=== design 1 ===
design_1/clocks.png
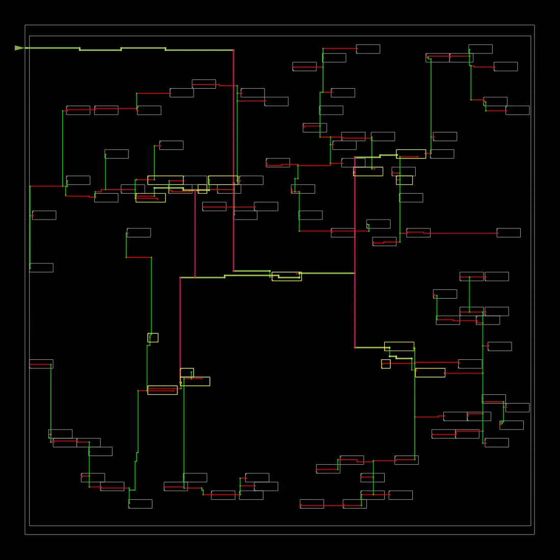
design_1/layer_met4.png
Cells faint in the background.
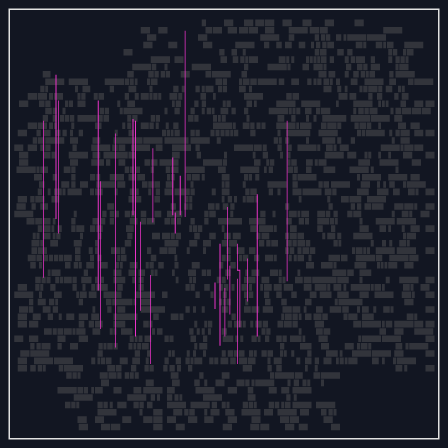
==> config.mk <==
export PLATFORM = sky130hd
export DESIGN_NAME = block_xfer_seq
export DESIGN_NICKNAME = d
export VERILOG_FILES = /design/src/rtl/block_xfer_seq.sv
export SDC_FILE = /design/constraint.sdc
export NUM_CORES = 1
export LEC_CHECK = 0
export CORE_MARGIN = 1
export CORE_UTILIZATION = 35
export DETAILED_ROUTE_END_ITERATION = 8
export PLACE_DENSITY = 0.53
export SLEW_MARGIN = 25
export SYNTH_ARGS = -nofsm -noshare
export SYNTH_HDL_FRONTEND = slang
export SYNTH_SLANG_ARGS = --single-unit
==> constraint.sdc <==
create_clock -name clk -period 9.55 [get_ports clk]
set_clock_uncertainty 0.2 [all_clocks]
set_input_delay 0.955 -clock clk [delete_from_list [all_inputs] [get_ports clk]]
set_output_delay 0.955 -clock clk [all_outputs]
set_load 0.05 [all_outputs]
==> src/rtl/block_xfer_seq.sv <==
// LDM/STM block-transfer sequencer: walks the register list lowest-first,
// one memory beat per acknowledged request, then reports base writeback.
module block_xfer_seq (
  input  logic        clk,
  input  logic        rst_b,
  input  logic        start,
  input  logic [31:0] insn,
  input  logic [31:0] base,
  input  logic        mem_ack,
  output logic        busy,
  output logic        mem_req,
  output logic        mem_wr,
  output logic [31:0] addr,
  output logic [3:0]  reg_num,
  output logic        done,
  output logic        wb_en,
  output logic [31:0] wb_value
);

  typedef enum logic [1:0] {IDLE, XFER, FIN} state_e;

  state_e      state_q, state_d;
  logic [15:0] rem_q, rem_d;
  logic [31:0] addr_q, addr_d;
  logic [31:0] wbv_q, wbv_d;
  logic [4:0]  n_q, n_d;
  logic        l_q, l_d;
  logic        w_q, w_d;

  logic [4:0]  pop;
  logic [31:0] four_n;
  logic [3:0]  low_idx;
  logic        unused_insn;

  assign unused_insn = ^{insn[31:25], insn[22], insn[19:16]};

  always_comb begin
    pop = '0;
    for (int i = 0; i < 16; i++) pop = pop + {4'd0, insn[i]};
  end

  assign four_n = {25'd0, pop, 2'b00};

  // Scan from the top so the last hit is the lowest set bit.
  always_comb begin
    low_idx = '0;
    for (int i = 15; i >= 0; i--) if (rem_q[i]) low_idx = 4'(i);
  end

  always_comb begin
    state_d = state_q;
    rem_d   = rem_q;
    addr_d  = addr_q;
    wbv_d   = wbv_q;
    n_d     = n_q;
    l_d     = l_q;
    w_d     = w_q;
    case (state_q)
      IDLE: begin
        if (start) begin
          rem_d = insn[15:0];
          l_d   = insn[20];
          w_d   = insn[21];
          n_d   = pop;
          // Beats always run at ascending addresses, so descending modes
          // start at the bottom of the block.
          case ({insn[24], insn[23]})
            2'b01:   addr_d = base;
            2'b11:   addr_d = base + 32'd4;
            2'b00:   addr_d = base - four_n + 32'd4;
            default: addr_d = base - four_n;
          endcase
          wbv_d   = insn[23] ? base + four_n : base - four_n;
          state_d = (insn[15:0] != 16'd0) ? XFER : FIN;
        end
      end
      XFER: begin
        if (mem_ack) begin
          rem_d  = rem_q & (rem_q - 16'd1);
          addr_d = addr_q + 32'd4;
          if (rem_d == 16'd0) state_d = FIN;
        end
      end
      FIN:     state_d = IDLE;
      default: state_d = IDLE;
    endcase
  end

  always_ff @(posedge clk) begin
    if (!rst_b) begin
      state_q <= IDLE;
      rem_q   <= '0;
      addr_q  <= '0;
      wbv_q   <= '0;
      n_q     <= '0;
      l_q     <= 1'b0;
      w_q     <= 1'b0;
    end else begin
      state_q <= state_d;
      rem_q   <= rem_d;
      addr_q  <= addr_d;
      wbv_q   <= wbv_d;
      n_q     <= n_d;
      l_q     <= l_d;
      w_q     <= w_d;
    end
  end

  assign busy     = (state_q != IDLE);
  assign mem_req  = (state_q == XFER);
  assign mem_wr   = mem_req & ~l_q;
  assign addr     = addr_q;
  assign reg_num  = low_idx;
  assign done     = (state_q == FIN);
  assign wb_en    = done & w_q & (n_q != 5'd0);
  assign wb_value = wbv_q;

endmodule
==> impl_metrics.ini <==
; flow metrics
[status]
status = completed

[power_and_ir_drop]
fin_total_pwr_mw = 2.083
p_per_area_nw_per_um2 = 202.0
p_sw_mw = 1.009
powerComb_mw = 1.22
p_clk_share_pct = 18.3
ir_worst_vdd_mv = 0.1259

[floorplanning]
taps = 319
chipArea_um2 = 25110

[final_timing]
period_minus_slack_ns = 8.093
tightest_slew_ns = 0.9128
rsz0062_at_grt = no
maxSlewHeadroom_pct = 39.15

[grt]
grt_pass1_wl_um = 49090
grt_max_degree = 93
grt_use_met2_pct = 43.00

[drt]
antenna_left = 0
highest_layer = met4

[clocking]
max-clock-path-buffers = 2
ctsResizeCount = 0
htreeDepth = 3
postCtsSetupBuffers = 0

[worst_setup_path]
crit_buf_inv = 4
r2r-start = state_q[0]
critPathMaxStageDelay_ns = 0.60
path_delay_family = adder cells
crit_chain = clkdlybuf4s50_1, inv_1, fa_1, fa_1, fa_1, fa_1, inv_1, ha_1, fa_1, a21oi_1, nor2b_1, inv_1, ha_1, nor4_1, nand2_1, nor4_1, xnor2_1, a2111oi_2, nand4_1, nor3_1, xor2_1, a221oi_1
critPathMaxFanout = 7
end_kind = register
cp-start-kind = input port
worstSetupPathType = input port to register

[logic_synthesis]
top_cell_area_share_pct = 20.80
async_flop_share_pct = 0
adder_share_pct = 6.368
yosys-top-cells-count = 161 x nand2_1, 101 x a21oi_1, 100 x o21ai_0, 89 x dfxtp_1, 82 x nor2_1

[layout]
drive_above_1_share_pct = 4.311
comb_area_um2 = 6238
final_core_util_pct = 43.43

[flow_run]
maxCapViolCount = 0

[placement]
place_hpwl_um = 23100

[min_path]
hold_class = register to register
## Picture notes: design_1/clocks.png
CTS sink cnt: 89
Power Clock: 0.382 mW
CTS Buf Count: 9
clk_buf instances: 10
clk ins delay skew pair: 0.36 ns

## Picture notes: design_1/layer_met4.png
The longest straight run is 79.6 um. The layer holds 3.1% of the routed length.
DRT Wirelength: 31370 um
total number of vias: 9369

[worst min-delay path: stages, from the launching register on]
cell,delay [ns]
dfxtp_1,0.31
nand2_1,0.04
a21boi_0,0.06
[worst max-delay path by stage]
stage	to	startpoint	slack, ns
final	addr[27]	insn[0]	1.46
after global routing	addr[27]	insn[0]	0.98
after CTS	addr[25]	insn[0]	1.54
after detailed placement	addr[25]	insn[0]	1.17
after global placement	addr[25]	insn[0]	1.25
after floorplan	addr[25]	insn[0]	2.50

=== design 2 ===
**src/rtl/hazard_stall_ctrl_if.sv**
```systemverilog
// Hazard-control bundle between the pipeline (master: decode/EX/MEM status)
// and hazard_stall_ctrl (slave: returns PC/IF-ID/ID-EX hold and flush controls).
interface hazard_stall_ctrl_if #(
  parameter int REG_W = 5,
  parameter int CNT_W = 16
);
  logic [REG_W-1:0] ID_RS;
  logic [REG_W-1:0] ID_RT;
  logic             ID_USES_RT;
  logic             EX_MEMREAD;
  logic [REG_W-1:0] EX_RT;
  logic             BR_TAKEN;
  logic             MEM_BUSY;
  logic             PC_STALL;
  logic             IFID_STALL;
  logic             IDEX_STALL;
  logic             IFID_FLUSH;
  logic             IDEX_FLUSH;
  logic [CNT_W-1:0] STALL_COUNT;

  modport master (
    output ID_RS, ID_RT, ID_USES_RT, EX_MEMREAD, EX_RT, BR_TAKEN, MEM_BUSY,
    input  PC_STALL, IFID_STALL, IDEX_STALL, IFID_FLUSH, IDEX_FLUSH, STALL_COUNT
  );
  modport slave (
    input  ID_RS, ID_RT, ID_USES_RT, EX_MEMREAD, EX_RT, BR_TAKEN, MEM_BUSY,
    output PC_STALL, IFID_STALL, IDEX_STALL, IFID_FLUSH, IDEX_FLUSH, STALL_COUNT
  );
endinterface

```
**src/rtl/hazard_stall_ctrl.sv**
```systemverilog
// Load-use stall, taken-branch flush and memory-busy freeze controller.
// Define HAZ_STATS_EN to build the saturating PC-stall cycle counter.
module hazard_stall_ctrl #(
  parameter int REG_W      = 5,
  parameter int BR_PENALTY = 2,
  parameter int CNT_W      = 16
) (
  input logic                CLK,
  input logic                RST,
  hazard_stall_ctrl_if.slave hz
);
  typedef enum logic {RUN = 1'b0, FLUSH = 1'b1} state_t;

  state_t           state, state_nxt;
  logic [2:0]       fcnt, fcnt_nxt;
  logic [REG_W-1:0] ex_rt;
  logic             hit;
  logic             pc_st, ifid_st, idex_st, ifid_fl, idex_fl;

  assign ex_rt = hz.EX_RT;
  assign hit   = hz.EX_MEMREAD && (ex_rt != '0) &&
                 ((ex_rt == hz.ID_RS) || (hz.ID_USES_RT && (ex_rt == hz.ID_RT)));

  always_ff @(posedge CLK) begin
    if (RST) begin
      state <= RUN;
      fcnt  <= 3'd0;
    end else begin
      state <= state_nxt;
      fcnt  <= fcnt_nxt;
    end
  end

  always_comb begin
    state_nxt = state;
    fcnt_nxt  = fcnt;
    pc_st     = 1'b0;
    ifid_st   = 1'b0;
    idex_st   = 1'b0;
    ifid_fl   = 1'b0;
    idex_fl   = 1'b0;
    if (RST) begin
      state_nxt = RUN;
      fcnt_nxt  = 3'd0;
    end else if (hz.MEM_BUSY) begin
      // Full freeze; a branch seen now is re-presented by EX after the freeze.
      pc_st   = 1'b1;
      ifid_st = 1'b1;
      idex_st = 1'b1;
    end else if (hz.BR_TAKEN) begin
      ifid_fl = 1'b1;
      idex_fl = 1'b1;
      if (BR_PENALTY > 1) begin
        state_nxt = FLUSH;
        fcnt_nxt  = 3'(BR_PENALTY - 1);
      end else begin
        state_nxt = RUN;
        fcnt_nxt  = 3'd0;
      end
    end else if (state == FLUSH) begin
      ifid_fl  = 1'b1;
      idex_fl  = 1'b1;
      fcnt_nxt = fcnt - 3'd1;
      if (fcnt == 3'd1) state_nxt = RUN;
    end else if (hit) begin
      pc_st   = 1'b1;
      ifid_st = 1'b1;
      idex_fl = 1'b1;
    end
  end

  assign hz.PC_STALL   = pc_st;
  assign hz.IFID_STALL = ifid_st;
  assign hz.IDEX_STALL = idex_st;
  assign hz.IFID_FLUSH = ifid_fl;
  assign hz.IDEX_FLUSH = idex_fl;

`ifdef HAZ_STATS_EN
  logic [CNT_W-1:0] stall_cnt;

  always_ff @(posedge CLK) begin
    if (RST)                              stall_cnt <= '0;
    else if (pc_st && (stall_cnt != '1))  stall_cnt <= stall_cnt + 1'b1;
  end

  assign hz.STALL_COUNT = stall_cnt;
`else
  assign hz.STALL_COUNT = {CNT_W{1'b0}};
`endif
endmodule

```
**src/flat_wrapper.sv**
```systemverilog
// flat-port wrapper written by rule: the top's interface ports become plain ports
module hazard_stall_ctrl_flat 
#(
  parameter int REG_W      = 5,
  parameter int BR_PENALTY = 2,
  parameter int CNT_W      = 16
)
  (CLK, RST, hz_ID_RS, hz_ID_RT, hz_ID_USES_RT, hz_EX_MEMREAD, hz_EX_RT, hz_BR_TAKEN, hz_MEM_BUSY, hz_PC_STALL, hz_IFID_STALL, hz_IDEX_STALL, hz_IFID_FLUSH, hz_IDEX_FLUSH, hz_STALL_COUNT);
  hazard_stall_ctrl_if #(.REG_W(REG_W), .CNT_W(CNT_W)) hz_i ();
  input logic CLK;
  input logic RST;
  input wire logic [$bits(hz_i.ID_RS)-1:0] hz_ID_RS;
  input wire logic [$bits(hz_i.ID_RT)-1:0] hz_ID_RT;
  input wire logic [$bits(hz_i.ID_USES_RT)-1:0] hz_ID_USES_RT;
  input wire logic [$bits(hz_i.EX_MEMREAD)-1:0] hz_EX_MEMREAD;
  input wire logic [$bits(hz_i.EX_RT)-1:0] hz_EX_RT;
  input wire logic [$bits(hz_i.BR_TAKEN)-1:0] hz_BR_TAKEN;
  input wire logic [$bits(hz_i.MEM_BUSY)-1:0] hz_MEM_BUSY;
  output wire logic [$bits(hz_i.PC_STALL)-1:0] hz_PC_STALL;
  output wire logic [$bits(hz_i.IFID_STALL)-1:0] hz_IFID_STALL;
  output wire logic [$bits(hz_i.IDEX_STALL)-1:0] hz_IDEX_STALL;
  output wire logic [$bits(hz_i.IFID_FLUSH)-1:0] hz_IFID_FLUSH;
  output wire logic [$bits(hz_i.IDEX_FLUSH)-1:0] hz_IDEX_FLUSH;
  output wire logic [$bits(hz_i.STALL_COUNT)-1:0] hz_STALL_COUNT;
  assign hz_i.ID_RS = hz_ID_RS;
  assign hz_i.ID_RT = hz_ID_RT;
  assign hz_i.ID_USES_RT = hz_ID_USES_RT;
  assign hz_i.EX_MEMREAD = hz_EX_MEMREAD;
  assign hz_i.EX_RT = hz_EX_RT;
  assign hz_i.BR_TAKEN = hz_BR_TAKEN;
  assign hz_i.MEM_BUSY = hz_MEM_BUSY;
  assign hz_PC_STALL = hz_i.PC_STALL;
  assign hz_IFID_STALL = hz_i.IFID_STALL;
  assign hz_IDEX_STALL = hz_i.IDEX_STALL;
  assign hz_IFID_FLUSH = hz_i.IFID_FLUSH;
  assign hz_IDEX_FLUSH = hz_i.IDEX_FLUSH;
  assign hz_STALL_COUNT = hz_i.STALL_COUNT;
  hazard_stall_ctrl #(.REG_W(REG_W), .BR_PENALTY(BR_PENALTY), .CNT_W(CNT_W)) u_core (.CLK(CLK), .RST(RST), .hz(hz_i));
endmodule
```
**config.mk**
```make
export PLATFORM = sky130hd
export DESIGN_NAME = hazard_stall_ctrl_flat
export DESIGN_NICKNAME = d
export VERILOG_FILES = /design/src/rtl/hazard_stall_ctrl_if.sv /design/src/rtl/hazard_stall_ctrl.sv /design/src/flat_wrapper.sv
export SDC_FILE = /design/constraint.sdc
export NUM_CORES = 1
export LEC_CHECK = 0
export CORE_AREA = 5 5 42 44
export DETAILED_ROUTE_END_ITERATION = 10
export DIE_AREA = 0 0 47 49
export DONT_BUFFER_PORTS = 1
export PLACE_DENSITY = 0.61
export SYNTH_ARGS = -nofsm -noshare
export SYNTH_HDL_FRONTEND = slang
export SYNTH_SLANG_ARGS = --single-unit
```
**constraint.sdc**
```tcl
create_clock -name CLK -period 1.7 [get_ports CLK]
set_input_delay 0.255 -clock CLK [delete_from_list [all_inputs] [get_ports CLK]]
set_output_delay 0.255 -clock CLK [all_outputs]
set_load 0.005 [all_outputs]
```
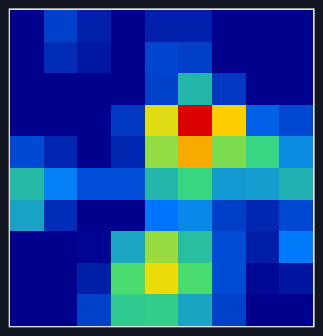
design_2/metal_density.png
9 x 10 tiles, from dark blue (low) to red (high), scaled to the fullest tile. Values are wire area over tile area, all layers added.
The densest ninth of the die: bottom middle. 11% of the tiles are over half the peak. The fullest tile reaches 0.38. The mean over all tiles is 0.072. 36% of the tiles are nearly empty.
Avg WL per Cell: 11.96 um
total global-route track usage: 8.093%
total number of vias: 392
DRT Wirelength: 981 um

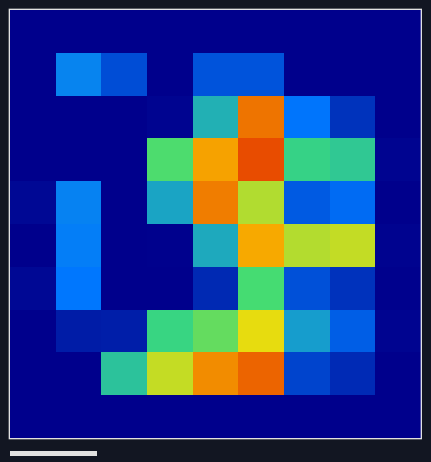
design_2/cell_density.png
Bar = 10 um. 9 x 10 tiles, from dark blue (low) to red (high), 0 to 100% covered.
7.8% of the tiles are over 75% full. 53% of the tiles are nearly empty. The densest ninth of the die: middle. The mean over all tiles is 20%.
Finished Core Util: 33.48%
core area: 1401 um2
FP Util: 35.45%

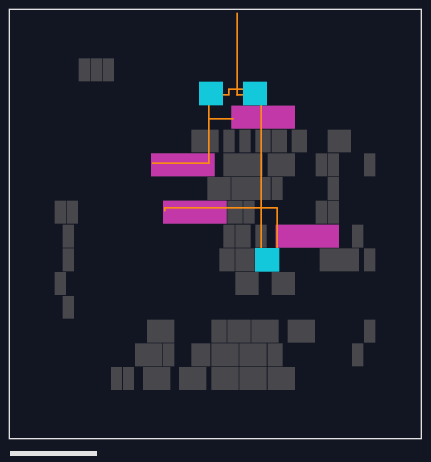
design_2/clk_routes.png
Bar = 10 um.
clock drivers: drawn in cyan, count 3. clock wires: drawn in orange, length 71.4 um. flip-flops: drawn in magenta, count 4.
There are 4 routed clock nets. Position of the flops: middle.

final timing paths:
path	start	end	slack, ns	cells after the start
min reg2reg	u_core.fcnt[1]	u_core.fcnt[1]	0.47	2
min	RST	u_core.fcnt[1]	0.09	1
max	u_core.state	hz_IFID_STALL	0.13	2
max reg2reg	u_core.fcnt[0]	u_core.fcnt[1]	0.64	4
flip-flops by register name, summed over array words and instances, names as in the netlist:
name          cells
u_core.fcnt       3
u_core.state      1
worst reg2reg max path, stage by stage (launching register included):
cell	delay, ns
dfxtp_1	0.36
inv_1	0.06
ha_1	0.27
nand3b_1	0.15
a21oi_1	0.14
==> impl_metrics.ini <==
; flow metrics
[status]
status = completed

[layout]
comb_area_um2 = 335.3
num-multi-input-gates = 56
comb-cell-share_pct = 71.47
bufAreaShareNonClock_pct = 0

[final_timing]
setup_viol = 0
fin_crit_sh_pct = 92.43

[grt]
grt_pass1_vias = 353
antenna_found_initial = 0
grt_pass1_wl_um = 1386
grt_util_met1_pct = 9.430

[min_path]
hold_class = input port to register

[floorplanning]
dieWidth_um = 47
chipArea_um2 = 2303
io_pins = 42
die_y_um = 49

[power_and_ir_drop]
ir_worst_vdd_mv = 0.1693
power_clock_mw = 0.118
seq_power_share_pct = 37.2
p_int_mw = 0.2048
p_per_area_nw_per_um2 = 599.7

[logic_synthesis]
top_logic_kind = buffers and inverters
yosys_warnings = 0
xor_share_pct = 17.63
synth_cell_types = 24
ff_type = dfxtp_1
yosys-top-cells-count = 17 x buf_4, 9 x xor2_1, 8 x nor2_1, 4 x dfxtp_1

[clocking]
ctsResizeCount = 0
postCtsSetupBuffers = 0
max-clock-path-buffers = 2
cts_tree = built

[worst_setup_path]
cp.arrival_ns = 1.32
path_delay_family = simple AND/OR/NAND/NOR gates
critPathSlowestCell = or4_1

[drt]
drcViolationCount = 0

[flow_run]
warnings = 27

=== design 3 ===
`src/rtl/sm_block_accumulator.sv`:
```
// sm_block_accumulator
//   Collects COUNT sign-magnitude sums from the upstream adder stage,
//   accumulates them in two's complement, converts the block total back to
//   sign-magnitude with saturation to OUT_W bits, and holds the result on a
//   valid/ready output port until the consumer takes it.
//
//   Optional feature: define SMACC_FLUSH_EN to add the flush input, which
//   closes a partial block early.
module sm_block_accumulator #(
  parameter int IN_W  = 6,
  parameter int OUT_W = 8,
  parameter int COUNT = 4
) (
  input  logic             clk,
  input  logic             rst,
  input  logic             in_valid,
  output logic             in_ready,
  input  logic [IN_W-1:0]  in_data,
  output logic             out_valid,
  input  logic             out_ready,
  output logic [OUT_W-1:0] out_data,
  output logic             out_ovf,
  output logic             busy
`ifdef SMACC_FLUSH_EN
  ,
  input  logic             flush
`endif
);

  // Accumulator is wide enough for COUNT full-scale inputs of either sign,
  // so it can never wrap.
  localparam int ACC_W = IN_W + $clog2(COUNT) + 1;
  localparam int CNT_W = $clog2(COUNT);
  localparam logic [CNT_W-1:0] LAST_CNT = CNT_W'(COUNT - 1);

  // Saturation compare is done at the wider of the accumulator and output
  // widths so that neither side is truncated.
  localparam int CMP_W = (ACC_W > OUT_W) ? ACC_W : OUT_W;
  localparam logic [CMP_W-1:0] MAG_MAX_W =
    {{(CMP_W - OUT_W + 1){1'b0}}, {(OUT_W - 1){1'b1}}};

  typedef enum logic [1:0] {
    ST_ACC,
    ST_CONVERT,
    ST_HOLD
  } state_t;

  state_t                    state_q, state_d;
  logic signed [ACC_W-1:0]   acc_q, acc_d;
  logic        [CNT_W-1:0]   cnt_q, cnt_d;
  logic        [OUT_W-1:0]   out_data_q, out_data_d;
  logic                      out_ovf_q, out_ovf_d;

  logic                      beat;
  logic                      flush_go;
  logic        [ACC_W-1:0]   in_mag_ext;
  logic signed [ACC_W-1:0]   in_value;
  logic                      acc_neg;
  logic        [ACC_W-1:0]   acc_abs;
  logic        [CMP_W-1:0]   abs_w;
  logic                      sat;
  logic        [OUT_W-2:0]   mag_sat;
  logic        [OUT_W-1:0]   cnv_data;

  // Handshake and status outputs are decoded from registered state only.
  assign in_ready  = (state_q == ST_ACC);
  assign out_valid = (state_q == ST_HOLD);
  assign out_data  = out_data_q;
  assign out_ovf   = out_ovf_q;
  assign busy      = (cnt_q != '0) || (state_q != ST_ACC);
  assign beat      = in_valid && in_ready;

`ifdef SMACC_FLUSH_EN
  // A flush only means something if there is data to close the block with.
  assign flush_go = flush && ((cnt_q != '0) || beat);
`else
  assign flush_go = 1'b0;
`endif

  // Decode the incoming sign-magnitude sum; negative zero becomes plain 0.
  always_comb begin
    in_mag_ext = {{(ACC_W - IN_W + 1){1'b0}}, in_data[IN_W-2:0]};
    in_value   = in_data[IN_W-1] ? -$signed(in_mag_ext) : $signed(in_mag_ext);
  end

  // Convert the block total to sign-magnitude with saturation. A zero total
  // has a clear sign bit because acc_neg is just the accumulator MSB.
  always_comb begin
    acc_neg  = acc_q[ACC_W-1];
    acc_abs  = acc_neg ? ACC_W'(-acc_q) : ACC_W'(acc_q);
    abs_w    = CMP_W'(acc_abs);
    sat      = (abs_w > MAG_MAX_W);
    mag_sat  = sat ? MAG_MAX_W[OUT_W-2:0] : abs_w[OUT_W-2:0];
    cnv_data = {acc_neg, mag_sat};
  end

  // Next-state and datapath update for the ACC -> CONVERT -> HOLD cycle.
  always_comb begin
    // NOTE: every output of this block gets a default first; a path that
    // leaves one unassigned would infer a latch.
    state_d    = state_q;
    acc_d      = acc_q;
    cnt_d      = cnt_q;
    out_data_d = out_data_q;
    out_ovf_d  = out_ovf_q;

    unique case (state_q)
      ST_ACC: begin
        if (beat) begin
          acc_d = acc_q + in_value;
          cnt_d = cnt_q + CNT_W'(1);
        end
        if ((beat && (cnt_q == LAST_CNT)) || flush_go) begin
          state_d = ST_CONVERT;
        end
      end
      ST_CONVERT: begin
        out_data_d = cnv_data;
        out_ovf_d  = sat;
        state_d    = ST_HOLD;
      end
      ST_HOLD: begin
        // No bypass: the next block may only start after the result is taken.
        if (out_ready) begin
          acc_d   = '0;
          cnt_d   = '0;
          state_d = ST_ACC;
        end
      end
      default: begin
        state_d = ST_ACC;
      end
    endcase
  end

  // State and datapath registers; reset discards any partial or pending block.
  always_ff @(posedge clk or posedge rst) begin
    if (rst) begin
      state_q    <= ST_ACC;
      acc_q      <= '0;
      cnt_q      <= '0;
      out_data_q <= '0;
      out_ovf_q  <= 1'b0;
    end else begin
      // NOTE: non-blocking assignments so every register samples the
      // pre-edge values computed by the combinational block.
      state_q    <= state_d;
      acc_q      <= acc_d;
      cnt_q      <= cnt_d;
      out_data_q <= out_data_d;
      out_ovf_q  <= out_ovf_d;
    end
  end

endmodule

```
`config.mk`:
```
export PLATFORM = sky130hd
export DESIGN_NAME = sm_block_accumulator
export DESIGN_NICKNAME = d
export VERILOG_FILES = /design/src/rtl/sm_block_accumulator.sv
export SDC_FILE = /design/constraint.sdc
export NUM_CORES = 1
export LEC_CHECK = 0
export CORE_MARGIN = 1
export CORE_UTILIZATION = 58
export DETAILED_ROUTE_END_ITERATION = 16
export PLACE_DENSITY = 0.84
export SYNTH_ARGS = -nofsm -noshare
export SYNTH_HDL_FRONTEND = slang
export SYNTH_SLANG_ARGS = --single-unit
export TNS_END_PERCENT = 100
```
`constraint.sdc`:
```
create_clock -name clk -period 3.9 [get_ports clk]
set_input_delay 0.39 -clock clk [delete_from_list [all_inputs] [get_ports clk]]
set_output_delay 0.39 -clock clk [all_outputs]
set_load 0.05 [all_outputs]
```
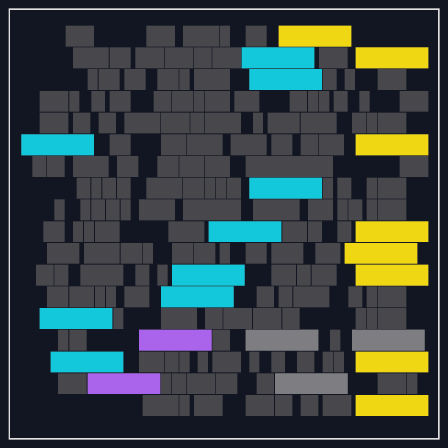
design_3/flops_by_reg.png
Other sequential cells in the stronger grey, the rest of the logic in the fainter grey.
`out_data`: drawn in yellow, flops 8. `acc_q`: drawn in cyan, flops 9. `cnt_q`: drawn in purple, flops 2.
Another 3 sequential cells are not coloured.

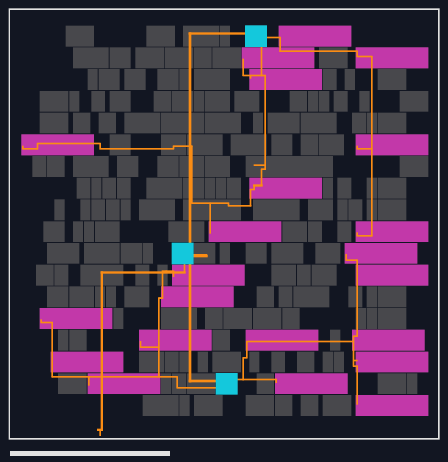
design_3/clk_routes.png
Bar = 20 um.
clock drivers: drawn in cyan, count 3. flip-flops: drawn in magenta, count 22. clock wires: drawn in orange, length 307 um.
Position of the flops: all over the die. There are 4 routed clock nets.
clk ins delay skew pair: 0.33 ns
clock power share: 11.2%

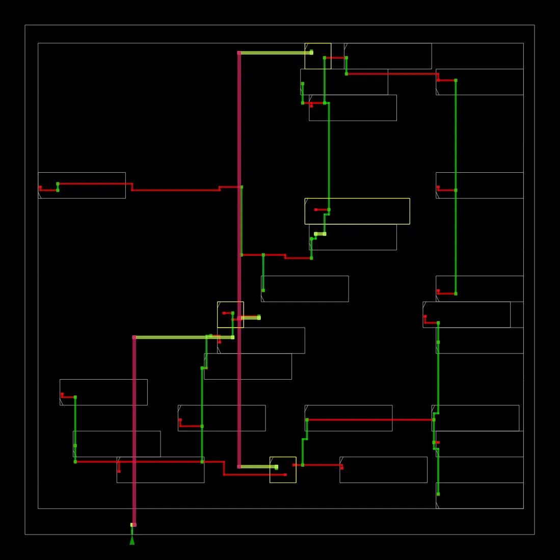
design_3/clocks.png
num sequential: 22
CTS sink cnt: 22
Power Clock: 0.181 mW
Layout Skew: 0.004775 ns
CTS Buf Count: 3

==> impl_metrics.ini <==
; flow metrics
[status]
status = completed

[worst_setup_path]
critPathMostFrequentCell = ha_1
end_kind = register

[logic_synthesis]
top_logic_kind = simple AND/OR/NAND/NOR gates
yosys-stat-cells = 168
ys_top_cells_by_area = dfrtp_1 36%, ha_1 11%, nand2_1 4.1%, nor2_1 3.6%, xor2_1 3.4%
synthesis.area_um2 = 1544

[placement]
finalWeightedCongestion = 0.9049

[layout]
comb-cell-share_pct = 51.24
largest_class = multi-input combinational cells
num-multi-input-gates = 131
finalNetCount = 214

[floorplanning]
taps = 30

[final_timing]
fin_crit_sh_pct = 72.49
setup_tns_ns = 0

[power_and_ir_drop]
p_sw_mw = 0.7844
leakage_nw = 0.8124
sw_frac_of_total_pct = 48.54

[drt]
detail_route.wl_per_cell_um = 14.58
drt_iter0_drc = 22
## per-layer routing
layer / GRT usage, % / part of all wire, %
met1: 26.01 / 43
met2: 47.50 / 52
met3: 3.955 / 2.9
met4: 12.72 / 2.0
met5: 0 / 0
## worst max path at each step
stage / end / startpoint / cells after the start / slack (ns)
floorplan: acc_q[8] / in_data[1] / 12 / 1.52
global placement: acc_q[7] / in_data[0] / 12 / 0.90
detailed placement: acc_q[7] / in_data[0] / 12 / 0.70
CTS: acc_q[7] / in_data[0] / 12 / 1.06
global route: acc_q[7] / in_data[0] / 12 / 0.91
finish: acc_q[7] / in_data[0] / 12 / 1.07

=== design 4 ===
design_4/clk_routes.png
Bar = 20 um.
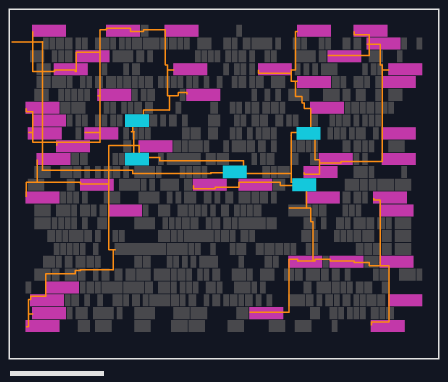
$ cat src/rtl/timer_controller.sv
`default_nettype none
// ============================================================================
// Module      : timer_controller
// Description : MM:SS BCD countdown timer with 1 Hz prescaler and state FSM.
//               Optional EXPIRED blink enabled by defining TIMER_BLINK_EN.
// Revision    : 1.0 - initial release
// ============================================================================
module timer_controller #(
    parameter int CLK_HZ    = 100_000_000,
    parameter int BLINK_CYC = 50_000_000
) (
    input  logic       CLK,
    input  logic       RST,
    input  logic       BTN_START,
    input  logic       BTN_STOP,
    input  logic       BTN_CLEAR,
    input  logic       BTN_INC_MIN,
    input  logic       BTN_INC_SEC,
    output logic [3:0] DIGIT_3,
    output logic [3:0] DIGIT_2,
    output logic [3:0] DIGIT_1,
    output logic [3:0] DIGIT_0,
    output logic [3:0] BLANK,
    output logic       DONE,
    output logic [1:0] STATE
);

    localparam int c_PRESC_W = (CLK_HZ > 1) ? $clog2(CLK_HZ) : 1;
    localparam logic [c_PRESC_W-1:0] c_PRESC_MAX = c_PRESC_W'(CLK_HZ - 1);

    typedef enum logic [1:0] {
        S_IDLE    = 2'd0,
        S_RUN     = 2'd1,
        S_PAUSE   = 2'd2,
        S_EXPIRED = 2'd3
    } state_t;

    state_t                 r_state, w_state_nxt;
    logic [3:0]             r_d3, r_d2, r_d1, r_d0;
    logic [3:0]             w_d3_nxt, w_d2_nxt, w_d1_nxt, w_d0_nxt;
    logic [3:0]             w_dec_d3, w_dec_d2, w_dec_d1, w_dec_d0;
    logic [c_PRESC_W-1:0]   r_presc, w_presc_nxt;
    logic                   r_done, w_done_nxt;
    logic                   w_clear, w_stop, w_start, w_inc_min, w_inc_sec;
    logic                   w_tick, w_time_nz, w_dec_zero, w_any_ctrl;

    // Only the highest-priority button of a cycle is acted on
    assign w_clear    = BTN_CLEAR;
    assign w_stop     = BTN_STOP & ~BTN_CLEAR;
    assign w_start    = BTN_START & ~BTN_STOP & ~BTN_CLEAR;
    assign w_inc_min  = BTN_INC_MIN & ~BTN_START & ~BTN_STOP & ~BTN_CLEAR;
    assign w_inc_sec  = BTN_INC_SEC & ~BTN_INC_MIN & ~BTN_START & ~BTN_STOP & ~BTN_CLEAR;
    assign w_any_ctrl = BTN_START | BTN_STOP | BTN_CLEAR;

    assign w_tick     = (r_presc == c_PRESC_MAX);
    assign w_time_nz  = |{r_d3, r_d2, r_d1, r_d0};
    assign w_dec_zero = ~|{w_dec_d3, w_dec_d2, w_dec_d1, w_dec_d0};

    always_comb begin
        w_dec_d3 = r_d3;
        w_dec_d2 = r_d2;
        w_dec_d1 = r_d1;
        w_dec_d0 = r_d0 - 4'd1;
        if (r_d0 == 4'd0) begin
            w_dec_d0 = 4'd9;
            w_dec_d1 = r_d1 - 4'd1;
            if (r_d1 == 4'd0) begin
                w_dec_d1 = 4'd5;
                w_dec_d2 = r_d2 - 4'd1;
                if (r_d2 == 4'd0) begin
                    w_dec_d2 = 4'd9;
                    w_dec_d3 = r_d3 - 4'd1;
                end
            end
        end
    end

    always_comb begin
        w_state_nxt = r_state;
        w_d3_nxt    = r_d3;
        w_d2_nxt    = r_d2;
        w_d1_nxt    = r_d1;
        w_d0_nxt    = r_d0;
        w_presc_nxt = r_presc;
        w_done_nxt  = r_done;
        case (r_state)
            S_IDLE: begin
                if (w_start) begin
                    if (w_time_nz) begin
                        w_state_nxt = S_RUN;
                        w_presc_nxt = '0;
                    end
                end else if (w_inc_min) begin
                    if (r_d2 == 4'd9) begin
                        w_d2_nxt = 4'd0;
                        w_d3_nxt = (r_d3 == 4'd9) ? 4'd0 : r_d3 + 4'd1;
                    end else begin
                        w_d2_nxt = r_d2 + 4'd1;
                    end
                end else if (w_inc_sec) begin
                    if (r_d0 == 4'd9) begin
                        w_d0_nxt = 4'd0;
                        w_d1_nxt = (r_d1 == 4'd5) ? 4'd0 : r_d1 + 4'd1;
                    end else begin
                        w_d0_nxt = r_d0 + 4'd1;
                    end
                end
            end
            S_RUN: begin
                if (w_clear) begin
                    w_state_nxt = S_IDLE;
                    {w_d3_nxt, w_d2_nxt, w_d1_nxt, w_d0_nxt} = '0;
                    w_presc_nxt = '0;
                end else begin
                    // A STOP cycle still counts as a running cycle
                    w_presc_nxt = w_tick ? '0 : r_presc + 1'b1;
                    if (w_stop) w_state_nxt = S_PAUSE;
                    if (w_tick) begin
                        {w_d3_nxt, w_d2_nxt, w_d1_nxt, w_d0_nxt} =
                            {w_dec_d3, w_dec_d2, w_dec_d1, w_dec_d0};
                        if (w_dec_zero) begin
                            w_state_nxt = S_EXPIRED;
                            w_done_nxt  = 1'b1;
                        end
                    end
                end
            end
            S_PAUSE: begin
                if (w_clear) begin
                    w_state_nxt = S_IDLE;
                    {w_d3_nxt, w_d2_nxt, w_d1_nxt, w_d0_nxt} = '0;
                    w_presc_nxt = '0;
                end else if (w_start) begin
                    w_state_nxt = S_RUN;
                end
            end
            S_EXPIRED: begin
                if (w_any_ctrl) begin
                    w_state_nxt = S_IDLE;
                    w_done_nxt  = 1'b0;
                end
            end
            default: begin
                w_state_nxt = S_IDLE;
                w_done_nxt  = 1'b0;
            end
        endcase
    end

    always_ff @(posedge CLK) begin
        if (RST) begin
            r_state <= S_IDLE;
            r_d3    <= '0;
            r_d2    <= '0;
            r_d1    <= '0;
            r_d0    <= '0;
            r_presc <= '0;
            r_done  <= 1'b0;
        end else begin
            r_state <= w_state_nxt;
            r_d3    <= w_d3_nxt;
            r_d2    <= w_d2_nxt;
            r_d1    <= w_d1_nxt;
            r_d0    <= w_d0_nxt;
            r_presc <= w_presc_nxt;
            r_done  <= w_done_nxt;
        end
    end

`ifdef TIMER_BLINK_EN
    localparam int c_BLINK_W = (BLINK_CYC > 1) ? $clog2(BLINK_CYC) : 1;
    localparam logic [c_BLINK_W-1:0] c_BLINK_MAX = c_BLINK_W'(BLINK_CYC - 1);

    logic [c_BLINK_W-1:0] r_blink;
    logic [3:0]           r_blank;

    // Counter only runs while staying in EXPIRED; entry and exit clear it
    always_ff @(posedge CLK) begin
        if (RST || (r_state != S_EXPIRED) || (w_state_nxt != S_EXPIRED)) begin
            r_blink <= '0;
            r_blank <= 4'b0000;
        end else if (r_blink == c_BLINK_MAX) begin
            r_blink <= '0;
            r_blank <= ~r_blank;
        end else begin
            r_blink <= r_blink + 1'b1;
        end
    end

    assign BLANK = r_blank;
`else
    assign BLANK = 4'b0000;
`endif

    assign DIGIT_3 = r_d3;
    assign DIGIT_2 = r_d2;
    assign DIGIT_1 = r_d1;
    assign DIGIT_0 = r_d0;
    assign DONE    = r_done;
    assign STATE   = r_state;

endmodule
`default_nettype wire

$ cat config.mk
export PLATFORM = sky130hd
export DESIGN_NAME = timer_controller
export DESIGN_NICKNAME = d
export VERILOG_FILES = /design/src/rtl/timer_controller.sv
export SDC_FILE = /design/constraint.sdc
export NUM_CORES = 1
export LEC_CHECK = 0
export ABC_AREA = 1
export CORE_ASPECT_RATIO = 0.8
export CORE_MARGIN = 3
export CORE_UTILIZATION = 58
export DETAILED_ROUTE_END_ITERATION = 10
export GPL_ROUTABILITY_DRIVEN = 1
export PLACE_DENSITY = 0.8
export SYNTH_ARGS = -nofsm -noshare
export SYNTH_HDL_FRONTEND = slang
export SYNTH_SLANG_ARGS = --single-unit
$ cat constraint.sdc
create_clock -name CLK -period 2.5 [get_ports CLK]
set_input_delay 0.25 -clock CLK [delete_from_list [all_inputs] [get_ports CLK]]
set_output_delay 0.25 -clock CLK [all_outputs]
set_load 0.05 [all_outputs]
==> impl_metrics.ini <==
; flow metrics
[status]
status = completed

[final_timing]
skew_ns = 0.008151
fin_crit_sh_pct = 87.52

[layout]
inverters = 76
layoutNonFillerInstCount = 634
n_all_buffers = 33
final_core_util_pct = 68.72
largest_class = multi-input combinational cells

[power_and_ir_drop]
seq_power_share_pct = 23.9
leakage_nw = 1.463
sw_frac_of_total_pct = 53.10

[grt]
track_usage_pct = 27.00
antenna_found_initial = 0
grt_max_degree = 20

[clocking]
cts-hold-fix-buffers = 0
max-clock-path-buffers = 2
cts.sink_count = 46

[worst_setup_path]
reg2reg_depth = 10
crit_start = STATE[1]
cp-start-kind = register

[floorplanning]
row_count = 24

[logic_synthesis]
avgSynthCellArea_um2 = 6.313
About design_4/clk_routes.png:
clock drivers: drawn in cyan, count 5. clock wires: drawn in orange, length 589 um. flip-flops: drawn in magenta, count 46.
There are 6 routed clock nets.
Power Clock: 0.573 mW
clk ins delay skew pair: 0.29 ns

kinds of logic after synthesis:
| kind of cell | Yosys count | synth area share, % |
|---|---|---|
| AND-OR/OR-AND | 93 | 16.89 |
| XOR/XNOR | 13 | 3.422 |
| adder cells (fa/ha/maj) | 10 | 3.761 |
| buffers and inverters | 90 | 11.17 |
| flip-flops | 46 | 27.68 |
| other | 1 | 0.1127 |
| AND/OR/NAND/NOR | 274 | 36.97 |
state kept, by name (all words and copies together), names as in the netlist:
register and count:
DONE 1, DIGIT_3 4, DIGIT_0 4, r_presc 27, DIGIT_1 4, STATE 2, DIGIT_2 4

=== design 5 ===
--- src/rtl/alu_seq.sv ---
// alu_seq: parametrised handshaked ALU with iterative multiply/divide.
// Single-cycle ops register their result at accept; MUL and DIV (b != 0)
// iterate for WIDTH cycles. Results are held in DONE until out_ready.
module alu_seq #(
  parameter int WIDTH = 8,
  parameter int SHW   = $clog2(WIDTH)
) (
  input  logic             clk,
  input  logic             rst_n,
  input  logic             in_valid,
  output logic             in_ready,
  input  logic [WIDTH-1:0] a,
  input  logic [WIDTH-1:0] b,
  input  logic [3:0]       op,
  output logic             out_valid,
  input  logic             out_ready,
  output logic [WIDTH-1:0] result,
  output logic [WIDTH-1:0] result_hi,
  output logic             carry,
  output logic             zero,
  output logic             div_by_zero
);

  localparam int CW = $clog2(WIDTH);

  typedef enum logic [1:0] {IDLE, BUSY, DONE} state_t;

  typedef enum logic [3:0] {
    OP_ADD  = 4'd0,  OP_SUB  = 4'd1,  OP_MUL = 4'd2,  OP_DIV  = 4'd3,
    OP_SHR  = 4'd4,  OP_SHL  = 4'd5,  OP_ROL = 4'd6,  OP_ROR  = 4'd7,
    OP_GT   = 4'd8,  OP_LT   = 4'd9,  OP_AND = 4'd10, OP_NAND = 4'd11,
    OP_OR   = 4'd12, OP_NOR  = 4'd13, OP_XOR = 4'd14, OP_XNOR = 4'd15
  } op_t;

  state_t           state, state_nxt;
  logic [3:0]       op_q;
  logic [WIDTH-1:0] m_q;      // multiplicand (MUL) or divisor (DIV)
  logic [WIDTH-1:0] hi_q;     // partial product high half / partial remainder
  logic [WIDTH-1:0] lo_q;     // multiplier being shifted out / quotient being shifted in
  logic [CW-1:0]    cnt_q;

  logic [WIDTH:0]   add_sum, sub_diff;
  logic [WIDTH-1:0] s_res, s_hi;
  logic             s_carry, s_dbz, shift_oob, start_busy;

  logic [WIDTH:0]   mul_sum, div_rem, div_try;
  logic [WIDTH-1:0] hi_nxt, lo_nxt;

  assign add_sum    = {1'b0, a} + {1'b0, b};
  assign sub_diff   = {1'b0, a} - {1'b0, b};
  assign shift_oob  = (b >= WIDTH'(WIDTH));
  assign start_busy = (op == OP_MUL) || ((op == OP_DIV) && (b != '0));

  assign in_ready  = (state == IDLE);
  assign out_valid = (state == DONE);

  // Single-cycle result and flags, computed directly from the live inputs at accept
  always_comb begin
    s_res   = '0;
    s_hi    = '0;
    s_carry = 1'b0;
    s_dbz   = 1'b0;
    case (op)
      OP_ADD:  begin s_res = add_sum[WIDTH-1:0];  s_carry = add_sum[WIDTH];  end
      OP_SUB:  begin s_res = sub_diff[WIDTH-1:0]; s_carry = sub_diff[WIDTH]; end
      OP_DIV:  begin
        if (b == '0) begin
          s_res = '1;
          s_hi  = a;
          s_dbz = 1'b1;
        end
      end
      OP_SHR:  s_res = shift_oob ? '0 : (a >> b[SHW-1:0]);
      OP_SHL:  s_res = shift_oob ? '0 : (a << b[SHW-1:0]);
      OP_ROL:  s_res = {a[WIDTH-2:0], a[WIDTH-1]};
      OP_ROR:  s_res = {b[0], b[WIDTH-1:1]};
      OP_GT:   s_res = {{(WIDTH-1){1'b0}}, (a > b)};
      OP_LT:   s_res = {{(WIDTH-1){1'b0}}, (a < b)};
      OP_AND:  s_res = a & b;
      OP_NAND: s_res = ~(a & b);
      OP_OR:   s_res = a | b;
      OP_NOR:  s_res = ~(a | b);
      OP_XOR:  s_res = a ^ b;
      OP_XNOR: s_res = ~(a ^ b);
      default: s_res = '0;
    endcase
  end

  assign mul_sum = {1'b0, hi_q} + {1'b0, m_q};
  assign div_rem = {hi_q, lo_q[WIDTH-1]};
  assign div_try = div_rem - {1'b0, m_q};

  // One iteration step: shift-add multiply or restoring divide
  always_comb begin
    hi_nxt = hi_q;
    lo_nxt = lo_q;
    if (op_q == OP_MUL) begin
      if (lo_q[0]) {hi_nxt, lo_nxt} = {mul_sum, lo_q[WIDTH-1:1]};
      else         {hi_nxt, lo_nxt} = {1'b0, hi_q, lo_q[WIDTH-1:1]};
    end else if (div_try[WIDTH]) begin
      hi_nxt = div_rem[WIDTH-1:0];
      lo_nxt = {lo_q[WIDTH-2:0], 1'b0};
    end else begin
      hi_nxt = div_try[WIDTH-1:0];
      lo_nxt = {lo_q[WIDTH-2:0], 1'b1};
    end
  end

  // State register
  always_ff @(posedge clk or negedge rst_n) begin
    if (!rst_n) state <= IDLE;
    else        state <= state_nxt;
  end

  // Next-state logic
  always_comb begin
    state_nxt = state;
    case (state)
      IDLE:    if (in_valid) state_nxt = start_busy ? BUSY : DONE;
      BUSY:    if (cnt_q == CW'(WIDTH - 1)) state_nxt = DONE;
      DONE:    if (out_ready) state_nxt = IDLE;
      default: state_nxt = IDLE;
    endcase
  end

  // Operand capture, iteration registers and output registers
  always_ff @(posedge clk or negedge rst_n) begin
    if (!rst_n) begin
      op_q        <= '0;
      m_q         <= '0;
      hi_q        <= '0;
      lo_q        <= '0;
      cnt_q       <= '0;
      result      <= '0;
      result_hi   <= '0;
      carry       <= 1'b0;
      zero        <= 1'b0;
      div_by_zero <= 1'b0;
    end else begin
      case (state)
        IDLE: begin
          if (in_valid) begin
            op_q  <= op;
            cnt_q <= '0;
            hi_q  <= '0;
            if (op == OP_MUL) begin
              m_q  <= a;
              lo_q <= b;
            end else begin
              m_q  <= b;
              lo_q <= a;
            end
            if (!start_busy) begin
              result      <= s_res;
              result_hi   <= s_hi;
              carry       <= s_carry;
              zero        <= (s_res == '0);
              div_by_zero <= s_dbz;
            end
          end
        end
        BUSY: begin
          hi_q  <= hi_nxt;
          lo_q  <= lo_nxt;
          cnt_q <= cnt_q + CW'(1);
          // The final iteration's combinational result is registered directly,
          // so MUL and DIV both leave product-low/quotient in lo, high/remainder in hi.
          if (cnt_q == CW'(WIDTH - 1)) begin
            result      <= lo_nxt;
            result_hi   <= hi_nxt;
            carry       <= 1'b0;
            zero        <= (lo_nxt == '0);
            div_by_zero <= 1'b0;
          end
        end
        default: ;
      endcase
    end
  end

endmodule

--- config.mk ---
export PLATFORM = sky130hd
export DESIGN_NAME = alu_seq
export DESIGN_NICKNAME = d
export VERILOG_FILES = /design/src/rtl/alu_seq.sv
export SDC_FILE = /design/constraint.sdc
export NUM_CORES = 1
export LEC_CHECK = 0
export CORE_ASPECT_RATIO = 1.25
export CORE_MARGIN = 3
export CORE_UTILIZATION = 50
export DETAILED_ROUTE_END_ITERATION = 6
export GPL_TIMING_DRIVEN = 0
export MAX_ROUTING_LAYER = met4
export PLACE_DENSITY = 0.7
export SETUP_SLACK_MARGIN = 0.4
export SLEW_MARGIN = 20
export SYNTH_ARGS = -nofsm -noshare
export SYNTH_HDL_FRONTEND = slang
export SYNTH_SLANG_ARGS = --single-unit
--- constraint.sdc ---
create_clock -name clk -period 5.45 [get_ports clk]
set_input_delay 0.545 -clock clk [delete_from_list [all_inputs] [get_ports clk]]
set_output_delay 0.545 -clock clk [all_outputs]
set_load 0.1 [all_outputs]
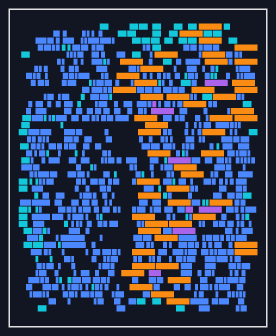
design_5/placement_by_type.png
clock drivers and dummy loads: drawn in purple, cells 8, share of their area 2.6%. sequential cells: drawn in orange, cells 52, share of their area 22%. combinational and other logic: drawn in blue, cells 569, share of their area 65%. remaining buffers and delay cells: drawn in cyan, cells 91, share of their area 11%.

==> impl_metrics.ini <==
; flow metrics
[status]
status = completed

[flow_run]
maxCapViolCount = 0

[clocking]
cts_made_buffers = 5
root_buffer = clkbuf_16
clk_latency_ns = 0.30

[power_and_ir_drop]
p_clk_share_pct = 14.3
ir_worst_vdd_mv = 0.1813
fin_total_pwr_mw = 2.311
pwr-share-comb_pct = 59.0

[placement]
finalWeightedCongestion = 0.9901

[logic_synthesis]
yosys-stat-cells = 669
synth_cell_types = 67
xor_share_pct = 5.372
top_logic_kind = AND-OR/OR-AND gates
top_area_cell = dfrtp_1

[worst_setup_path]
critPathSlowestCell = clkbuf_1
crit_chain = clkdlybuf4s50_1, clkbuf_1, inv_1, ha_1, clkbuf_1, inv_1, a21oi_1, nand4_1, o21ai_0, mux2i_1, nor3_1, nor3_1, a31o_1

[layout]
comb_area_um2 = 3715
layout_top_cells = 82 x nand2_1, 53 x o21ai_0, 52 x dfrtp_1, 43 x ha_1

[final_timing]
skew_ns = 0.005583
slew_viol_final = 0
max_freq_mhz = 252.6

[drt]
viasPerCell = 6.357
[cells by family (layout without fill, tap and decap cells)]
logic type,after synthesis,in the layout
AND-OR/OR-AND,197,197
XOR/XNOR,33,33
adder cells (fa/ha/maj),47,47
buffers and inverters,89,140
flip-flops,52,52
multiplexers,45,45
AND/OR/NAND/NOR,206,206
[critical path, delay by kind of cell]
kind	cells	cell delay, ns
buffers and inverters	5	1.81
AND/OR/NAND/NOR	3	0.60
AND-OR/OR-AND	3	0.59
adder cells (fa/ha/maj)	1	0.35
multiplexers	1	0.31

=== design 6 ===
### src/rtl/int_req_ctrl_pkg.sv
// Shared constants for the interrupt request controller: vector base/offsets,
// FSM state encoding and the CPU sequencer CAR_* step codes.
package int_req_ctrl_pkg;

   localparam logic [15:0] VEC_BASE_DEF = 16'hFFE0;
   localparam logic [15:0] NMI_VEC_OFS  = 16'h001C;

   typedef enum logic [1:0] {
      ST_IDLE    = 2'd0,
      ST_REQ     = 2'd1,
      ST_SERVICE = 2'd2
   } irq_state_t;

   localparam logic [2:0] CAR_INT0 = 3'd0;
   localparam logic [2:0] CAR_INT1 = 3'd1;
   localparam logic [2:0] CAR_INT2 = 3'd2;
   localparam logic [2:0] CAR_INT3 = 3'd3;
   localparam logic [2:0] CAR_INT4 = 3'd4;

   // Word-aligned vector slot for a maskable source index.
   function automatic logic [15:0] vec_addr(input logic [15:0] base, input logic [15:0] idx);
      return base + (idx << 1);
   endfunction

endpackage

### src/rtl/int_req_ctrl_if.sv
// Interrupt controller <-> CPU/peripheral signal bundle.
// master drives sources and sequencer handshakes; slave is the controller.
interface int_req_ctrl_if #(parameter int NSRC = 14);

   logic [NSRC-1:0] irq_src;
   logic [NSRC-1:0] ien;
   logic            GIE;
   logic            nmi;
   logic            INTACK;
   logic            INTDONE;
   logic            INTREQ;
   logic [15:0]     vector;
   logic [NSRC-1:0] pending;

   modport master (
      output irq_src, ien, GIE, nmi, INTACK, INTDONE,
      input  INTREQ, vector, pending
   );

   modport slave (
      input  irq_src, ien, GIE, nmi, INTACK, INTDONE,
      output INTREQ, vector, pending
   );

endinterface

### src/rtl/int_req_ctrl_prio_enc.sv
// Combinational priority encoder: highest set request bit wins.
// Zero latency; o_vld low when no request is set.
module int_prio_enc #(
   parameter int N  = 14,
   parameter int IW = 4
) (
   input  logic [N-1:0]  i_req,
   output logic [IW-1:0] o_idx,
   output logic          o_vld
);

   always_comb begin
      o_idx = '0;
      o_vld = 1'b0;
      for (int i = 0; i < N; i++) begin
         if (i_req[i]) begin
            o_idx = IW'(i);
            o_vld = 1'b1;
         end
      end
   end

endmodule

### src/rtl/int_req_ctrl.sv
// Interrupt request controller: edge-detect sources, arbitrate, raise INTREQ, supply vector.
// Source edge -> pending +1 cycle -> INTREQ +2; optional NMI path under INT_REQ_CTRL_NMI_EN.
module int_req_ctrl import int_req_ctrl_pkg::*; #(
   parameter int          NSRC     = 14,
   parameter logic [15:0] VEC_BASE = VEC_BASE_DEF
) (
   input  logic           clk,
   input  logic           rst_n,
   int_req_ctrl_if.slave  bus
);

   localparam int IW = (NSRC > 1) ? $clog2(NSRC) : 1;

   irq_state_t      r_state;
   logic            r_intreq;
   logic [15:0]     r_vector;
   logic [NSRC-1:0] r_irq_q;
   logic [NSRC-1:0] r_pending;
   logic [IW-1:0]   r_sel;

   logic [NSRC-1:0] w_rise;
   logic [NSRC-1:0] w_elig;
   logic [NSRC-1:0] w_clr;
   logic [IW-1:0]   w_idx;
   logic            w_vld;
   logic            w_nmi_pend;
   logic            w_sel_nmi;
   logic            w_any;
   logic            w_arb;
   logic            w_ack;
   logic [15:0]     w_ack_vec;

   assign w_rise = bus.irq_src & ~r_irq_q;
   assign w_elig = r_pending & bus.ien & {NSRC{bus.GIE}};

   int_prio_enc #(.N(NSRC), .IW(IW)) u_prio_enc (
      .i_req (w_elig),
      .o_idx (w_idx),
      .o_vld (w_vld)
   );

   assign w_any = w_vld | w_nmi_pend;
   // sel follows the live winner in IDLE/REQ; frozen from INTACK until back in IDLE
   assign w_arb = w_any && ((r_state == ST_IDLE) || (r_state == ST_REQ && !bus.INTACK));
   assign w_ack = (r_state == ST_REQ) && w_any && bus.INTACK;

   always_comb begin
      w_clr = '0;
      if (w_ack && !w_sel_nmi)
         w_clr = NSRC'(1) << r_sel;
   end

`ifdef INT_REQ_CTRL_NMI_EN
   logic r_nmi_q;
   logic r_nmi_pend;
   logic r_nmi_sel;

   always_ff @(posedge clk or negedge rst_n) begin
      if (!rst_n) begin
         r_nmi_q    <= 1'b0;
         r_nmi_pend <= 1'b0;
         r_nmi_sel  <= 1'b0;
      end else begin
         r_nmi_q    <= bus.nmi;
         r_nmi_pend <= (r_nmi_pend & ~(w_ack & r_nmi_sel)) | (bus.nmi & ~r_nmi_q);
         if (w_arb)
            r_nmi_sel <= r_nmi_pend;
      end
   end

   assign w_nmi_pend = r_nmi_pend;
   assign w_sel_nmi  = r_nmi_sel;
   assign w_ack_vec  = r_nmi_sel ? (VEC_BASE + NMI_VEC_OFS) : vec_addr(VEC_BASE, 16'(r_sel));
`else
   assign w_nmi_pend = 1'b0;
   assign w_sel_nmi  = 1'b0;
   assign w_ack_vec  = vec_addr(VEC_BASE, 16'(r_sel));
`endif

   always_ff @(posedge clk or negedge rst_n) begin
      if (!rst_n) begin
         r_state   <= ST_IDLE;
         r_intreq  <= 1'b0;
         r_vector  <= 16'h0000;
         r_irq_q   <= '0;
         r_pending <= '0;
         r_sel     <= '0;
      end else begin
         r_irq_q   <= bus.irq_src;
         // a new edge on the bit being acknowledged survives the clear
         r_pending <= (r_pending & ~w_clr) | w_rise;
         if (w_arb)
            r_sel <= w_idx;
         case (r_state)
            ST_IDLE: begin
               if (w_any) begin
                  r_state  <= ST_REQ;
                  r_intreq <= 1'b1;
               end
            end
            ST_REQ: begin
               if (!w_any) begin
                  r_state  <= ST_IDLE;
                  r_intreq <= 1'b0;
               end else if (bus.INTACK) begin
                  r_state  <= ST_SERVICE;
                  r_intreq <= 1'b0;
                  r_vector <= w_ack_vec;
               end
            end
            ST_SERVICE: begin
               if (bus.INTDONE)
                  r_state <= ST_IDLE;
            end
            default: begin
               r_state  <= ST_IDLE;
               r_intreq <= 1'b0;
            end
         endcase
      end
   end

   assign bus.INTREQ  = r_intreq;
   assign bus.vector  = r_vector;
   assign bus.pending = r_pending;

endmodule

### src/flat_wrapper.sv
// flat-port wrapper written by rule: the top's interface ports become plain ports
module int_req_ctrl_flat import int_req_ctrl_pkg::*;
#(
   parameter int          NSRC     = 14,
   parameter logic [15:0] VEC_BASE = VEC_BASE_DEF
)
  (clk, rst_n, bus_irq_src, bus_ien, bus_GIE, bus_nmi, bus_INTACK, bus_INTDONE, bus_INTREQ, bus_vector, bus_pending);
  int_req_ctrl_if #(.NSRC(NSRC)) bus_i ();
  input  logic clk;
  input  logic rst_n;
  input wire logic [$bits(bus_i.irq_src)-1:0] bus_irq_src;
  input wire logic [$bits(bus_i.ien)-1:0] bus_ien;
  input wire logic [$bits(bus_i.GIE)-1:0] bus_GIE;
  input wire logic [$bits(bus_i.nmi)-1:0] bus_nmi;
  input wire logic [$bits(bus_i.INTACK)-1:0] bus_INTACK;
  input wire logic [$bits(bus_i.INTDONE)-1:0] bus_INTDONE;
  output wire logic [$bits(bus_i.INTREQ)-1:0] bus_INTREQ;
  output wire logic [$bits(bus_i.vector)-1:0] bus_vector;
  output wire logic [$bits(bus_i.pending)-1:0] bus_pending;
  assign bus_i.irq_src = bus_irq_src;
  assign bus_i.ien = bus_ien;
  assign bus_i.GIE = bus_GIE;
  assign bus_i.nmi = bus_nmi;
  assign bus_i.INTACK = bus_INTACK;
  assign bus_i.INTDONE = bus_INTDONE;
  assign bus_INTREQ = bus_i.INTREQ;
  assign bus_vector = bus_i.vector;
  assign bus_pending = bus_i.pending;
  int_req_ctrl #(.NSRC(NSRC), .VEC_BASE(VEC_BASE)) u_core (.clk(clk), .rst_n(rst_n), .bus(bus_i));
endmodule
### config.mk
export PLATFORM = sky130hd
export DESIGN_NAME = int_req_ctrl_flat
export DESIGN_NICKNAME = d
export VERILOG_FILES = /design/src/rtl/int_req_ctrl_pkg.sv /design/src/rtl/int_req_ctrl_if.sv /design/src/rtl/int_req_ctrl_prio_enc.sv /design/src/rtl/int_req_ctrl.sv /design/src/flat_wrapper.sv
export SDC_FILE = /design/constraint.sdc
export NUM_CORES = 1
export LEC_CHECK = 0
export ABC_AREA = 1
export CAP_MARGIN = 20
export CORE_MARGIN = 8
export CORE_UTILIZATION = 40
export CTS_BUF_LIST = sky130_fd_sc_hd__clkbuf_16
export DETAILED_ROUTE_END_ITERATION = 8
export GPL_ROUTABILITY_DRIVEN = 0
export PLACE_DENSITY = 0.8
export SYNTH_ARGS = -nofsm -noshare
export SYNTH_HDL_FRONTEND = slang
export SYNTH_HIERARCHICAL = 1
export SYNTH_SLANG_ARGS = --single-unit
### constraint.sdc
create_clock -name clk -period 4.4 [get_ports clk]
set_clock_uncertainty 0.1 [all_clocks]
set_input_delay 0.66 -clock clk [delete_from_list [all_inputs] [get_ports clk]]
set_output_delay 0.66 -clock clk [all_outputs]
set_load 0.005 [all_outputs]
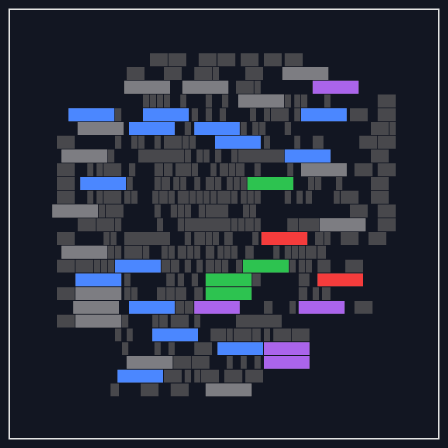
design_6/flops_by_reg.png
Other sequential cells in the stronger grey, the rest of the logic in the fainter grey.
`u_core/bus.pending`: drawn in blue, flops 14. `u_core/bus.vector`: drawn in purple, flops 5. `u_core/r_sel`: drawn in green, flops 4, where middle. `u_core/r_state`: drawn in red, flops 2.

==> impl_metrics.ini <==
; flow metrics
[power_and_ir_drop]
p_sw_mw = 0.4196
power_clock_mw = 0.331
power_leader = registers
sw_frac_of_total_pct = 33.41
leakage_nw = 1.274
pg_seq_mw = 0.526
ir_worst_vdd_mv = 0.2310
fin_total_pwr_mw = 1.256
p_int_mw = 0.8361

[floorplanning]
dieWidth_um = 84.66
row_count = 25
chipArea_um2 = 7166
die_y_um = 84.66
io_pins = 65

[clocking]
cts_tree = built
clk_latency_ns = 0.28
postCtsSetupBuffers = 0
root_buffer = clkbuf_16
ctsResizeCount = 0
cts-hold-fix-buffers = 0
cts_made_buffers = 5
max-clock-path-buffers = 2
clk_pin_slew_ns = 0.06

[worst_setup_path]
r2r-start = u_core/bus.pending[2]
path_delay_family = simple AND/OR/NAND/NOR gates
cp-endpoint = u_core/bus.pending[4]
critPathMaxStageDelay_ns = 0.40
required_ns = 4.51
cp.arrival_ns = 2.73

[status]
status = completed

[logic_synthesis]
synthesis.area_um2 = 1886
synthAoiAreaFrac_pct = 5.441
async_flop_share_pct = 100.0
adder_share_pct = 0
top_cell_area_share_pct = 53.09
top_logic_kind = simple AND/OR/NAND/NOR gates
synth_dominant_cell_count = nand2_1
edf_count = 0
postSynthSeqShare_pct = 53.09
yosys_warnings = 6
yosys_register_bits = 40

[final_timing]
period_minus_slack_ns = 2.612
max_freq_mhz = 382.8
setup_viol = 0
hold_viol = 0

[drt]
highest_layer = met4

[flow_run]
warnings = 27

[layout]
final_core_util_pct = 56.22

[grt]
antenna_found_initial = 0
grt_pass1_vias = 1714
grt_pass1_wl_um = 7279

[placement]
place_hpwl_um = 3369
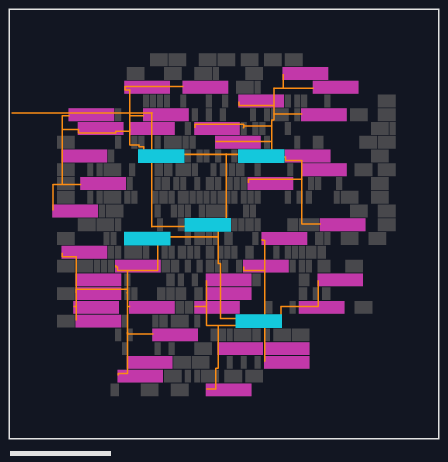
design_6/clk_routes.png
Bar = 20 um.
flip-flops: drawn in magenta, count 40. clock wires: drawn in orange, length 464 um. clock drivers: drawn in cyan, count 5.
There are 6 routed clock nets.

-- area by class of cell --
class / count / area [um2]
clock buffer: 5 / 125.1
sequential: 40 / 1001
clock inverter: 3 / 11.26
multi-input combinational: 148 / 643.1
inverter: 37 / 138.9
timing repair buffer: 62 / 615.6
tap: 54 / 67.56
fill: 414 / 2027
-- routing by layer --
layer	vias to the layer above	global-route usage [%]
met1	770	13.02
li1	826	-
met4	0	4.531
met3	6	5.561
met2	56	22.26
met5	-	0

=== design 7 ===
===== src/rtl/mips_bytemem.sv =====
// Byte-wide memory responder for the multicycle mips core. It provides a
// registered read port, a core byte-write port, and a word loader that
// writes 32-bit words big-endian, one byte per cycle, with priority over
// core writes.
module mips_bytemem #(
    parameter int WIDTH = 8,
    parameter int ADDRW = 8,
    parameter int DEPTH = 256
) (
    input  logic             clk,
    input  logic             reset,
    input  logic             memread,
    input  logic             memwrite,
    input  logic [ADDRW-1:0] adr,
    input  logic [WIDTH-1:0] writedata,
    output logic [WIDTH-1:0] memdata,
    input  logic             ld_valid,
    output logic             ld_ready,
    input  logic [31:0]      ld_word,
    input  logic [ADDRW-1:0] ld_addr,
    output logic             ld_busy,
    output logic             oob_err,
    output logic             wr_drop
);

    localparam int IDXW = (DEPTH > 1) ? $clog2(DEPTH) : 1;
    localparam logic [ADDRW:0] DEPTH_L = (ADDRW+1)'(DEPTH);

    typedef enum logic [2:0] {LD_IDLE, LD_B0, LD_B1, LD_B2, LD_B3} ld_state_e;

    ld_state_e        state_q, state_d;
    logic [31:0]      word_q, word_d;
    logic [ADDRW-1:0] base_q, base_d;

    logic [WIDTH-1:0] mem_q [DEPTH];
    logic [WIDTH-1:0] memdata_q;
    logic             oob_q, drop_q;

    logic [1:0]       lw_off;
    logic [WIDTH-1:0] lw_byte;
    logic [ADDRW-1:0] lw_addr;
    logic             core_in, ld_in;
    logic             we;
    logic [IDXW-1:0]  widx;
    logic [WIDTH-1:0] wdat;

    // Loader state register plus latched word and base address.
    always_ff @(posedge clk or negedge reset) begin
        if (!reset) begin
            state_q <= LD_IDLE;
            word_q  <= '0;
            base_q  <= '0;
        end else begin
            state_q <= state_d;
            word_q  <= word_d;
            base_q  <= base_d;
        end
    end

    // Loader next state, handshake outputs and the byte to write this cycle.
    always_comb begin
        state_d  = state_q;
        word_d   = word_q;
        base_d   = base_q;
        ld_ready = 1'b0;
        ld_busy  = 1'b1;
        lw_off   = 2'd0;
        lw_byte  = WIDTH'(word_q[31:24]);
        unique case (state_q)
            LD_IDLE: begin
                ld_ready = 1'b1;
                ld_busy  = 1'b0;
                if (ld_valid) begin
                    state_d = LD_B0;
                    word_d  = ld_word;
                    base_d  = ld_addr;
                end
            end
            LD_B0: begin
                state_d = LD_B1;
            end
            LD_B1: begin
                state_d = LD_B2;
                lw_off  = 2'd1;
                lw_byte = WIDTH'(word_q[23:16]);
            end
            LD_B2: begin
                state_d = LD_B3;
                lw_off  = 2'd2;
                lw_byte = WIDTH'(word_q[15:8]);
            end
            LD_B3: begin
                state_d = LD_IDLE;
                lw_off  = 2'd3;
                lw_byte = WIDTH'(word_q[7:0]);
            end
            default: state_d = LD_IDLE;
        endcase
    end

    // Single write port: a busy loader owns it, otherwise the core may write.
    always_comb begin
        lw_addr = base_q + ADDRW'(lw_off);
        core_in = ({1'b0, adr} < DEPTH_L);
        ld_in   = ({1'b0, lw_addr} < DEPTH_L);
        we      = 1'b0;
        widx    = '0;
        wdat    = '0;
        if (ld_busy) begin
            we   = ld_in;
            widx = lw_addr[IDXW-1:0];
            wdat = lw_byte;
        end else if (memwrite) begin
            we   = core_in;
            widx = adr[IDXW-1:0];
            wdat = writedata;
        end
    end

    // Storage array; contents survive reset.
    always_ff @(posedge clk) begin
        if (we) begin
            mem_q[widx] <= wdat;
        end
    end

    // Registered read byte (old data on same-address write) and sticky flags.
    always_ff @(posedge clk or negedge reset) begin
        if (!reset) begin
            memdata_q <= '0;
            oob_q     <= 1'b0;
            drop_q    <= 1'b0;
        end else begin
            if (memread) begin
                memdata_q <= core_in ? mem_q[adr[IDXW-1:0]] : '0;
            end
            if ((memread || memwrite) && !core_in) begin
                oob_q <= 1'b1;
            end
            if (memwrite && ld_busy) begin
                drop_q <= 1'b1;
            end
        end
    end

    assign memdata = memdata_q;
    assign oob_err = oob_q;
    assign wr_drop = drop_q;

endmodule


===== config.mk =====
export PLATFORM = sky130hd
export DESIGN_NAME = mips_bytemem
export DESIGN_NICKNAME = d
export VERILOG_FILES = /design/src/rtl/mips_bytemem.sv
export SDC_FILE = /design/constraint.sdc
export NUM_CORES = 2
export LEC_CHECK = 0
export CORE_UTILIZATION = 63
export DETAILED_ROUTE_END_ITERATION = 7
export GPL_ROUTABILITY_DRIVEN = 0
export PLACE_DENSITY_LB_ADDON = 0.15
export SLEW_MARGIN = 20
export SYNTH_ARGS = -nofsm -noshare
export SYNTH_HDL_FRONTEND = slang
export SYNTH_SLANG_ARGS = --single-unit
export TNS_END_PERCENT = 50

===== constraint.sdc =====
create_clock -name clk -period 11.7 [get_ports clk]
set_input_delay 1.17 -clock clk [delete_from_list [all_inputs] [get_ports clk]]
set_output_delay 1.17 -clock clk [all_outputs]
set_load 0.02 [all_outputs]

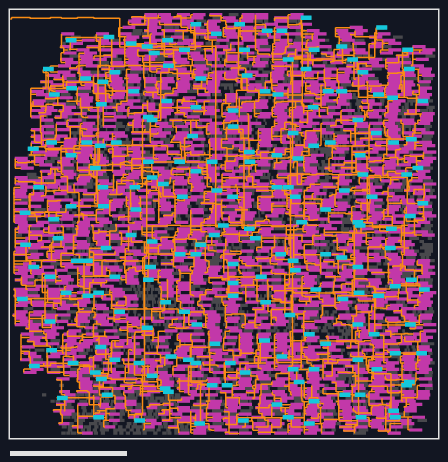
design_7/clk_routes.png
Bar = 100 um.
flip-flops: drawn in magenta, count 2100. clock drivers: drawn in cyan, count 199. clock wires: drawn in orange, length 21.6 mm.
Position of the flops: all over the die. There are 200 routed clock nets.

==> impl_metrics.ini <==
; flow metrics
[status]
status = complete, but fails checks
violations = DRC

[worst_setup_path]
crit_start = state_q[2]
cp-endpoint = mem_q[250][5]
reg2reg_depth = 12

[clocking]
postCtsSetupBuffers = 0
cts-hold-fix-buffers = 0

[logic_synthesis]
synth_dominant_cell_count = edfxtp_1
postSynthSeqShare_pct = 75.91

[layout]
largest_class = flip-flops and latches
n_all_buffers = 164

[min_path]
worstHoldStart = wr_drop

[power_and_ir_drop]
p_per_area_nw_per_um2 = 248.3

[drt]
drcViolationCount = 1

[grt]
grt_pass1_wl_um = 301400

[floorplanning]
die_y_um = 364.4
flip-flops by register name, indices dropped and copies added, names as in the netlist:
signal   cells
word_q      32
wr_drop      1
base_q       8
state_q      3
memdata      8
mem_q     2048
metal layers:
layer | global-route usage (%) | up-vias | share of wire [%]
li1 | - | 17535 | -
met1 | 45.36 | 22403 | 38
met3 | 7.228 | 473 | 11
met5 | 0 | - | 0.053
met4 | 12.25 | 10 | 4.1
met2 | 50.27 | 2607 | 47

=== design 8 ===
design_8/clocks.png
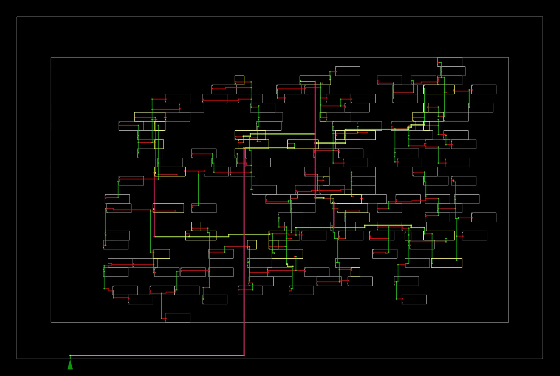
design_8/layer_met4.png
Cells faint in the background.
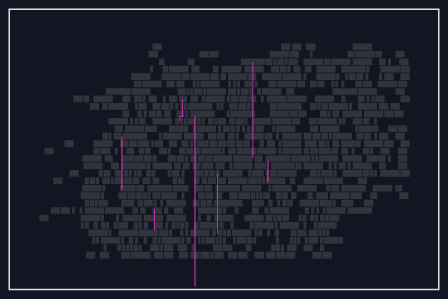
[src/rtl/masked_inv_sub_nibbles.sv]
// Two-share masked S-AES inverse SubNibbles: one nibble per cycle enters a 2-stage
// GF((2^2)^2) tower-field inversion core with DOM multipliers fed by fresh randomness Z.
module masked_inv_sub_nibbles #(
  parameter int NIBBLES = 4
) (
  input  logic                   clk,
  input  logic                   reset,
  input  logic                   start,
  input  logic [4*NIBBLES-1:0]   A_in,
  input  logic [4*NIBBLES-1:0]   B_in,
  input  logic [11:0]            Z,
  output logic                   rnd_req,
  output logic                   busy,
  output logic                   done,
  output logic [4*NIBBLES-1:0]   A_out,
  output logic [4*NIBBLES-1:0]   B_out
);

  typedef enum logic [1:0] {IDLE, FEED, DRAIN, DONE} state_t;

  // GF(4) elements are {coef of w, const}, with w^2 = w + 1.
  function automatic logic [1:0] gf4_mul(input logic [1:0] a, input logic [1:0] b);
    return {(a[1] & b[1]) ^ (a[1] & b[0]) ^ (a[0] & b[1]),
            (a[1] & b[1]) ^ (a[0] & b[0])};
  endfunction

  // Squaring is linear in GF(4) and doubles as inversion.
  function automatic logic [1:0] gf4_sq(input logic [1:0] a);
    return {a[1], a[1] ^ a[0]};
  endfunction

  // N * a^2 with tower constant N = w^2.
  function automatic logic [1:0] gf4_sq_scl(input logic [1:0] a);
    return {a[1] ^ a[0], a[0]};
  endfunction

  // Linear part of the inverse affine map; constant 4'hC is added on share A only.
  function automatic logic [3:0] inv_aff_lin(input logic [3:0] y);
    return {y[1] ^ y[2] ^ y[3], y[0] ^ y[1] ^ y[2],
            y[0] ^ y[1] ^ y[3], y[0] ^ y[2] ^ y[3]};
  endfunction

  // Polynomial basis (x^4+x+1) <-> tower {h1,h0,l1,l0}, with Y = x^2 and W = x^5.
  function automatic logic [3:0] to_tower(input logic [3:0] p);
    return {p[3], p[3] ^ p[2] ^ p[1], p[3] ^ p[1], p[3] ^ p[0]};
  endfunction

  function automatic logic [3:0] from_tower(input logic [3:0] t);
    return {t[3], t[2] ^ t[1], t[3] ^ t[1], t[3] ^ t[0]};
  endfunction

  state_t      state, state_nx;
  logic [1:0]  cnt, cnt_nx;
  logic        accept;
  logic [15:0] a_sh, b_sh;

  // Stage-0 combinational signals
  logic [3:0]  in_a, in_b, ta, tb;
  logic [1:0]  aha, ala, ahb, alb;

  // Stage-1 registers: inner and cross DOM terms are kept apart until the next stage.
  logic        s1_vld;
  logic [1:0]  s1_idx;
  logic [1:0]  s1_ha, s1_hb, s1_sa, s1_sb;
  logic [1:0]  s1_la, s1_lb, s1_xa, s1_xb;
  logic [7:0]  s1_z;

  // Stage-2 combinational signals
  logic [1:0]  da, db;

  // Stage-2 registers
  logic        s2_vld;
  logic [1:0]  s2_idx;
  logic [1:0]  s2_hia, s2_hxa, s2_hib, s2_hxb;
  logic [1:0]  s2_lia, s2_lxa, s2_lib, s2_lxb;

  logic [3:0]  res_a, res_b;

  always_comb begin
    state_nx = state;
    cnt_nx   = cnt;
    accept   = 1'b0;
    case (state)
      IDLE: begin
        if (start) begin
          accept   = 1'b1;
          state_nx = FEED;
          cnt_nx   = '0;
        end
      end
      FEED: begin
        cnt_nx = cnt + 2'd1;
        if (cnt == 2'd3) state_nx = DRAIN;
      end
      DRAIN: begin
        cnt_nx = cnt + 2'd1;
        if (cnt == 2'd1) begin
          state_nx = DONE;
          cnt_nx   = '0;
        end
      end
      DONE:    state_nx = IDLE;
      default: state_nx = IDLE;
    endcase
  end

  always_comb begin
    rnd_req = (state == FEED);
    busy    = (state != IDLE);
    done    = (state == DONE);
  end

  always_comb begin
    in_a = '0;
    in_b = '0;
    case (cnt)
      2'd0: begin in_a = a_sh[15:12]; in_b = b_sh[15:12]; end
      2'd1: begin in_a = a_sh[11:8];  in_b = b_sh[11:8];  end
      2'd2: begin in_a = a_sh[7:4];   in_b = b_sh[7:4];   end
      default: begin in_a = a_sh[3:0]; in_b = b_sh[3:0]; end
    endcase
    ta  = to_tower(inv_aff_lin(in_a) ^ 4'hC);
    tb  = to_tower(inv_aff_lin(in_b));
    aha = ta[3:2];
    ala = ta[1:0];
    ahb = tb[3:2];
    alb = tb[1:0];
  end

  // Norm delta = N*h^2 + l^2 + h*l; its GF(4) inverse is simply its square.
  always_comb begin
    da    = gf4_sq(s1_la ^ s1_xa);
    db    = gf4_sq(s1_lb ^ s1_xb);
    res_a = from_tower({s2_hia ^ s2_hxa, s2_lia ^ s2_lxa});
    res_b = from_tower({s2_hib ^ s2_hxb, s2_lib ^ s2_lxb});
  end

  always_ff @(posedge clk) begin
    if (reset) begin
      state <= IDLE;
      cnt   <= '0;
      a_sh  <= '0;
      b_sh  <= '0;
    end else begin
      state <= state_nx;
      cnt   <= cnt_nx;
      if (accept) begin
        a_sh <= A_in;
        b_sh <= B_in;
      end
    end
  end

  always_ff @(posedge clk) begin
    if (reset) begin
      s1_vld <= 1'b0;
      s1_idx <= '0;
      s1_ha  <= '0;
      s1_hb  <= '0;
      s1_sa  <= '0;
      s1_sb  <= '0;
      s1_la  <= '0;
      s1_lb  <= '0;
      s1_xa  <= '0;
      s1_xb  <= '0;
      s1_z   <= '0;
    end else begin
      s1_vld <= (state == FEED);
      s1_idx <= cnt;
      s1_ha  <= aha ^ Z[3:2];
      s1_hb  <= ahb ^ Z[3:2];
      s1_sa  <= aha ^ ala;
      s1_sb  <= ahb ^ alb;
      s1_la  <= gf4_sq_scl(aha) ^ gf4_sq(ala) ^ gf4_mul(aha, ala);
      s1_lb  <= gf4_sq_scl(ahb) ^ gf4_sq(alb) ^ gf4_mul(ahb, alb);
      s1_xa  <= gf4_mul(aha, alb) ^ Z[1:0];
      s1_xb  <= gf4_mul(ahb, ala) ^ Z[1:0];
      s1_z   <= Z[11:4];
    end
  end

  // s1_z holds Z[11:4]: [1:0] and [3:2] mask the cross terms, [5:4] and [7:6] remask the inner terms.
  always_ff @(posedge clk) begin
    if (reset) begin
      s2_vld <= 1'b0;
      s2_idx <= '0;
      s2_hia <= '0;
      s2_hxa <= '0;
      s2_hib <= '0;
      s2_hxb <= '0;
      s2_lia <= '0;
      s2_lxa <= '0;
      s2_lib <= '0;
      s2_lxb <= '0;
    end else begin
      s2_vld <= s1_vld;
      s2_idx <= s1_idx;
      s2_hia <= gf4_mul(s1_ha, da) ^ s1_z[5:4];
      s2_hxa <= gf4_mul(s1_ha, db) ^ s1_z[1:0];
      s2_hib <= gf4_mul(s1_hb, db) ^ s1_z[5:4];
      s2_hxb <= gf4_mul(s1_hb, da) ^ s1_z[1:0];
      s2_lia <= gf4_mul(s1_sa, da) ^ s1_z[7:6];
      s2_lxa <= gf4_mul(s1_sa, db) ^ s1_z[3:2];
      s2_lib <= gf4_mul(s1_sb, db) ^ s1_z[7:6];
      s2_lxb <= gf4_mul(s1_sb, da) ^ s1_z[3:2];
    end
  end

  always_ff @(posedge clk) begin
    if (reset) begin
      A_out <= '0;
      B_out <= '0;
    end else if (s2_vld) begin
      case (s2_idx)
        2'd0: begin A_out[15:12] <= res_a; B_out[15:12] <= res_b; end
        2'd1: begin A_out[11:8]  <= res_a; B_out[11:8]  <= res_b; end
        2'd2: begin A_out[7:4]   <= res_a; B_out[7:4]   <= res_b; end
        default: begin A_out[3:0] <= res_a; B_out[3:0] <= res_b; end
      endcase
    end
  end

endmodule

[config.mk]
export PLATFORM = sky130hd
export DESIGN_NAME = masked_inv_sub_nibbles
export DESIGN_NICKNAME = d
export VERILOG_FILES = /design/src/rtl/masked_inv_sub_nibbles.sv
export SDC_FILE = /design/constraint.sdc
export NUM_CORES = 1
export LEC_CHECK = 0
export CORE_ASPECT_RATIO = 0.6
export CORE_MARGIN = 10
export CORE_UTILIZATION = 45
export CTS_CLUSTER_SIZE = 30
export DETAILED_ROUTE_END_ITERATION = 12
export PLACE_DENSITY = 0.81
export SYNTH_ARGS = -nofsm -noshare
export SYNTH_HDL_FRONTEND = slang
export SYNTH_SLANG_ARGS = --single-unit
[constraint.sdc]
create_clock -name clk -period 5.07 [get_ports clk]
set_clock_uncertainty 0.1 [all_clocks]
set_input_delay 0.507 -clock clk [delete_from_list [all_inputs] [get_ports clk]]
set_output_delay 0.507 -clock clk [all_outputs]
set_load 0.01 [all_outputs]
==> impl_metrics.ini <==
; flow metrics
[layout]
comb-cell-share_pct = 40.14
seq_area_um2 = 2282
num-multi-input-gates = 419
final_core_util_pct = 59.88
finalNetCount = 707

[worst_setup_path]
r2r-start = cnt[0]
required_ns = 5.23
critPathSlowestCell = xnor2_1

[power_and_ir_drop]
pg_seq_mw = 1.20
pwr-share-comb_pct = 39.4
power_leader = combinational logic
p_sw_mw = 1.406
power_clock_mw = 1.04

[logic_synthesis]
synth_dominant_cell_count = dfxtp_1
top_area_cell = dfxtp_1
yosys-top-cells-count = 114 x dfxtp_1, 89 x nand2_1, 74 x nor2_1, 43 x a21oi_1, 41 x xnor2_1
edf_count = 0
ff_type = dfxtp_1
top_cell_area_share_pct = 45.40

[floorplanning]
fp_util_pct = 46.81
row_count = 29

[drt]
antenna_left = 0
wl_met2_um = 5575

[clocking]
clk_pin_slew_ns = 0.05
cts_tree = built
ctsResizeCount = 0

[grt]
track_usage_pct = 15.97
gr-total-overflow = 0

[status]
status = completed

[final_timing]
maxSlewHeadroom_pct = 29.64
slew_viol_final = 0
fin_crit_sh_pct = 71.28

[min_path]
hold_end = s2_vld
About design_8/clocks.png:
num sequential: 114
clk ins delay skew pair: 0.41 ns
CTS Buf Count: 17

About design_8/layer_met4.png:
The wires run mostly vertical. The longest straight run is 61.9 um. The layer carries 161 um of wire.
DRT Wirelength: 12470 um
total number of vias: 4247

==> registers in the layout (all words and copies together) (netlist names), 8 cells and up <==
register / flops
B_out: 16
a_sh: 16
b_sh: 16
s1_z: 8
A_out: 16
==> kinds of logic after synthesis <==
| kind of cell | count (synthesis) | synth area share (%) |
|---|---|---|
| fa+ha+maj | 14 | 3.484 |
| buf+inv | 42 | 3.360 |
| compound gates | 114 | 15.41 |
| xor+xnor | 73 | 13.02 |
| mux | 2 | 0.4231 |
| simple gates | 216 | 18.92 |
| flops | 114 | 45.40 |

=== design 9 ===
design_9/placement_by_type.png
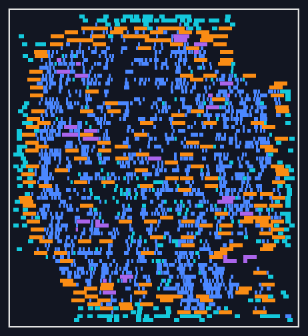
design_9/layer_met4.png
Cells faint in the background.
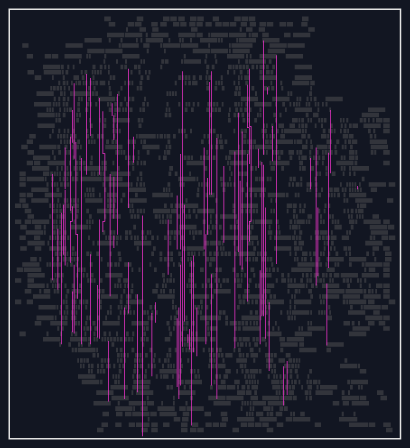
design_9/clk_routes.png
Bar = 50 um.
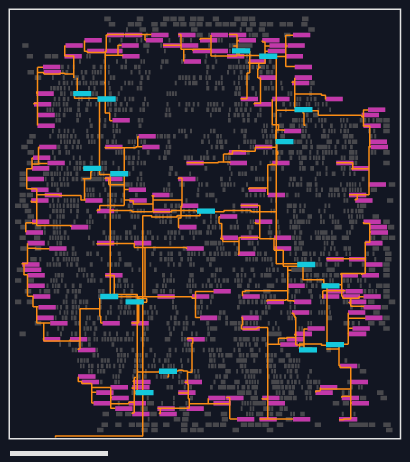
--- config.mk ---
export PLATFORM = sky130hd
export DESIGN_NAME = eq_menu_ctrl
export DESIGN_NICKNAME = d
export VERILOG_FILES = /design/src/rtl/eq_menu_pkg.sv /design/src/rtl/eq_btn_repeat.sv /design/src/rtl/eq_menu_ctrl.sv
export SDC_FILE = /design/constraint.sdc
export NUM_CORES = 1
export LEC_CHECK = 0
export ABC_AREA = 1
export CORE_ASPECT_RATIO = 1.1
export CORE_MARGIN = 2
export CORE_UTILIZATION = 30
export CTS_BUF_LIST = sky130_fd_sc_hd__clkbuf_16
export DETAILED_ROUTE_END_ITERATION = 10
export GPL_TIMING_DRIVEN = 0
export PLACE_DENSITY = 0.61
export SYNTH_ARGS = -nofsm -noshare
export SYNTH_HDL_FRONTEND = slang
export SYNTH_SLANG_ARGS = --single-unit
--- constraint.sdc ---
create_clock -name i_clk -period 7.2 [get_ports i_clk]
set_clock_uncertainty 0.1 [all_clocks]
set_input_delay 1.44 -clock i_clk [delete_from_list [all_inputs] [get_ports i_clk]]
set_output_delay 1.44 -clock i_clk [all_outputs]
set_load 0.01 [all_outputs]
--- src/rtl/eq_menu_pkg.sv ---
// Shared state/menu encodings for the equalizer menu controller.
// Optional auto-repeat is enabled with the EQ_MENU_AUTOREPEAT_EN macro.
package eq_menu_pkg;

  typedef enum logic [2:0] {
    ST_INIT       = 3'd0,
    ST_IDLE       = 3'd1,
    ST_MENU       = 3'd2,
    ST_BAND_SEL   = 3'd3,
    ST_SET_GAIN   = 3'd4,
    ST_SET_OFFSET = 3'd5,
    ST_RESET_DSP  = 3'd6
  } state_e;

  typedef enum logic [1:0] {
    MENU_EQ     = 2'd0,
    MENU_OFFSET = 2'd1,
    MENU_RESET  = 2'd2
  } menu_e;

  localparam int STATE_W   = 3;
  localparam int MENU_W    = 2;
  localparam int N_BUTTONS = 4;

endpackage

--- src/rtl/eq_btn_repeat.sv ---
// Rising-edge press detector for one debounced button, with an optional
// hold-to-repeat counter when EQ_MENU_AUTOREPEAT_EN is defined.
module eq_btn_repeat
  import eq_menu_pkg::*;
#(
  parameter int REPEAT_DELAY = 400000,
  parameter int REPEAT_RATE  = 100000
) (
  input  logic i_clk,
  input  logic i_rst,
  input  logic i_level,
  input  logic i_hold_ok,
  output logic o_press
);

  logic level_q;
  logic level_d;

  assign level_d = i_level;

`ifdef EQ_MENU_AUTOREPEAT_EN
  localparam int CNT_W = $clog2(REPEAT_DELAY + 1);

  logic [CNT_W-1:0] cnt_q;
  logic [CNT_W-1:0] cnt_d;
  logic             rep_fire;

  // Counter runs only while the button stays held after its edge; after the
  // first repeat it reloads so later repeats come every REPEAT_RATE cycles.
  always_comb begin
    cnt_d    = '0;
    rep_fire = 1'b0;
    if (i_level && level_q && i_hold_ok) begin
      if (cnt_q == CNT_W'(REPEAT_DELAY - 1)) begin
        rep_fire = 1'b1;
        cnt_d    = CNT_W'(REPEAT_DELAY - REPEAT_RATE);
      end else begin
        cnt_d = cnt_q + 1'b1;
      end
    end
  end

  always_ff @(posedge i_clk or posedge i_rst) begin
    if (i_rst) begin
      level_q <= 1'b0;
      cnt_q   <= '0;
    end else begin
      level_q <= level_d;
      cnt_q   <= cnt_d;
    end
  end

  assign o_press = (i_level & ~level_q) | rep_fire;
`else
  logic unused_cfg;
  assign unused_cfg = i_hold_ok ^ (REPEAT_DELAY > REPEAT_RATE);

  always_ff @(posedge i_clk or posedge i_rst) begin
    if (i_rst) begin
      level_q <= 1'b0;
    end else begin
      level_q <= level_d;
    end
  end

  assign o_press = i_level & ~level_q;
`endif

endmodule

--- src/rtl/eq_menu_ctrl.sv ---
// Button-driven menu FSM for the EQ/visualizer: band gain edit, offset, DSP reset.
// Define EQ_MENU_AUTOREPEAT_EN to enable hold-to-repeat on up/down.
module eq_menu_ctrl
  import eq_menu_pkg::*;
#(
  parameter int N_BAND       = 7,
  parameter int GAIN_W       = 16,
  parameter int GAIN_MAX     = 12,
  parameter int GAIN_MIN     = -12,
  parameter int OFFSET_MAX   = 3,
  parameter int REPEAT_DELAY = 400000,
  parameter int REPEAT_RATE  = 100000,
  localparam int BAND_W      = $clog2(N_BAND),
  localparam int OFF_W       = $clog2(OFFSET_MAX + 1)
) (
  input  logic                     i_clk,
  input  logic                     i_rst,
  input  logic                     i_select,
  input  logic                     i_back,
  input  logic                     i_up,
  input  logic                     i_down,
  output logic                     o_i2c_start,
  input  logic                     i_i2c_done,
  output logic [STATE_W-1:0]       o_state,
  output logic [MENU_W-1:0]        o_menu_sel,
  output logic [BAND_W-1:0]        o_band,
  output logic [GAIN_W-1:0]        o_gain_cur,
  output logic [N_BAND*GAIN_W-1:0] o_gains,
  output logic [OFF_W-1:0]         o_offset,
  output logic                     o_dsp_rst,
  output logic                     o_upd_valid,
  output logic [BAND_W-1:0]        o_upd_band,
  output logic [GAIN_W-1:0]        o_upd_gain,
  input  logic                     i_upd_ready
);

  localparam logic signed [GAIN_W-1:0] G_MAX = GAIN_W'(GAIN_MAX);
  localparam logic signed [GAIN_W-1:0] G_MIN = GAIN_W'(GAIN_MIN);

  state_e                    state_q, state_d;
  menu_e                     menu_sel_q, menu_sel_d;
  logic [BAND_W-1:0]         band_q, band_d;
  logic signed [GAIN_W-1:0]  gain_work_q, gain_work_d;
  logic signed [GAIN_W-1:0]  gains_q [N_BAND];
  logic signed [GAIN_W-1:0]  gains_d [N_BAND];
  logic [GAIN_W-1:0]         gain_cur_q, gain_cur_d;
  logic [OFF_W-1:0]          offset_q, offset_d;
  logic                      dsp_rst_q, dsp_rst_d;
  logic                      upd_valid_q, upd_valid_d;
  logic [BAND_W-1:0]         upd_band_q, upd_band_d;
  logic [GAIN_W-1:0]         upd_gain_q, upd_gain_d;
  logic                      i2c_start_q, i2c_start_d;

  logic p_select, p_back, p_up, p_down;
  logic hold_up, hold_down;
  logic back_ev, sel_ev, up_ev, dn_ev;

`ifdef EQ_MENU_AUTOREPEAT_EN
  state_e last_state_q, last_state_d;
  logic   rep_state;

  // Repeat only while a single up/down is held in an editing state that has
  // not just changed; any other button or a transition restarts the counter.
  assign last_state_d = state_q;
  assign rep_state    = (state_q == ST_BAND_SEL) || (state_q == ST_SET_GAIN) ||
                        (state_q == ST_SET_OFFSET);
  assign hold_up      = rep_state && (state_q == last_state_q) &&
                        i_up && !i_down && !i_select && !i_back;
  assign hold_down    = rep_state && (state_q == last_state_q) &&
                        i_down && !i_up && !i_select && !i_back;

  always_ff @(posedge i_clk or posedge i_rst) begin
    if (i_rst) last_state_q <= ST_INIT;
    else       last_state_q <= last_state_d;
  end
`else
  assign hold_up   = 1'b0;
  assign hold_down = 1'b0;
`endif

  eq_btn_repeat #(.REPEAT_DELAY(REPEAT_DELAY), .REPEAT_RATE(REPEAT_RATE)) u_btn_select (
    .i_clk(i_clk), .i_rst(i_rst), .i_level(i_select), .i_hold_ok(1'b0), .o_press(p_select));
  eq_btn_repeat #(.REPEAT_DELAY(REPEAT_DELAY), .REPEAT_RATE(REPEAT_RATE)) u_btn_back (
    .i_clk(i_clk), .i_rst(i_rst), .i_level(i_back), .i_hold_ok(1'b0), .o_press(p_back));
  eq_btn_repeat #(.REPEAT_DELAY(REPEAT_DELAY), .REPEAT_RATE(REPEAT_RATE)) u_btn_up (
    .i_clk(i_clk), .i_rst(i_rst), .i_level(i_up), .i_hold_ok(hold_up), .o_press(p_up));
  eq_btn_repeat #(.REPEAT_DELAY(REPEAT_DELAY), .REPEAT_RATE(REPEAT_RATE)) u_btn_down (
    .i_clk(i_clk), .i_rst(i_rst), .i_level(i_down), .i_hold_ok(hold_down), .o_press(p_down));

  assign back_ev = p_back;
  assign sel_ev  = p_select & ~p_back;
  assign up_ev   = p_up & ~p_back & ~p_select;
  assign dn_ev   = p_down & ~p_back & ~p_select & ~p_up;

  always_comb begin
    state_d     = state_q;
    menu_sel_d  = menu_sel_q;
    band_d      = band_q;
    gain_work_d = gain_work_q;
    gains_d     = gains_q;
    offset_d    = offset_q;
    dsp_rst_d   = 1'b0;
    upd_valid_d = upd_valid_q;
    upd_band_d  = upd_band_q;
    upd_gain_d  = upd_gain_q;
    i2c_start_d = i2c_start_q;

    if (upd_valid_q && i_upd_ready) upd_valid_d = 1'b0;

    case (state_q)
      ST_INIT: begin
        if (i_i2c_done) begin
          state_d     = ST_IDLE;
          i2c_start_d = 1'b0;
        end
      end
      ST_IDLE: begin
        if (sel_ev) begin
          state_d    = ST_MENU;
          menu_sel_d = MENU_EQ;
        end
      end
      ST_MENU: begin
        if (back_ev) begin
          state_d = ST_IDLE;
        end else if (sel_ev) begin
          case (menu_sel_q)
            MENU_EQ:     state_d = ST_BAND_SEL;
            MENU_OFFSET: state_d = ST_SET_OFFSET;
            default: begin
              // Clear on entry so o_gains/o_offset read zero during the pulse.
              state_d     = ST_RESET_DSP;
              dsp_rst_d   = 1'b1;
              offset_d    = '0;
              upd_valid_d = 1'b0;
              for (int b = 0; b < N_BAND; b++) gains_d[b] = '0;
            end
          endcase
        end else if (up_ev && menu_sel_q != MENU_RESET) begin
          menu_sel_d = menu_e'(menu_sel_q + 2'd1);
        end else if (dn_ev && menu_sel_q != MENU_EQ) begin
          menu_sel_d = menu_e'(menu_sel_q - 2'd1);
        end
      end
      ST_BAND_SEL: begin
        if (back_ev) begin
          state_d = ST_MENU;
        end else if (sel_ev) begin
          if (!upd_valid_q) begin
            state_d     = ST_SET_GAIN;
            gain_work_d = gains_q[band_q];
          end
        end else if (up_ev && band_q != BAND_W'(N_BAND - 1)) begin
          band_d = band_q + 1'b1;
        end else if (dn_ev && band_q != '0) begin
          band_d = band_q - 1'b1;
        end
      end
      ST_SET_GAIN: begin
        if (back_ev) begin
          state_d = ST_BAND_SEL;
        end else if (sel_ev) begin
          state_d         = ST_BAND_SEL;
          gains_d[band_q] = gain_work_q;
          upd_valid_d     = 1'b1;
          upd_band_d      = band_q;
          upd_gain_d      = gain_work_q;
        end else if (up_ev && gain_work_q < G_MAX) begin
          gain_work_d = gain_work_q + GAIN_W'(1);
        end else if (dn_ev && gain_work_q > G_MIN) begin
          gain_work_d = gain_work_q - GAIN_W'(1);
        end
      end
      ST_SET_OFFSET: begin
        if (back_ev || sel_ev) begin
          state_d = ST_MENU;
        end else if (up_ev && offset_q != OFF_W'(OFFSET_MAX)) begin
          offset_d = offset_q + 1'b1;
        end else if (dn_ev && offset_q != '0) begin
          offset_d = offset_q - 1'b1;
        end
      end
      ST_RESET_DSP: state_d = ST_MENU;
      default:      state_d = ST_INIT;
    endcase

    gain_cur_d = (state_d == ST_SET_GAIN) ? gain_work_d : gains_d[band_d];
  end

  always_ff @(posedge i_clk or posedge i_rst) begin
    if (i_rst) begin
      state_q     <= ST_INIT;
      menu_sel_q  <= MENU_EQ;
      band_q      <= '0;
      gain_work_q <= '0;
      gains_q     <= '{default: '0};
      gain_cur_q  <= '0;
      offset_q    <= '0;
      dsp_rst_q   <= 1'b0;
      upd_valid_q <= 1'b0;
      upd_band_q  <= '0;
      upd_gain_q  <= '0;
      i2c_start_q <= 1'b1;
    end else begin
      state_q     <= state_d;
      menu_sel_q  <= menu_sel_d;
      band_q      <= band_d;
      gain_work_q <= gain_work_d;
      gains_q     <= gains_d;
      gain_cur_q  <= gain_cur_d;
      offset_q    <= offset_d;
      dsp_rst_q   <= dsp_rst_d;
      upd_valid_q <= upd_valid_d;
      upd_band_q  <= upd_band_d;
      upd_gain_q  <= upd_gain_d;
      i2c_start_q <= i2c_start_d;
    end
  end

  for (genvar g = 0; g < N_BAND; g++) begin : g_pack
    assign o_gains[g*GAIN_W +: GAIN_W] = gains_q[g];
  end

  assign o_i2c_start = i2c_start_q;
  assign o_state     = state_q;
  assign o_menu_sel  = menu_sel_q;
  assign o_band      = band_q;
  assign o_gain_cur  = gain_cur_q;
  assign o_offset    = offset_q;
  assign o_dsp_rst   = dsp_rst_q;
  assign o_upd_valid = upd_valid_q;
  assign o_upd_band  = upd_band_q;
  assign o_upd_gain  = upd_gain_q;

endmodule

==> impl_metrics.ini <==
; flow metrics
[status]
status = completed

[logic_synthesis]
synthAoiAreaFrac_pct = 11.44
avgSynthCellArea_um2 = 6.464

[worst_setup_path]
end_kind = register
path_delay_family = buffers and inverters
worstSetupPathType = register to register
crit_start = o_band[0]

[final_timing]
setup_viol = 0

[grt]
grt_pass1_vias = 13766
gr-total-overflow = 0

[placement]
dp_cells = 2661

[power_and_ir_drop]
seq_power_share_pct = 24.2
pwr-share-comb_pct = 57.3
p_clk_share_pct = 18.5

[clocking]
max-clock-path-buffers = 2
postCtsSetupBuffers = 0

[drt]
detail_route.first_pass.iterations = 6

[layout]
layoutNonFillerInstCount = 2693
antennaDiodeCount = 0

[flow_run]
warnings = 32
Notes on design_9/placement_by_type.png above:
clock drivers and dummy loads: drawn in purple, cells 32, share of their area 4.2%. combinational and other logic: drawn in blue, cells 1631, share of their area 50%. sequential cells: drawn in orange, cells 180, share of their area 30%. remaining buffers and delay cells: drawn in cyan, cells 290, share of their area 16%.

Notes on design_9/layer_met4.png above:
The layer carries 3830 um of wire. The wires run mostly vertical. The longest straight run is 140 um. 62 nets have wire on it. The layer holds 5.7% of the routed length.
DRT Wirelength: 67290 um
total number of vias: 14337

Notes on design_9/clk_routes.png above:
clock drivers: drawn in cyan, count 17. flip-flops: drawn in magenta, count 180. clock wires: drawn in orange, length 2860 um.
There are 18 routed clock nets.

cell families after synthesis:
group                      Yosys count
and+or+nand+nor                   1071
buffers and inverters              379
AOI/OAI and AO/OA                  264
DFF                                180
xor gates and xnor gates            30
adders and majority gates            9
metrics by stage:
stage | TNS, ns | cell area (um2) | setup slack, ns | utilization [%]
finish | 0 | 15530 | 2.647 | 37.71
global route | 0 | 15530 | 2.647 | 37.71
CTS | 0 | 15530 | 2.902 | 37.71
detailed placement | 0 | 14900 | 2.744 | 36.19
global placement | -381.77 | 14870 | -2.155 | 36.10
floorplan | 0 | 12500 | 0.7747 | -

=== design 10 ===
design_10/layer_met4.png
Cells faint in the background.
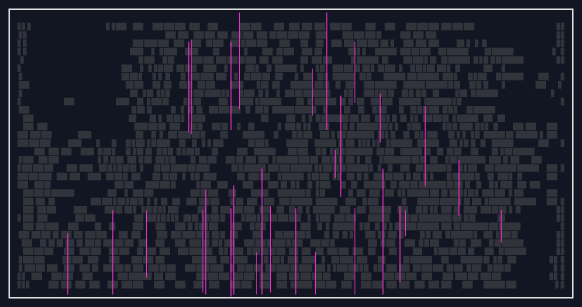
==> config.mk <==
export PLATFORM = sky130hd
export DESIGN_NAME = npc_fetch_unit
export DESIGN_NICKNAME = d
export VERILOG_FILES = /design/src/rtl/npc_fetch_unit.sv
export SDC_FILE = /design/constraint.sdc
export NUM_CORES = 1
export LEC_CHECK = 0
export ABC_CLOCK_PERIOD_IN_PS = 5200
export CAP_MARGIN = 0
export CORE_ASPECT_RATIO = 0.5
export CORE_MARGIN = 2
export CORE_UTILIZATION = 42
export CTS_BUF_LIST = sky130_fd_sc_hd__clkbuf_16
export CTS_CLUSTER_DIAMETER = 40
export DETAILED_ROUTE_END_ITERATION = 10
export PLACE_DENSITY = 0.83
export REMOVE_ABC_BUFFERS = 1
export SLEW_MARGIN = 20
export SYNTH_ARGS = -nofsm -noshare
export SYNTH_HDL_FRONTEND = slang
export SYNTH_SLANG_ARGS = --single-unit
export TNS_END_PERCENT = 1
==> constraint.sdc <==
create_clock -name clk -period 5.2 [get_ports clk]
set_clock_uncertainty 0.15 [all_clocks]
set_input_delay 1.3 -clock clk [delete_from_list [all_inputs] [get_ports clk]]
set_output_delay 1.3 -clock clk [all_outputs]
set_load 0.01 [all_outputs]
==> src/rtl/npc_fetch_unit.sv <==
// npc_fetch_unit: fetch PC register, decode-stage branch/j/jr resolution with one delay slot,
// pending-redirect capture, exception entry and eret. Optional counters under NPC_PERF_EN.
module npc_fetch_unit #(
   parameter int unsigned  W        = 32,
   parameter logic [W-1:0] RESET_PC = W'(32'h0000_3000),
   parameter logic [W-1:0] EXC_VEC  = W'(32'h0000_4180)
) (
   input  logic         clk,
   input  logic         reset_n,
   input  logic         stall,
   output logic         if_req,
   output logic [W-1:0] if_addr,
   input  logic         if_ready,
   input  logic         d_valid,
   input  logic         d_br,
   input  logic [2:0]   d_brop,
   input  logic [W-1:0] d_pc4,
   input  logic [W-1:0] d_imm,
   input  logic [W-1:0] d_cmp1,
   input  logic [W-1:0] d_cmp2,
   input  logic         d_j,
   input  logic [25:0]  d_imm26,
   input  logic         d_jr,
   input  logic [W-1:0] d_jr_tgt,
   input  logic         exc_req,
   input  logic         eret_req,
   input  logic [W-1:0] epc,
   output logic         br_taken,
   output logic [31:0]  perf_br,
   output logic [31:0]  perf_taken
);

   typedef enum logic {ST_RUN, ST_PEND} state_t;

   state_t       r_state;
   logic [W-1:0] r_pc;
   logic [W-1:0] r_pend_tgt;
   logic         r_if_req;

   logic         w_taken;
   logic         w_lez;
   logic         w_redir;
   logic         w_fire;
   logic [W-1:0] w_br_tgt;
   logic [W-1:0] w_j_tgt;
   logic [W-1:0] w_tgt;

   // Signed compare against zero reduces to sign bit and zero test
   assign w_lez = d_cmp1[W-1] | (d_cmp1 == '0);

   always_comb begin
      w_taken = 1'b0;
      case (d_brop)
         3'd0:    w_taken = (d_cmp1 == d_cmp2);
         3'd1:    w_taken = (d_cmp1 != d_cmp2);
         3'd2:    w_taken = w_lez;
         3'd3:    w_taken = ~w_lez;
         3'd4:    w_taken = d_cmp1[W-1];
         3'd5:    w_taken = ~d_cmp1[W-1];
         default: w_taken = 1'b0;
      endcase
   end

   assign w_br_tgt = d_pc4 + (d_imm << 2);
   assign w_j_tgt  = {d_pc4[W-1:28], d_imm26, 2'b00};
   assign w_tgt    = d_j ? w_j_tgt : (d_jr ? d_jr_tgt : w_br_tgt);
   assign w_redir  = d_valid & ~stall & (d_j | d_jr | (d_br & w_taken));
   // A fetch only completes while a request is actually presented
   assign w_fire   = if_ready & r_if_req;

   always_ff @(posedge clk) begin
      if (!reset_n) begin
         r_pc       <= RESET_PC;
         r_state    <= ST_RUN;
         r_pend_tgt <= '0;
         r_if_req   <= 1'b0;
      end else begin
         r_if_req <= 1'b1;
         if (exc_req) begin
            r_pc    <= EXC_VEC;
            r_state <= ST_RUN;
         end else if (eret_req) begin
            r_pc    <= epc;
            r_state <= ST_RUN;
         end else if (!stall) begin
            case (r_state)
               ST_RUN: begin
                  if (w_redir && w_fire) begin
                     r_pc <= w_tgt;
                  end else if (w_redir) begin
                     r_pend_tgt <= w_tgt;
                     r_state    <= ST_PEND;
                  end else if (w_fire) begin
                     r_pc <= r_pc + W'(4);
                  end
               end
               ST_PEND: begin
                  if (w_fire) begin
                     r_pc    <= r_pend_tgt;
                     r_state <= ST_RUN;
                  end else if (w_redir) begin
                     r_pend_tgt <= w_tgt;
                  end
               end
               default: r_state <= ST_RUN;
            endcase
         end
      end
   end

   assign if_req   = r_if_req;
   assign if_addr  = r_pc;
   assign br_taken = d_valid & d_br & w_taken;

`ifdef NPC_PERF_EN
   logic [31:0] r_perf_br;
   logic [31:0] r_perf_taken;

   always_ff @(posedge clk) begin
      if (!reset_n) begin
         r_perf_br    <= '0;
         r_perf_taken <= '0;
      end else if (d_valid && !stall && d_br) begin
         r_perf_br <= r_perf_br + 32'd1;
         if (w_taken) r_perf_taken <= r_perf_taken + 32'd1;
      end
   end

   assign perf_br    = r_perf_br;
   assign perf_taken = r_perf_taken;
`else
   assign perf_br    = '0;
   assign perf_taken = '0;
`endif

endmodule

==> impl_metrics.ini <==
; flow metrics
[clocking]
clk_latency_ns = 0.33
cts_tree = built
postCtsSetupBuffers = 0
clk_pin_slew_ns = 0.06
root_buffer = clkbuf_16
cts.sink_count = 66

[logic_synthesis]
synth_cell_types = 73
adder_share_pct = 5.833
avgSynthCellArea_um2 = 7.440
top_logic_kind = AND-OR/OR-AND gates
synthesis.area_um2 = 6778
top_area_cell = dfxtp_1

[layout]
final-clk-cell-share_pct = 3.014
num-multi-input-gates = 776
final_core_util_pct = 62.63
bufAreaShareNonClock_pct = 28.76
seq_area_um2 = 1321
n_all_buffers = 286

[power_and_ir_drop]
p_per_area_nw_per_um2 = 186.4
p_int_mw = 1.235
powerComb_mw = 0.672

[worst_setup_path]
crit_start = d_cmp1[25]
cp-endpoint = br_taken
path_delay_family = buffers and inverters
critPathMaxStageDelay_ns = 0.53
r2r-start = if_addr[4]
crit_buf_inv = 2
critPathMostFrequentCell = clkdlybuf4s50_1

[final_timing]
slew_viol_final = 0
period_minus_slack_ns = 5.095
tightest_slew_ns = 1.127
maxSlewHeadroom_pct = 24.20
hold_viol = 0

[drt]
wl_met3_um = 2374
detail_route.wl_per_cell_um = 18.59
drcViolationCount = 0
highest_layer = met4

[status]
status = completed

[min_path]
hold_class = register to register
min_path_cells = 2
## Picture notes: design_10/layer_met4.png
The layer carries 722 um of wire. The wires run mostly vertical. The longest straight run is 40.8 um. The layer holds 2.8% of the routed length.
total number of vias: 7846
DRT Wirelength: 25470 um

==> cells in the final DEF (no fill, tap or decap), types with 30 or more instances in the layout <==
cell type	synthesis	layout
o21ai_0	59	58
xnor2_1	56	56
nand2_1	93	93
a21oi_1	60	60
dfxtp_1	66	66
nor2_1	59	59
clkdlybuf4s50_1	0	261
ha_1	30	30
conb_1	1	64
mux2i_1	30	30
==> state kept, by name (all words and copies together), names as in the netlist, named ones only <==
signal and flops:
r_pend_tgt 32, if_req 1, if_addr 30, r_state 1
==> worst min-delay path: stages, from the launching register on <==
cell	delay (ns)
dfxtp_1	0.31
nand2_1	0.05
a21oi_1	0.05

=== design 11 ===
design_11/clk_routes.png
Bar = 20 um.
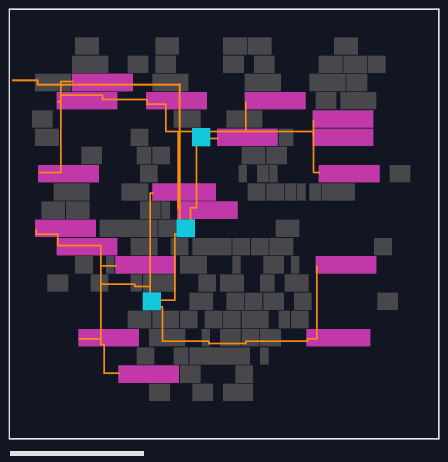
design_11/metal_density.png
13 x 13 tiles, from dark blue (low) to red (high), scaled to the fullest tile. Values are wire area over tile area, all layers added.
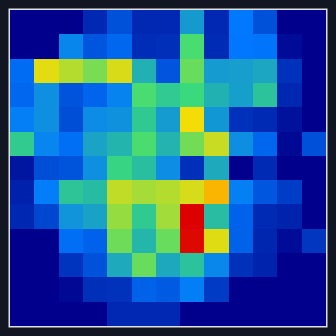
design_11/flops_by_reg.png
Other sequential cells in the stronger grey, the rest of the logic in the fainter grey.
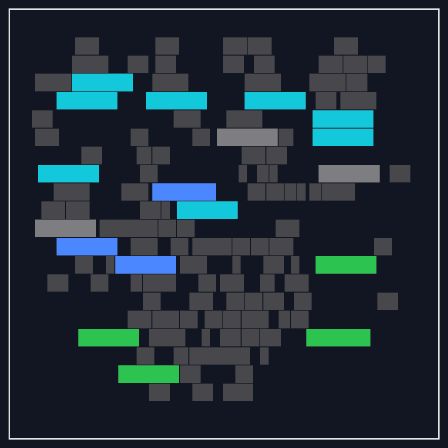
==> src/rtl/message_pkg.sv <==
// Shared definitions for the message printer and message RAM: FSM states, default sizes, line-ending bytes.
// Latency: n/a (types and constants only).
// Backpressure: n/a.
package message_pkg;

  // Printer FSM states
  typedef enum logic [2:0] {
    S_IDLE    = 3'd0,
    S_FETCH   = 3'd1,
    S_WAIT_TX = 3'd2,
    S_SEND    = 3'd3,
    S_DONE    = 3'd4
  } state_e;

  // Default sizes; MSG_LEN legal 1..16, RX_COUNT legal 1..15
  localparam int MSG_LEN_DEF  = 10;
  localparam int RX_COUNT_DEF = 8;

  // Line-ending bytes shared with message_ram contents
  localparam logic [7:0] CHAR_CR = 8'h0D;
  localparam logic [7:0] CHAR_LF = 8'h0A;

  // Address of the last byte of a message of the given length
  function automatic logic [3:0] last_addr(input int len);
    return 4'(len - 1);
  endfunction

endpackage

==> src/rtl/rx_byte_counter.sv <==
// Counts rising edges of the UART RX byte strobe and pulses threshold_o once every RX_COUNT edges.
// Latency: threshold_o rises the cycle after the edge that completes the count.
// Backpressure: none; every rising edge is counted, the counter wraps to 0 when the pulse fires.
module rx_byte_counter #(
  parameter int RX_COUNT = 8
) (
  input  logic clk_i,
  input  logic rst_ni,
  input  logic new_rx_data_i,
  output logic threshold_o
);

  localparam logic [3:0] CNT_LAST = 4'(RX_COUNT - 1);

  logic       rx_prev_q;
  logic [3:0] cnt_q, cnt_d;
  logic       thresh_q, thresh_d;
  logic       rx_rise;

  assign rx_rise = new_rx_data_i & ~rx_prev_q;

  // Next count: advance on each rising edge, clear and fire on reaching the threshold
  always_comb begin
    cnt_d    = cnt_q;
    thresh_d = 1'b0;
    if (rx_rise) begin
      if (cnt_q == CNT_LAST) begin
        cnt_d    = 4'd0;
        thresh_d = 1'b1;
      end else begin
        cnt_d = cnt_q + 4'd1;
      end
    end
  end

  // Edge-detect history, counter and registered threshold pulse
  always_ff @(posedge clk_i or negedge rst_ni) begin
    if (!rst_ni) begin
      rx_prev_q <= 1'b0;
      cnt_q     <= 4'd0;
      thresh_q  <= 1'b0;
    end else begin
      rx_prev_q <= new_rx_data_i;
      cnt_q     <= cnt_d;
      thresh_q  <= thresh_d;
    end
  end

  assign threshold_o = thresh_q;

endmodule

==> src/rtl/message_printer.sv <==
// Walks message RAM 0..MSG_LEN-1 and hands each byte to the UART TX; optional autostart via MSG_PRINTER_AUTOSTART_EN.
// Latency: first strobe 3 cycles after the trigger edge, then one byte every 3 cycles plus one per tx_busy cycle.
// Backpressure: holds in WAIT_TX while tx_busy_i is high; start_i while busy is dropped, autostart is remembered once.
module message_printer
  import message_pkg::*;
#(
  parameter int MSG_LEN  = MSG_LEN_DEF,
  parameter int RX_COUNT = RX_COUNT_DEF
) (
  input  logic       clk_i,
  input  logic       rst_ni,
  input  logic       start_i,
  input  logic       new_rx_data_i,
  input  logic [7:0] ram_data_i,
  input  logic       tx_busy_i,
  output logic [3:0] addr_o,
  output logic [7:0] tx_data_o,
  output logic       new_tx_data_o,
  output logic       busy_o,
  output logic       done_o
);

  localparam logic [3:0] LAST_ADDR = last_addr(MSG_LEN);

  state_e     state_q;
  logic [3:0] addr_q;
  logic [7:0] tx_data_q;
  logic       new_tx_q;
  logic       busy_q;
  logic       done_q;

  logic       thresh;   // autostart threshold pulse
  logic       rerun;    // start another message straight out of DONE

`ifdef MSG_PRINTER_AUTOSTART_EN
  logic pending_q;

  rx_byte_counter #(
    .RX_COUNT (RX_COUNT)
  ) u_rx_byte_counter (
    .clk_i         (clk_i),
    .rst_ni        (rst_ni),
    .new_rx_data_i (new_rx_data_i),
    .threshold_o   (thresh)
  );

  // Remember a threshold hit while a message is in flight; consumed in DONE
  always_ff @(posedge clk_i or negedge rst_ni) begin
    if (!rst_ni) begin
      pending_q <= 1'b0;
    end else if (state_q == S_DONE) begin
      pending_q <= 1'b0;
    end else if (thresh && busy_q) begin
      pending_q <= 1'b1;
    end
  end

  // A threshold landing in the DONE cycle itself also chains directly
  assign rerun = pending_q | thresh;
`else
  logic unused_rx;

  assign thresh    = 1'b0;
  assign rerun     = 1'b0;
  assign unused_rx = new_rx_data_i ^ (RX_COUNT == 0);
`endif

  // Print FSM with registered outputs
  always_ff @(posedge clk_i or negedge rst_ni) begin
    if (!rst_ni) begin
      state_q   <= S_IDLE;
      addr_q    <= 4'd0;
      tx_data_q <= 8'd0;
      new_tx_q  <= 1'b0;
      busy_q    <= 1'b0;
      done_q    <= 1'b0;
    end else begin
      case (state_q)
        S_IDLE: begin
          // start and threshold together still yield one message
          if (start_i || thresh) begin
            state_q <= S_FETCH;
            addr_q  <= 4'd0;
            busy_q  <= 1'b1;
          end
        end
        S_FETCH: begin
          // RAM registers ram_data_i for the current addr this cycle
          state_q <= S_WAIT_TX;
        end
        S_WAIT_TX: begin
          if (!tx_busy_i) begin
            tx_data_q <= ram_data_i;
            new_tx_q  <= 1'b1;
            state_q   <= S_SEND;
          end
        end
        S_SEND: begin
          new_tx_q <= 1'b0;
          if (addr_q == LAST_ADDR) begin
            done_q  <= 1'b1;
            state_q <= S_DONE;
          end else begin
            addr_q  <= addr_q + 4'd1;
            state_q <= S_FETCH;
          end
        end
        S_DONE: begin
          done_q <= 1'b0;
          addr_q <= 4'd0;
          if (rerun) begin
            state_q <= S_FETCH;
          end else begin
            busy_q  <= 1'b0;
            state_q <= S_IDLE;
          end
        end
        default: begin
          state_q <= S_IDLE;
          busy_q  <= 1'b0;
          new_tx_q <= 1'b0;
          done_q  <= 1'b0;
        end
      endcase
    end
  end

  assign addr_o        = addr_q;
  assign tx_data_o     = tx_data_q;
  assign new_tx_data_o = new_tx_q;
  assign busy_o        = busy_q;
  assign done_o        = done_q;

endmodule

==> config.mk <==
export PLATFORM = sky130hd
export DESIGN_NAME = message_printer
export DESIGN_NICKNAME = d
export VERILOG_FILES = /design/src/rtl/message_pkg.sv /design/src/rtl/rx_byte_counter.sv /design/src/rtl/message_printer.sv
export SDC_FILE = /design/constraint.sdc
export NUM_CORES = 1
export LEC_CHECK = 0
export ABC_CLOCK_PERIOD_IN_PS = 1310
export CORE_MARGIN = 3
export CORE_UTILIZATION = 25
export DETAILED_ROUTE_END_ITERATION = 6
export HOLD_SLACK_MARGIN = 0.02
export PLACE_DENSITY_LB_ADDON = 0.12
export SYNTH_ARGS = -nofsm -noshare
export SYNTH_HDL_FRONTEND = slang
export SYNTH_SLANG_ARGS = --single-unit
==> constraint.sdc <==
create_clock -name clk_i -period 1.31 [get_ports clk_i]
set_input_delay 0.1965 -clock clk_i [delete_from_list [all_inputs] [get_ports clk_i]]
set_output_delay 0.1965 -clock clk_i [all_outputs]
set_load 0.01 [all_outputs]
==> impl_metrics.ini <==
; flow metrics
[status]
status = complete, but fails checks
violations = setup timing

[worst_setup_path]
r2r-end = tx_data_o[2]
cp-endpoint = tx_data_o[2]
required_ns = 1.50
r2r-start = state_q[0]
critPathMaxFanout = 4
critPathSlowestCell = dfrtp_1
worstSetupPathType = register to register
cp.arrival_ns = 1.55
critPathMaxStageDelay_ns = 0.44

[floorplanning]
chipArea_um2 = 4079
taps = 44
die_y_um = 63.87

[logic_synthesis]
yosys-top-cells-count = 18 x dfrtp_1, 9 x mux2_2, 6 x nor2_1
yosys_register_bits = 18
async_flop_share_pct = 100.0
synthesis.area_um2 = 837.1
yosys_warnings = 0
xor_share_pct = 1.046
ff_type = dfrtp_1
edf_count = 0
mux_share_pct = 14.50
synth_nets = 84
synthCells = 69

[clocking]
postCtsSetupBuffers = 8
clk_latency_ns = 0.29
cts.sink_count = 18

[layout]
n_all_buffers = 51
sh_seq_area_pct = 31.29
final_core_util_pct = 46.28
drive_above_1_share_pct = 40.50
layoutNonFillerInstCount = 165
bufAreaShareNonClock_pct = 30.94

[power_and_ir_drop]
pwr-share-comb_pct = 57.5
ir_worst_vdd_mv = 0.7856

[final_timing]
max_freq_mhz = 733.6
layout_setup_ws_ns = -0.05320
setup_viol = 10
period_minus_slack_ns = 1.363
holdWs_ns = 0.2145

[grt]
grt_pass1_wl_um = 3629
gr-total-overflow = 0

[placement]
port_buffers = 26
place_hpwl_um = 1456

[flow_run]
warnings = 31
## Picture notes: design_11/clk_routes.png
flip-flops: drawn in magenta, count 18. clock drivers: drawn in cyan, count 3. clock wires: drawn in orange, length 269 um.
There are 4 routed clock nets.

## Picture notes: design_11/metal_density.png
The fullest tile reaches 0.32. The densest ninth of the die: middle. The emptiest ninth of the die: bottom right. 24% of the tiles are nearly empty.

## Picture notes: design_11/flops_by_reg.png
`state_q`: drawn in blue, flops 3. `tx_data_o`: drawn in cyan, flops 8. `addr_o`: drawn in green, flops 4.
Another 3 sequential cells are not coloured.

[layer usage]
layer / GRT usage, % / vias up / routed length, um
met5: 0 / - / 0
met4: 5.660 / 0 / 21
met3: 2.636 / 2 / 50
met2: 18.71 / 9 / 1065
met1: 14.68 / 344 / 940
li1: - / 357 / -
[flip-flops by register name, summed over array words and instances (netlist names)]
| register | cells |
|---|---|
| tx_data_o | 8 |
| new_tx_data_o | 1 |
| addr_o | 4 |
| busy_o | 1 |
| state_q | 3 |
| done_o | 1 |

=== design 12 ===
design_12/clk_routes.png
Bar = 20 um.
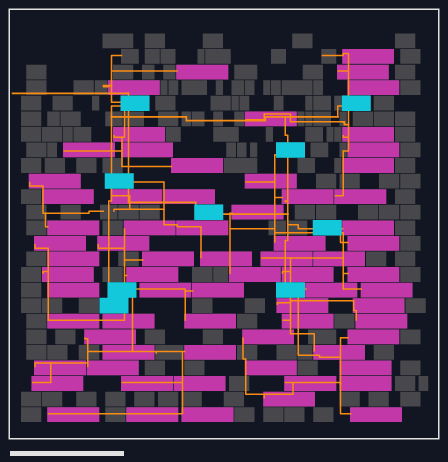
design_12/flops_by_reg.png
Other cells in grey.
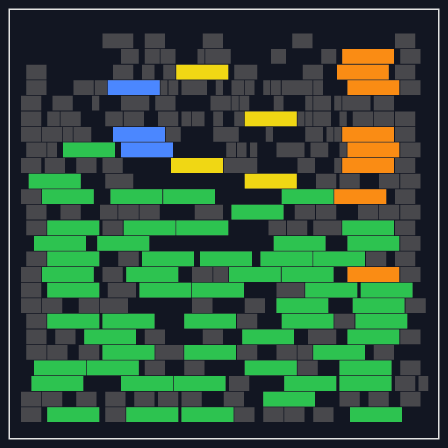
==> src/rtl/mvm_pkg.sv <==
// mvm_pkg: shared defaults and read-sequencer state type for the matrix-vector multiplier
package mvm_pkg;
  localparam int MVM_DEPTH      = 8;
  localparam int MVM_DATA_WIDTH = 8;
  typedef enum logic [2:0] {
    S_IDLE,
    S_ARM,
    S_CLR,
    S_RUN,
    S_FLUSH,
    S_DONE
  } mvm_rd_state_t;
endpackage

==> src/rtl/b_skew_line.sv <==
// b_skew_line: DEPTH-1 stage register chain giving each lane its B operand one cycle later than the previous lane
module b_skew_line #(
  parameter int DEPTH      = 8,
  parameter int DATA_WIDTH = 8
) (
  input  logic                  clk,
  input  logic                  rst_n,
  input  logic [DATA_WIDTH-1:0] din,
  output logic [DATA_WIDTH-1:0] taps [DEPTH-1]
);
  logic [DATA_WIDTH-1:0] stage_q [DEPTH-1];
  // shift B one lane further every cycle; reset empties the chain
  always_ff @(posedge clk or negedge rst_n) begin
    if (!rst_n) begin
      for (int j = 0; j < DEPTH-1; j++) stage_q[j] <= '0;
    end else begin
      stage_q[0] <= din;
      for (int j = 1; j < DEPTH-1; j++) stage_q[j] <= stage_q[j-1];
    end
  end
  assign taps = stage_q;
endmodule

==> src/rtl/mvm_fifo_reader.sv <==
// mvm_fifo_reader: drains full A/B FIFOs in a systolic skew and drives MAC enable/clear
module mvm_fifo_reader
  import mvm_pkg::*;
#(
  parameter int DEPTH      = MVM_DEPTH,
  parameter int DATA_WIDTH = MVM_DATA_WIDTH
) (
  input  logic                  clk,
  input  logic                  rst_n,
  input  logic                  start,
  input  logic [DEPTH-1:0]      a_full,
  input  logic                  b_full,
  input  logic [DATA_WIDTH-1:0] b_fifo_out,
  output logic [DEPTH-1:0]      a_rden,
  output logic                  b_rden,
  output logic [DATA_WIDTH-1:0] b_lane [DEPTH],
  output logic [DEPTH-1:0]      mac_en,
  output logic                  mac_clr,
  output logic                  busy,
  output logic                  done
);
  localparam int CW = $clog2(2*DEPTH-1);
  localparam logic [CW-1:0] C_LAST  = CW'(2*DEPTH-2);
  localparam logic [CW-1:0] C_DEPTH = CW'(DEPTH);
  mvm_rd_state_t state_q, state_d;
  logic [CW-1:0] c_q, c_d;
  logic [DEPTH-1:0] mac_en_q;
  logic [DATA_WIDTH-1:0] taps [DEPTH-1];
  // state, step counter and read-latency-aligned MAC enables
  always_ff @(posedge clk or negedge rst_n) begin
    if (!rst_n) begin
      state_q  <= S_IDLE;
      c_q      <= '0;
      mac_en_q <= '0;
    end else begin
      state_q  <= state_d;
      c_q      <= c_d;
      mac_en_q <= a_rden;
    end
  end
  // pass sequencing: wait for full FIFOs, clear, run 2*DEPTH-1 steps, flush, report
  always_comb begin
    state_d = state_q;
    c_d     = c_q;
    case (state_q)
      S_IDLE:  if (start) state_d = S_ARM;
      S_ARM:   if (&a_full && b_full) state_d = S_CLR;
      S_CLR:   begin
        state_d = S_RUN;
        c_d     = '0;
      end
      S_RUN:   if (c_q == C_LAST) state_d = S_FLUSH;
               else c_d = c_q + 1'b1;
      S_FLUSH: state_d = S_DONE;
      S_DONE:  state_d = S_IDLE;
      default: state_d = S_IDLE;
    endcase
  end
  assign b_rden  = (state_q == S_RUN) && (c_q < C_DEPTH);
  assign mac_en  = mac_en_q;
  assign mac_clr = state_q == S_CLR;
  assign busy    = state_q != S_IDLE;
  assign done    = state_q == S_DONE;
  assign b_lane[0] = b_fifo_out;
  for (genvar i = 0; i < DEPTH; i++) begin : g_lane
    localparam logic [CW-1:0] LO = CW'(i);
    localparam logic [CW-1:0] HI = CW'(i + DEPTH);
    assign a_rden[i] = (state_q == S_RUN) && (c_q >= LO) && (c_q < HI);
    if (i > 0) begin : g_tap
      assign b_lane[i] = taps[i-1];
    end
  end
  b_skew_line #(
    .DEPTH      (DEPTH),
    .DATA_WIDTH (DATA_WIDTH)
  ) u_skew (
    .clk  (clk),
    .rst_n(rst_n),
    .din  (b_fifo_out),
    .taps (taps)
  );
endmodule

==> config.mk <==
export PLATFORM = sky130hd
export DESIGN_NAME = mvm_fifo_reader
export DESIGN_NICKNAME = d
export VERILOG_FILES = /design/src/rtl/mvm_pkg.sv /design/src/rtl/b_skew_line.sv /design/src/rtl/mvm_fifo_reader.sv
export SDC_FILE = /design/constraint.sdc
export NUM_CORES = 1
export LEC_CHECK = 0
export CAP_MARGIN = 10
export CORE_MARGIN = 1.5
export CORE_UTILIZATION = 44
export CTS_CLUSTER_SIZE = 25
export DETAILED_ROUTE_END_ITERATION = 10
export PLACE_DENSITY = 0.84
export SLEW_MARGIN = 10
export SYNTH_ARGS = -nofsm -noshare
export SYNTH_HDL_FRONTEND = slang
export SYNTH_HIERARCHICAL = 1
export SYNTH_SLANG_ARGS = --single-unit
==> constraint.sdc <==
create_clock -name clk -period 4.2 [get_ports clk]
set_input_delay 1.26 -clock clk [delete_from_list [all_inputs] [get_ports clk]]
set_output_delay 1.26 -clock clk [all_outputs]
set_load 0.005 [all_outputs]
==> impl_metrics.ini <==
; flow metrics
[status]
status = completed

[layout]
comb-cell-share_pct = 10.86
bufAreaShareNonClock_pct = 29.70

[drt]
viasPerCell = 4.646
vias = 1468
wl_met2_um = 2205
finalWirelength_um = 4372

[logic_synthesis]
synthAoiAreaFrac_pct = 4.473
avgSynthCellArea_um2 = 15.96
synthesis.area_um2 = 2266
xor_share_pct = 1.933

[min_path]
hold_class = register to register

[grt]
use_met3_pct = 8.032
grt_util_met1_pct = 20.07

[floorplanning]
coreArea_um2 = 4848
die_y_um = 74.76
dieWidth_um = 74.76

[clocking]
max-clock-path-buffers = 2
ctsResizeCount = 0
postCtsSetupBuffers = 0

[power_and_ir_drop]
p_per_area_nw_per_um2 = 446.1
p_int_mw = 1.141
ir_worst_vdd_mv = 0.2787

[worst_setup_path]
reg2reg_depth = 3
cp.arrival_ns = 2.36

[placement]
place_hpwl_um = 3160

[final_timing]
hold_viol = 0
## Picture notes: design_12/clk_routes.png
clock wires: drawn in orange, length 743 um. flip-flops: drawn in magenta, count 71. clock drivers: drawn in cyan, count 9.
There are 10 routed clock nets.

## Picture notes: design_12/flops_by_reg.png
`state_q`: drawn in blue, flops 3. `c_q`: drawn in yellow, flops 4. `u_skew/taps`: drawn in green, flops 56. `mac_en`: drawn in orange, flops 8.
Finished Core Util: 71.77%
sequential power: 0.790 mW
sequential share of cell area: 51.06%
sequential cell area: 1777 um2

-- placed cells by master, fill, tap and decap left out, types with 2 or more instances in the layout --
cell type	count
xor2_1	4
nand2_1	3
ha_1	3
nand3_1	4
nor3_1	4
clkinv_4	2
nand4_1	2
clkbuf_8	11
inv_1	4
nor3b_1	2
a21oi_1	3
clkdlybuf4s50_1	102
clkinvlp_4	2
o21ai_0	2
dfrtp_1	71
nor2_1	10
-- worst max-delay path, cell delays in order, from the launching register on --
cell	delay (ns)
dfrtp_1	0.48
nor2b_1	0.53
nand2_4	0.17
nor3b_1	0.29
clkdlybuf4s50_1	0.55


## Gallery

Clock wiring as the flow saved it.
shot_01.png
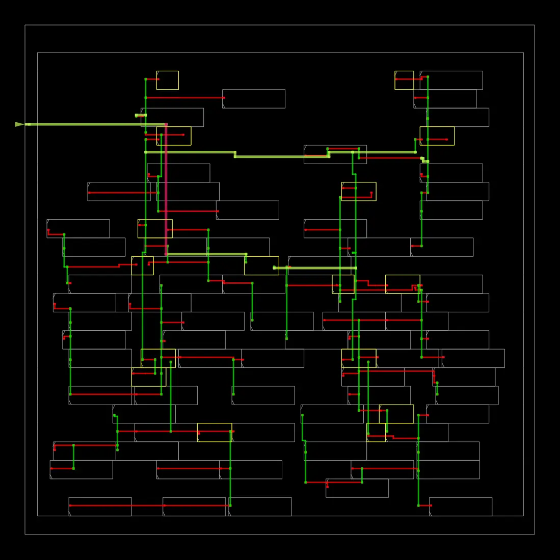
shot_02.png
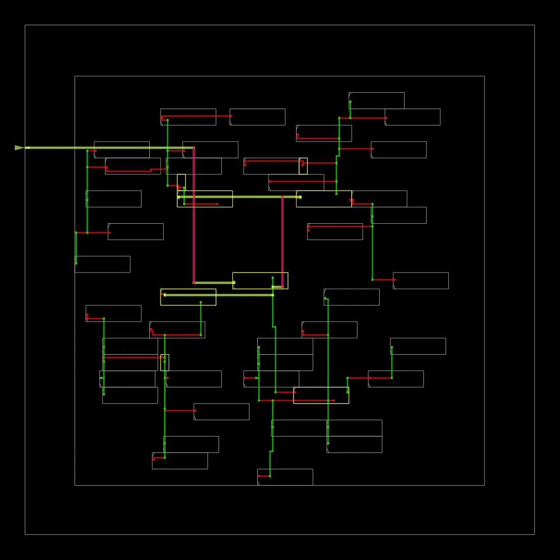
shot_03.png
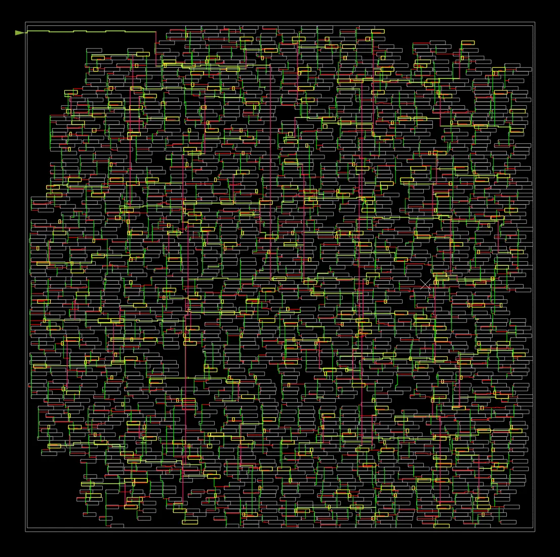
shot_04.png
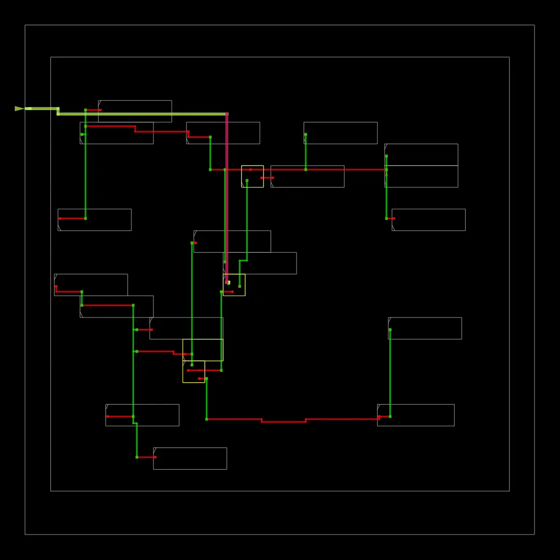
shot_05.png
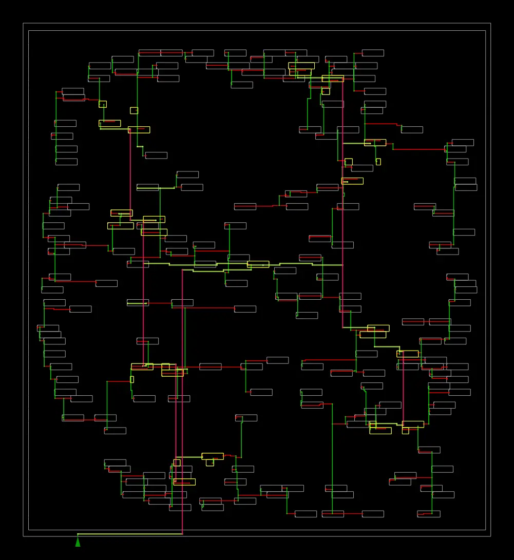
shot_06.png
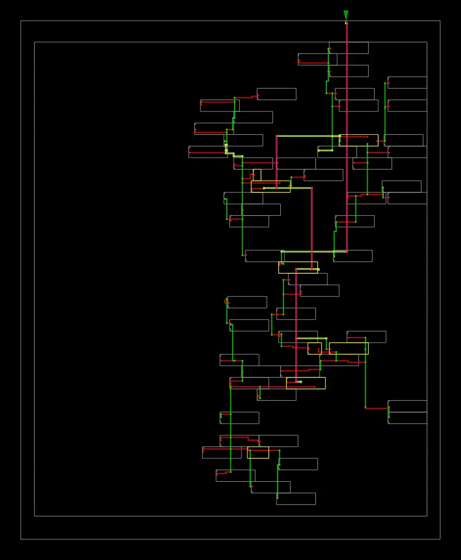
shot_02.png is design 6.
shot_06.png is design 5.
shot_04.png is design 11.
shot_01.png is design 12.
shot_03.png is design 7.
shot_05.png is design 9.
The one with the most sequential cells is shot_03.png.


## Gallery

Clock network drawn from the DEF.
Plate I
Bar = 50 um.
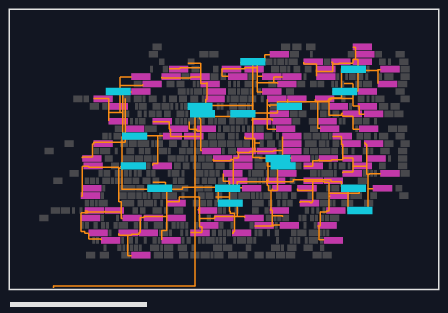
Plate II
Bar = 50 um.
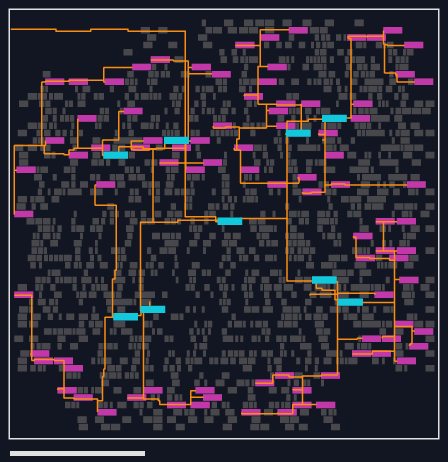
Plate III
Bar = 50 um.
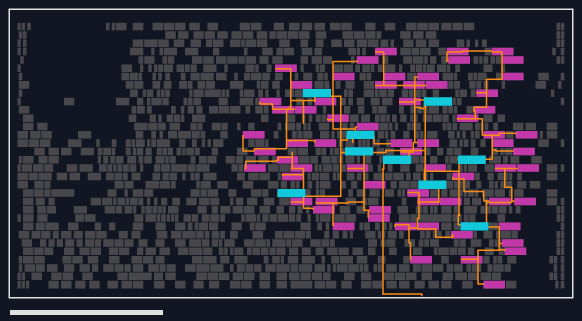
Plate IV
Bar = 20 um.
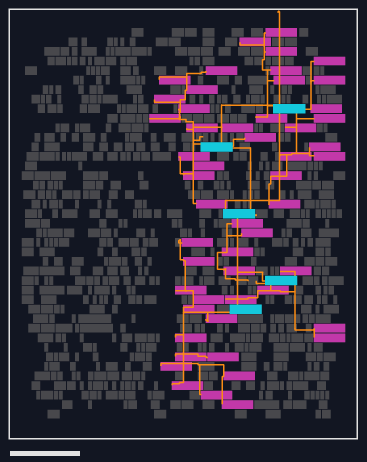
The one with the largest die is Plate II.
The one with the smallest die is Plate IV.
- design 5 = Plate IV
- design 1 = Plate II
- design 8 = Plate I
- design 10 = Plate III

Power and IR drop assume default switching activity.
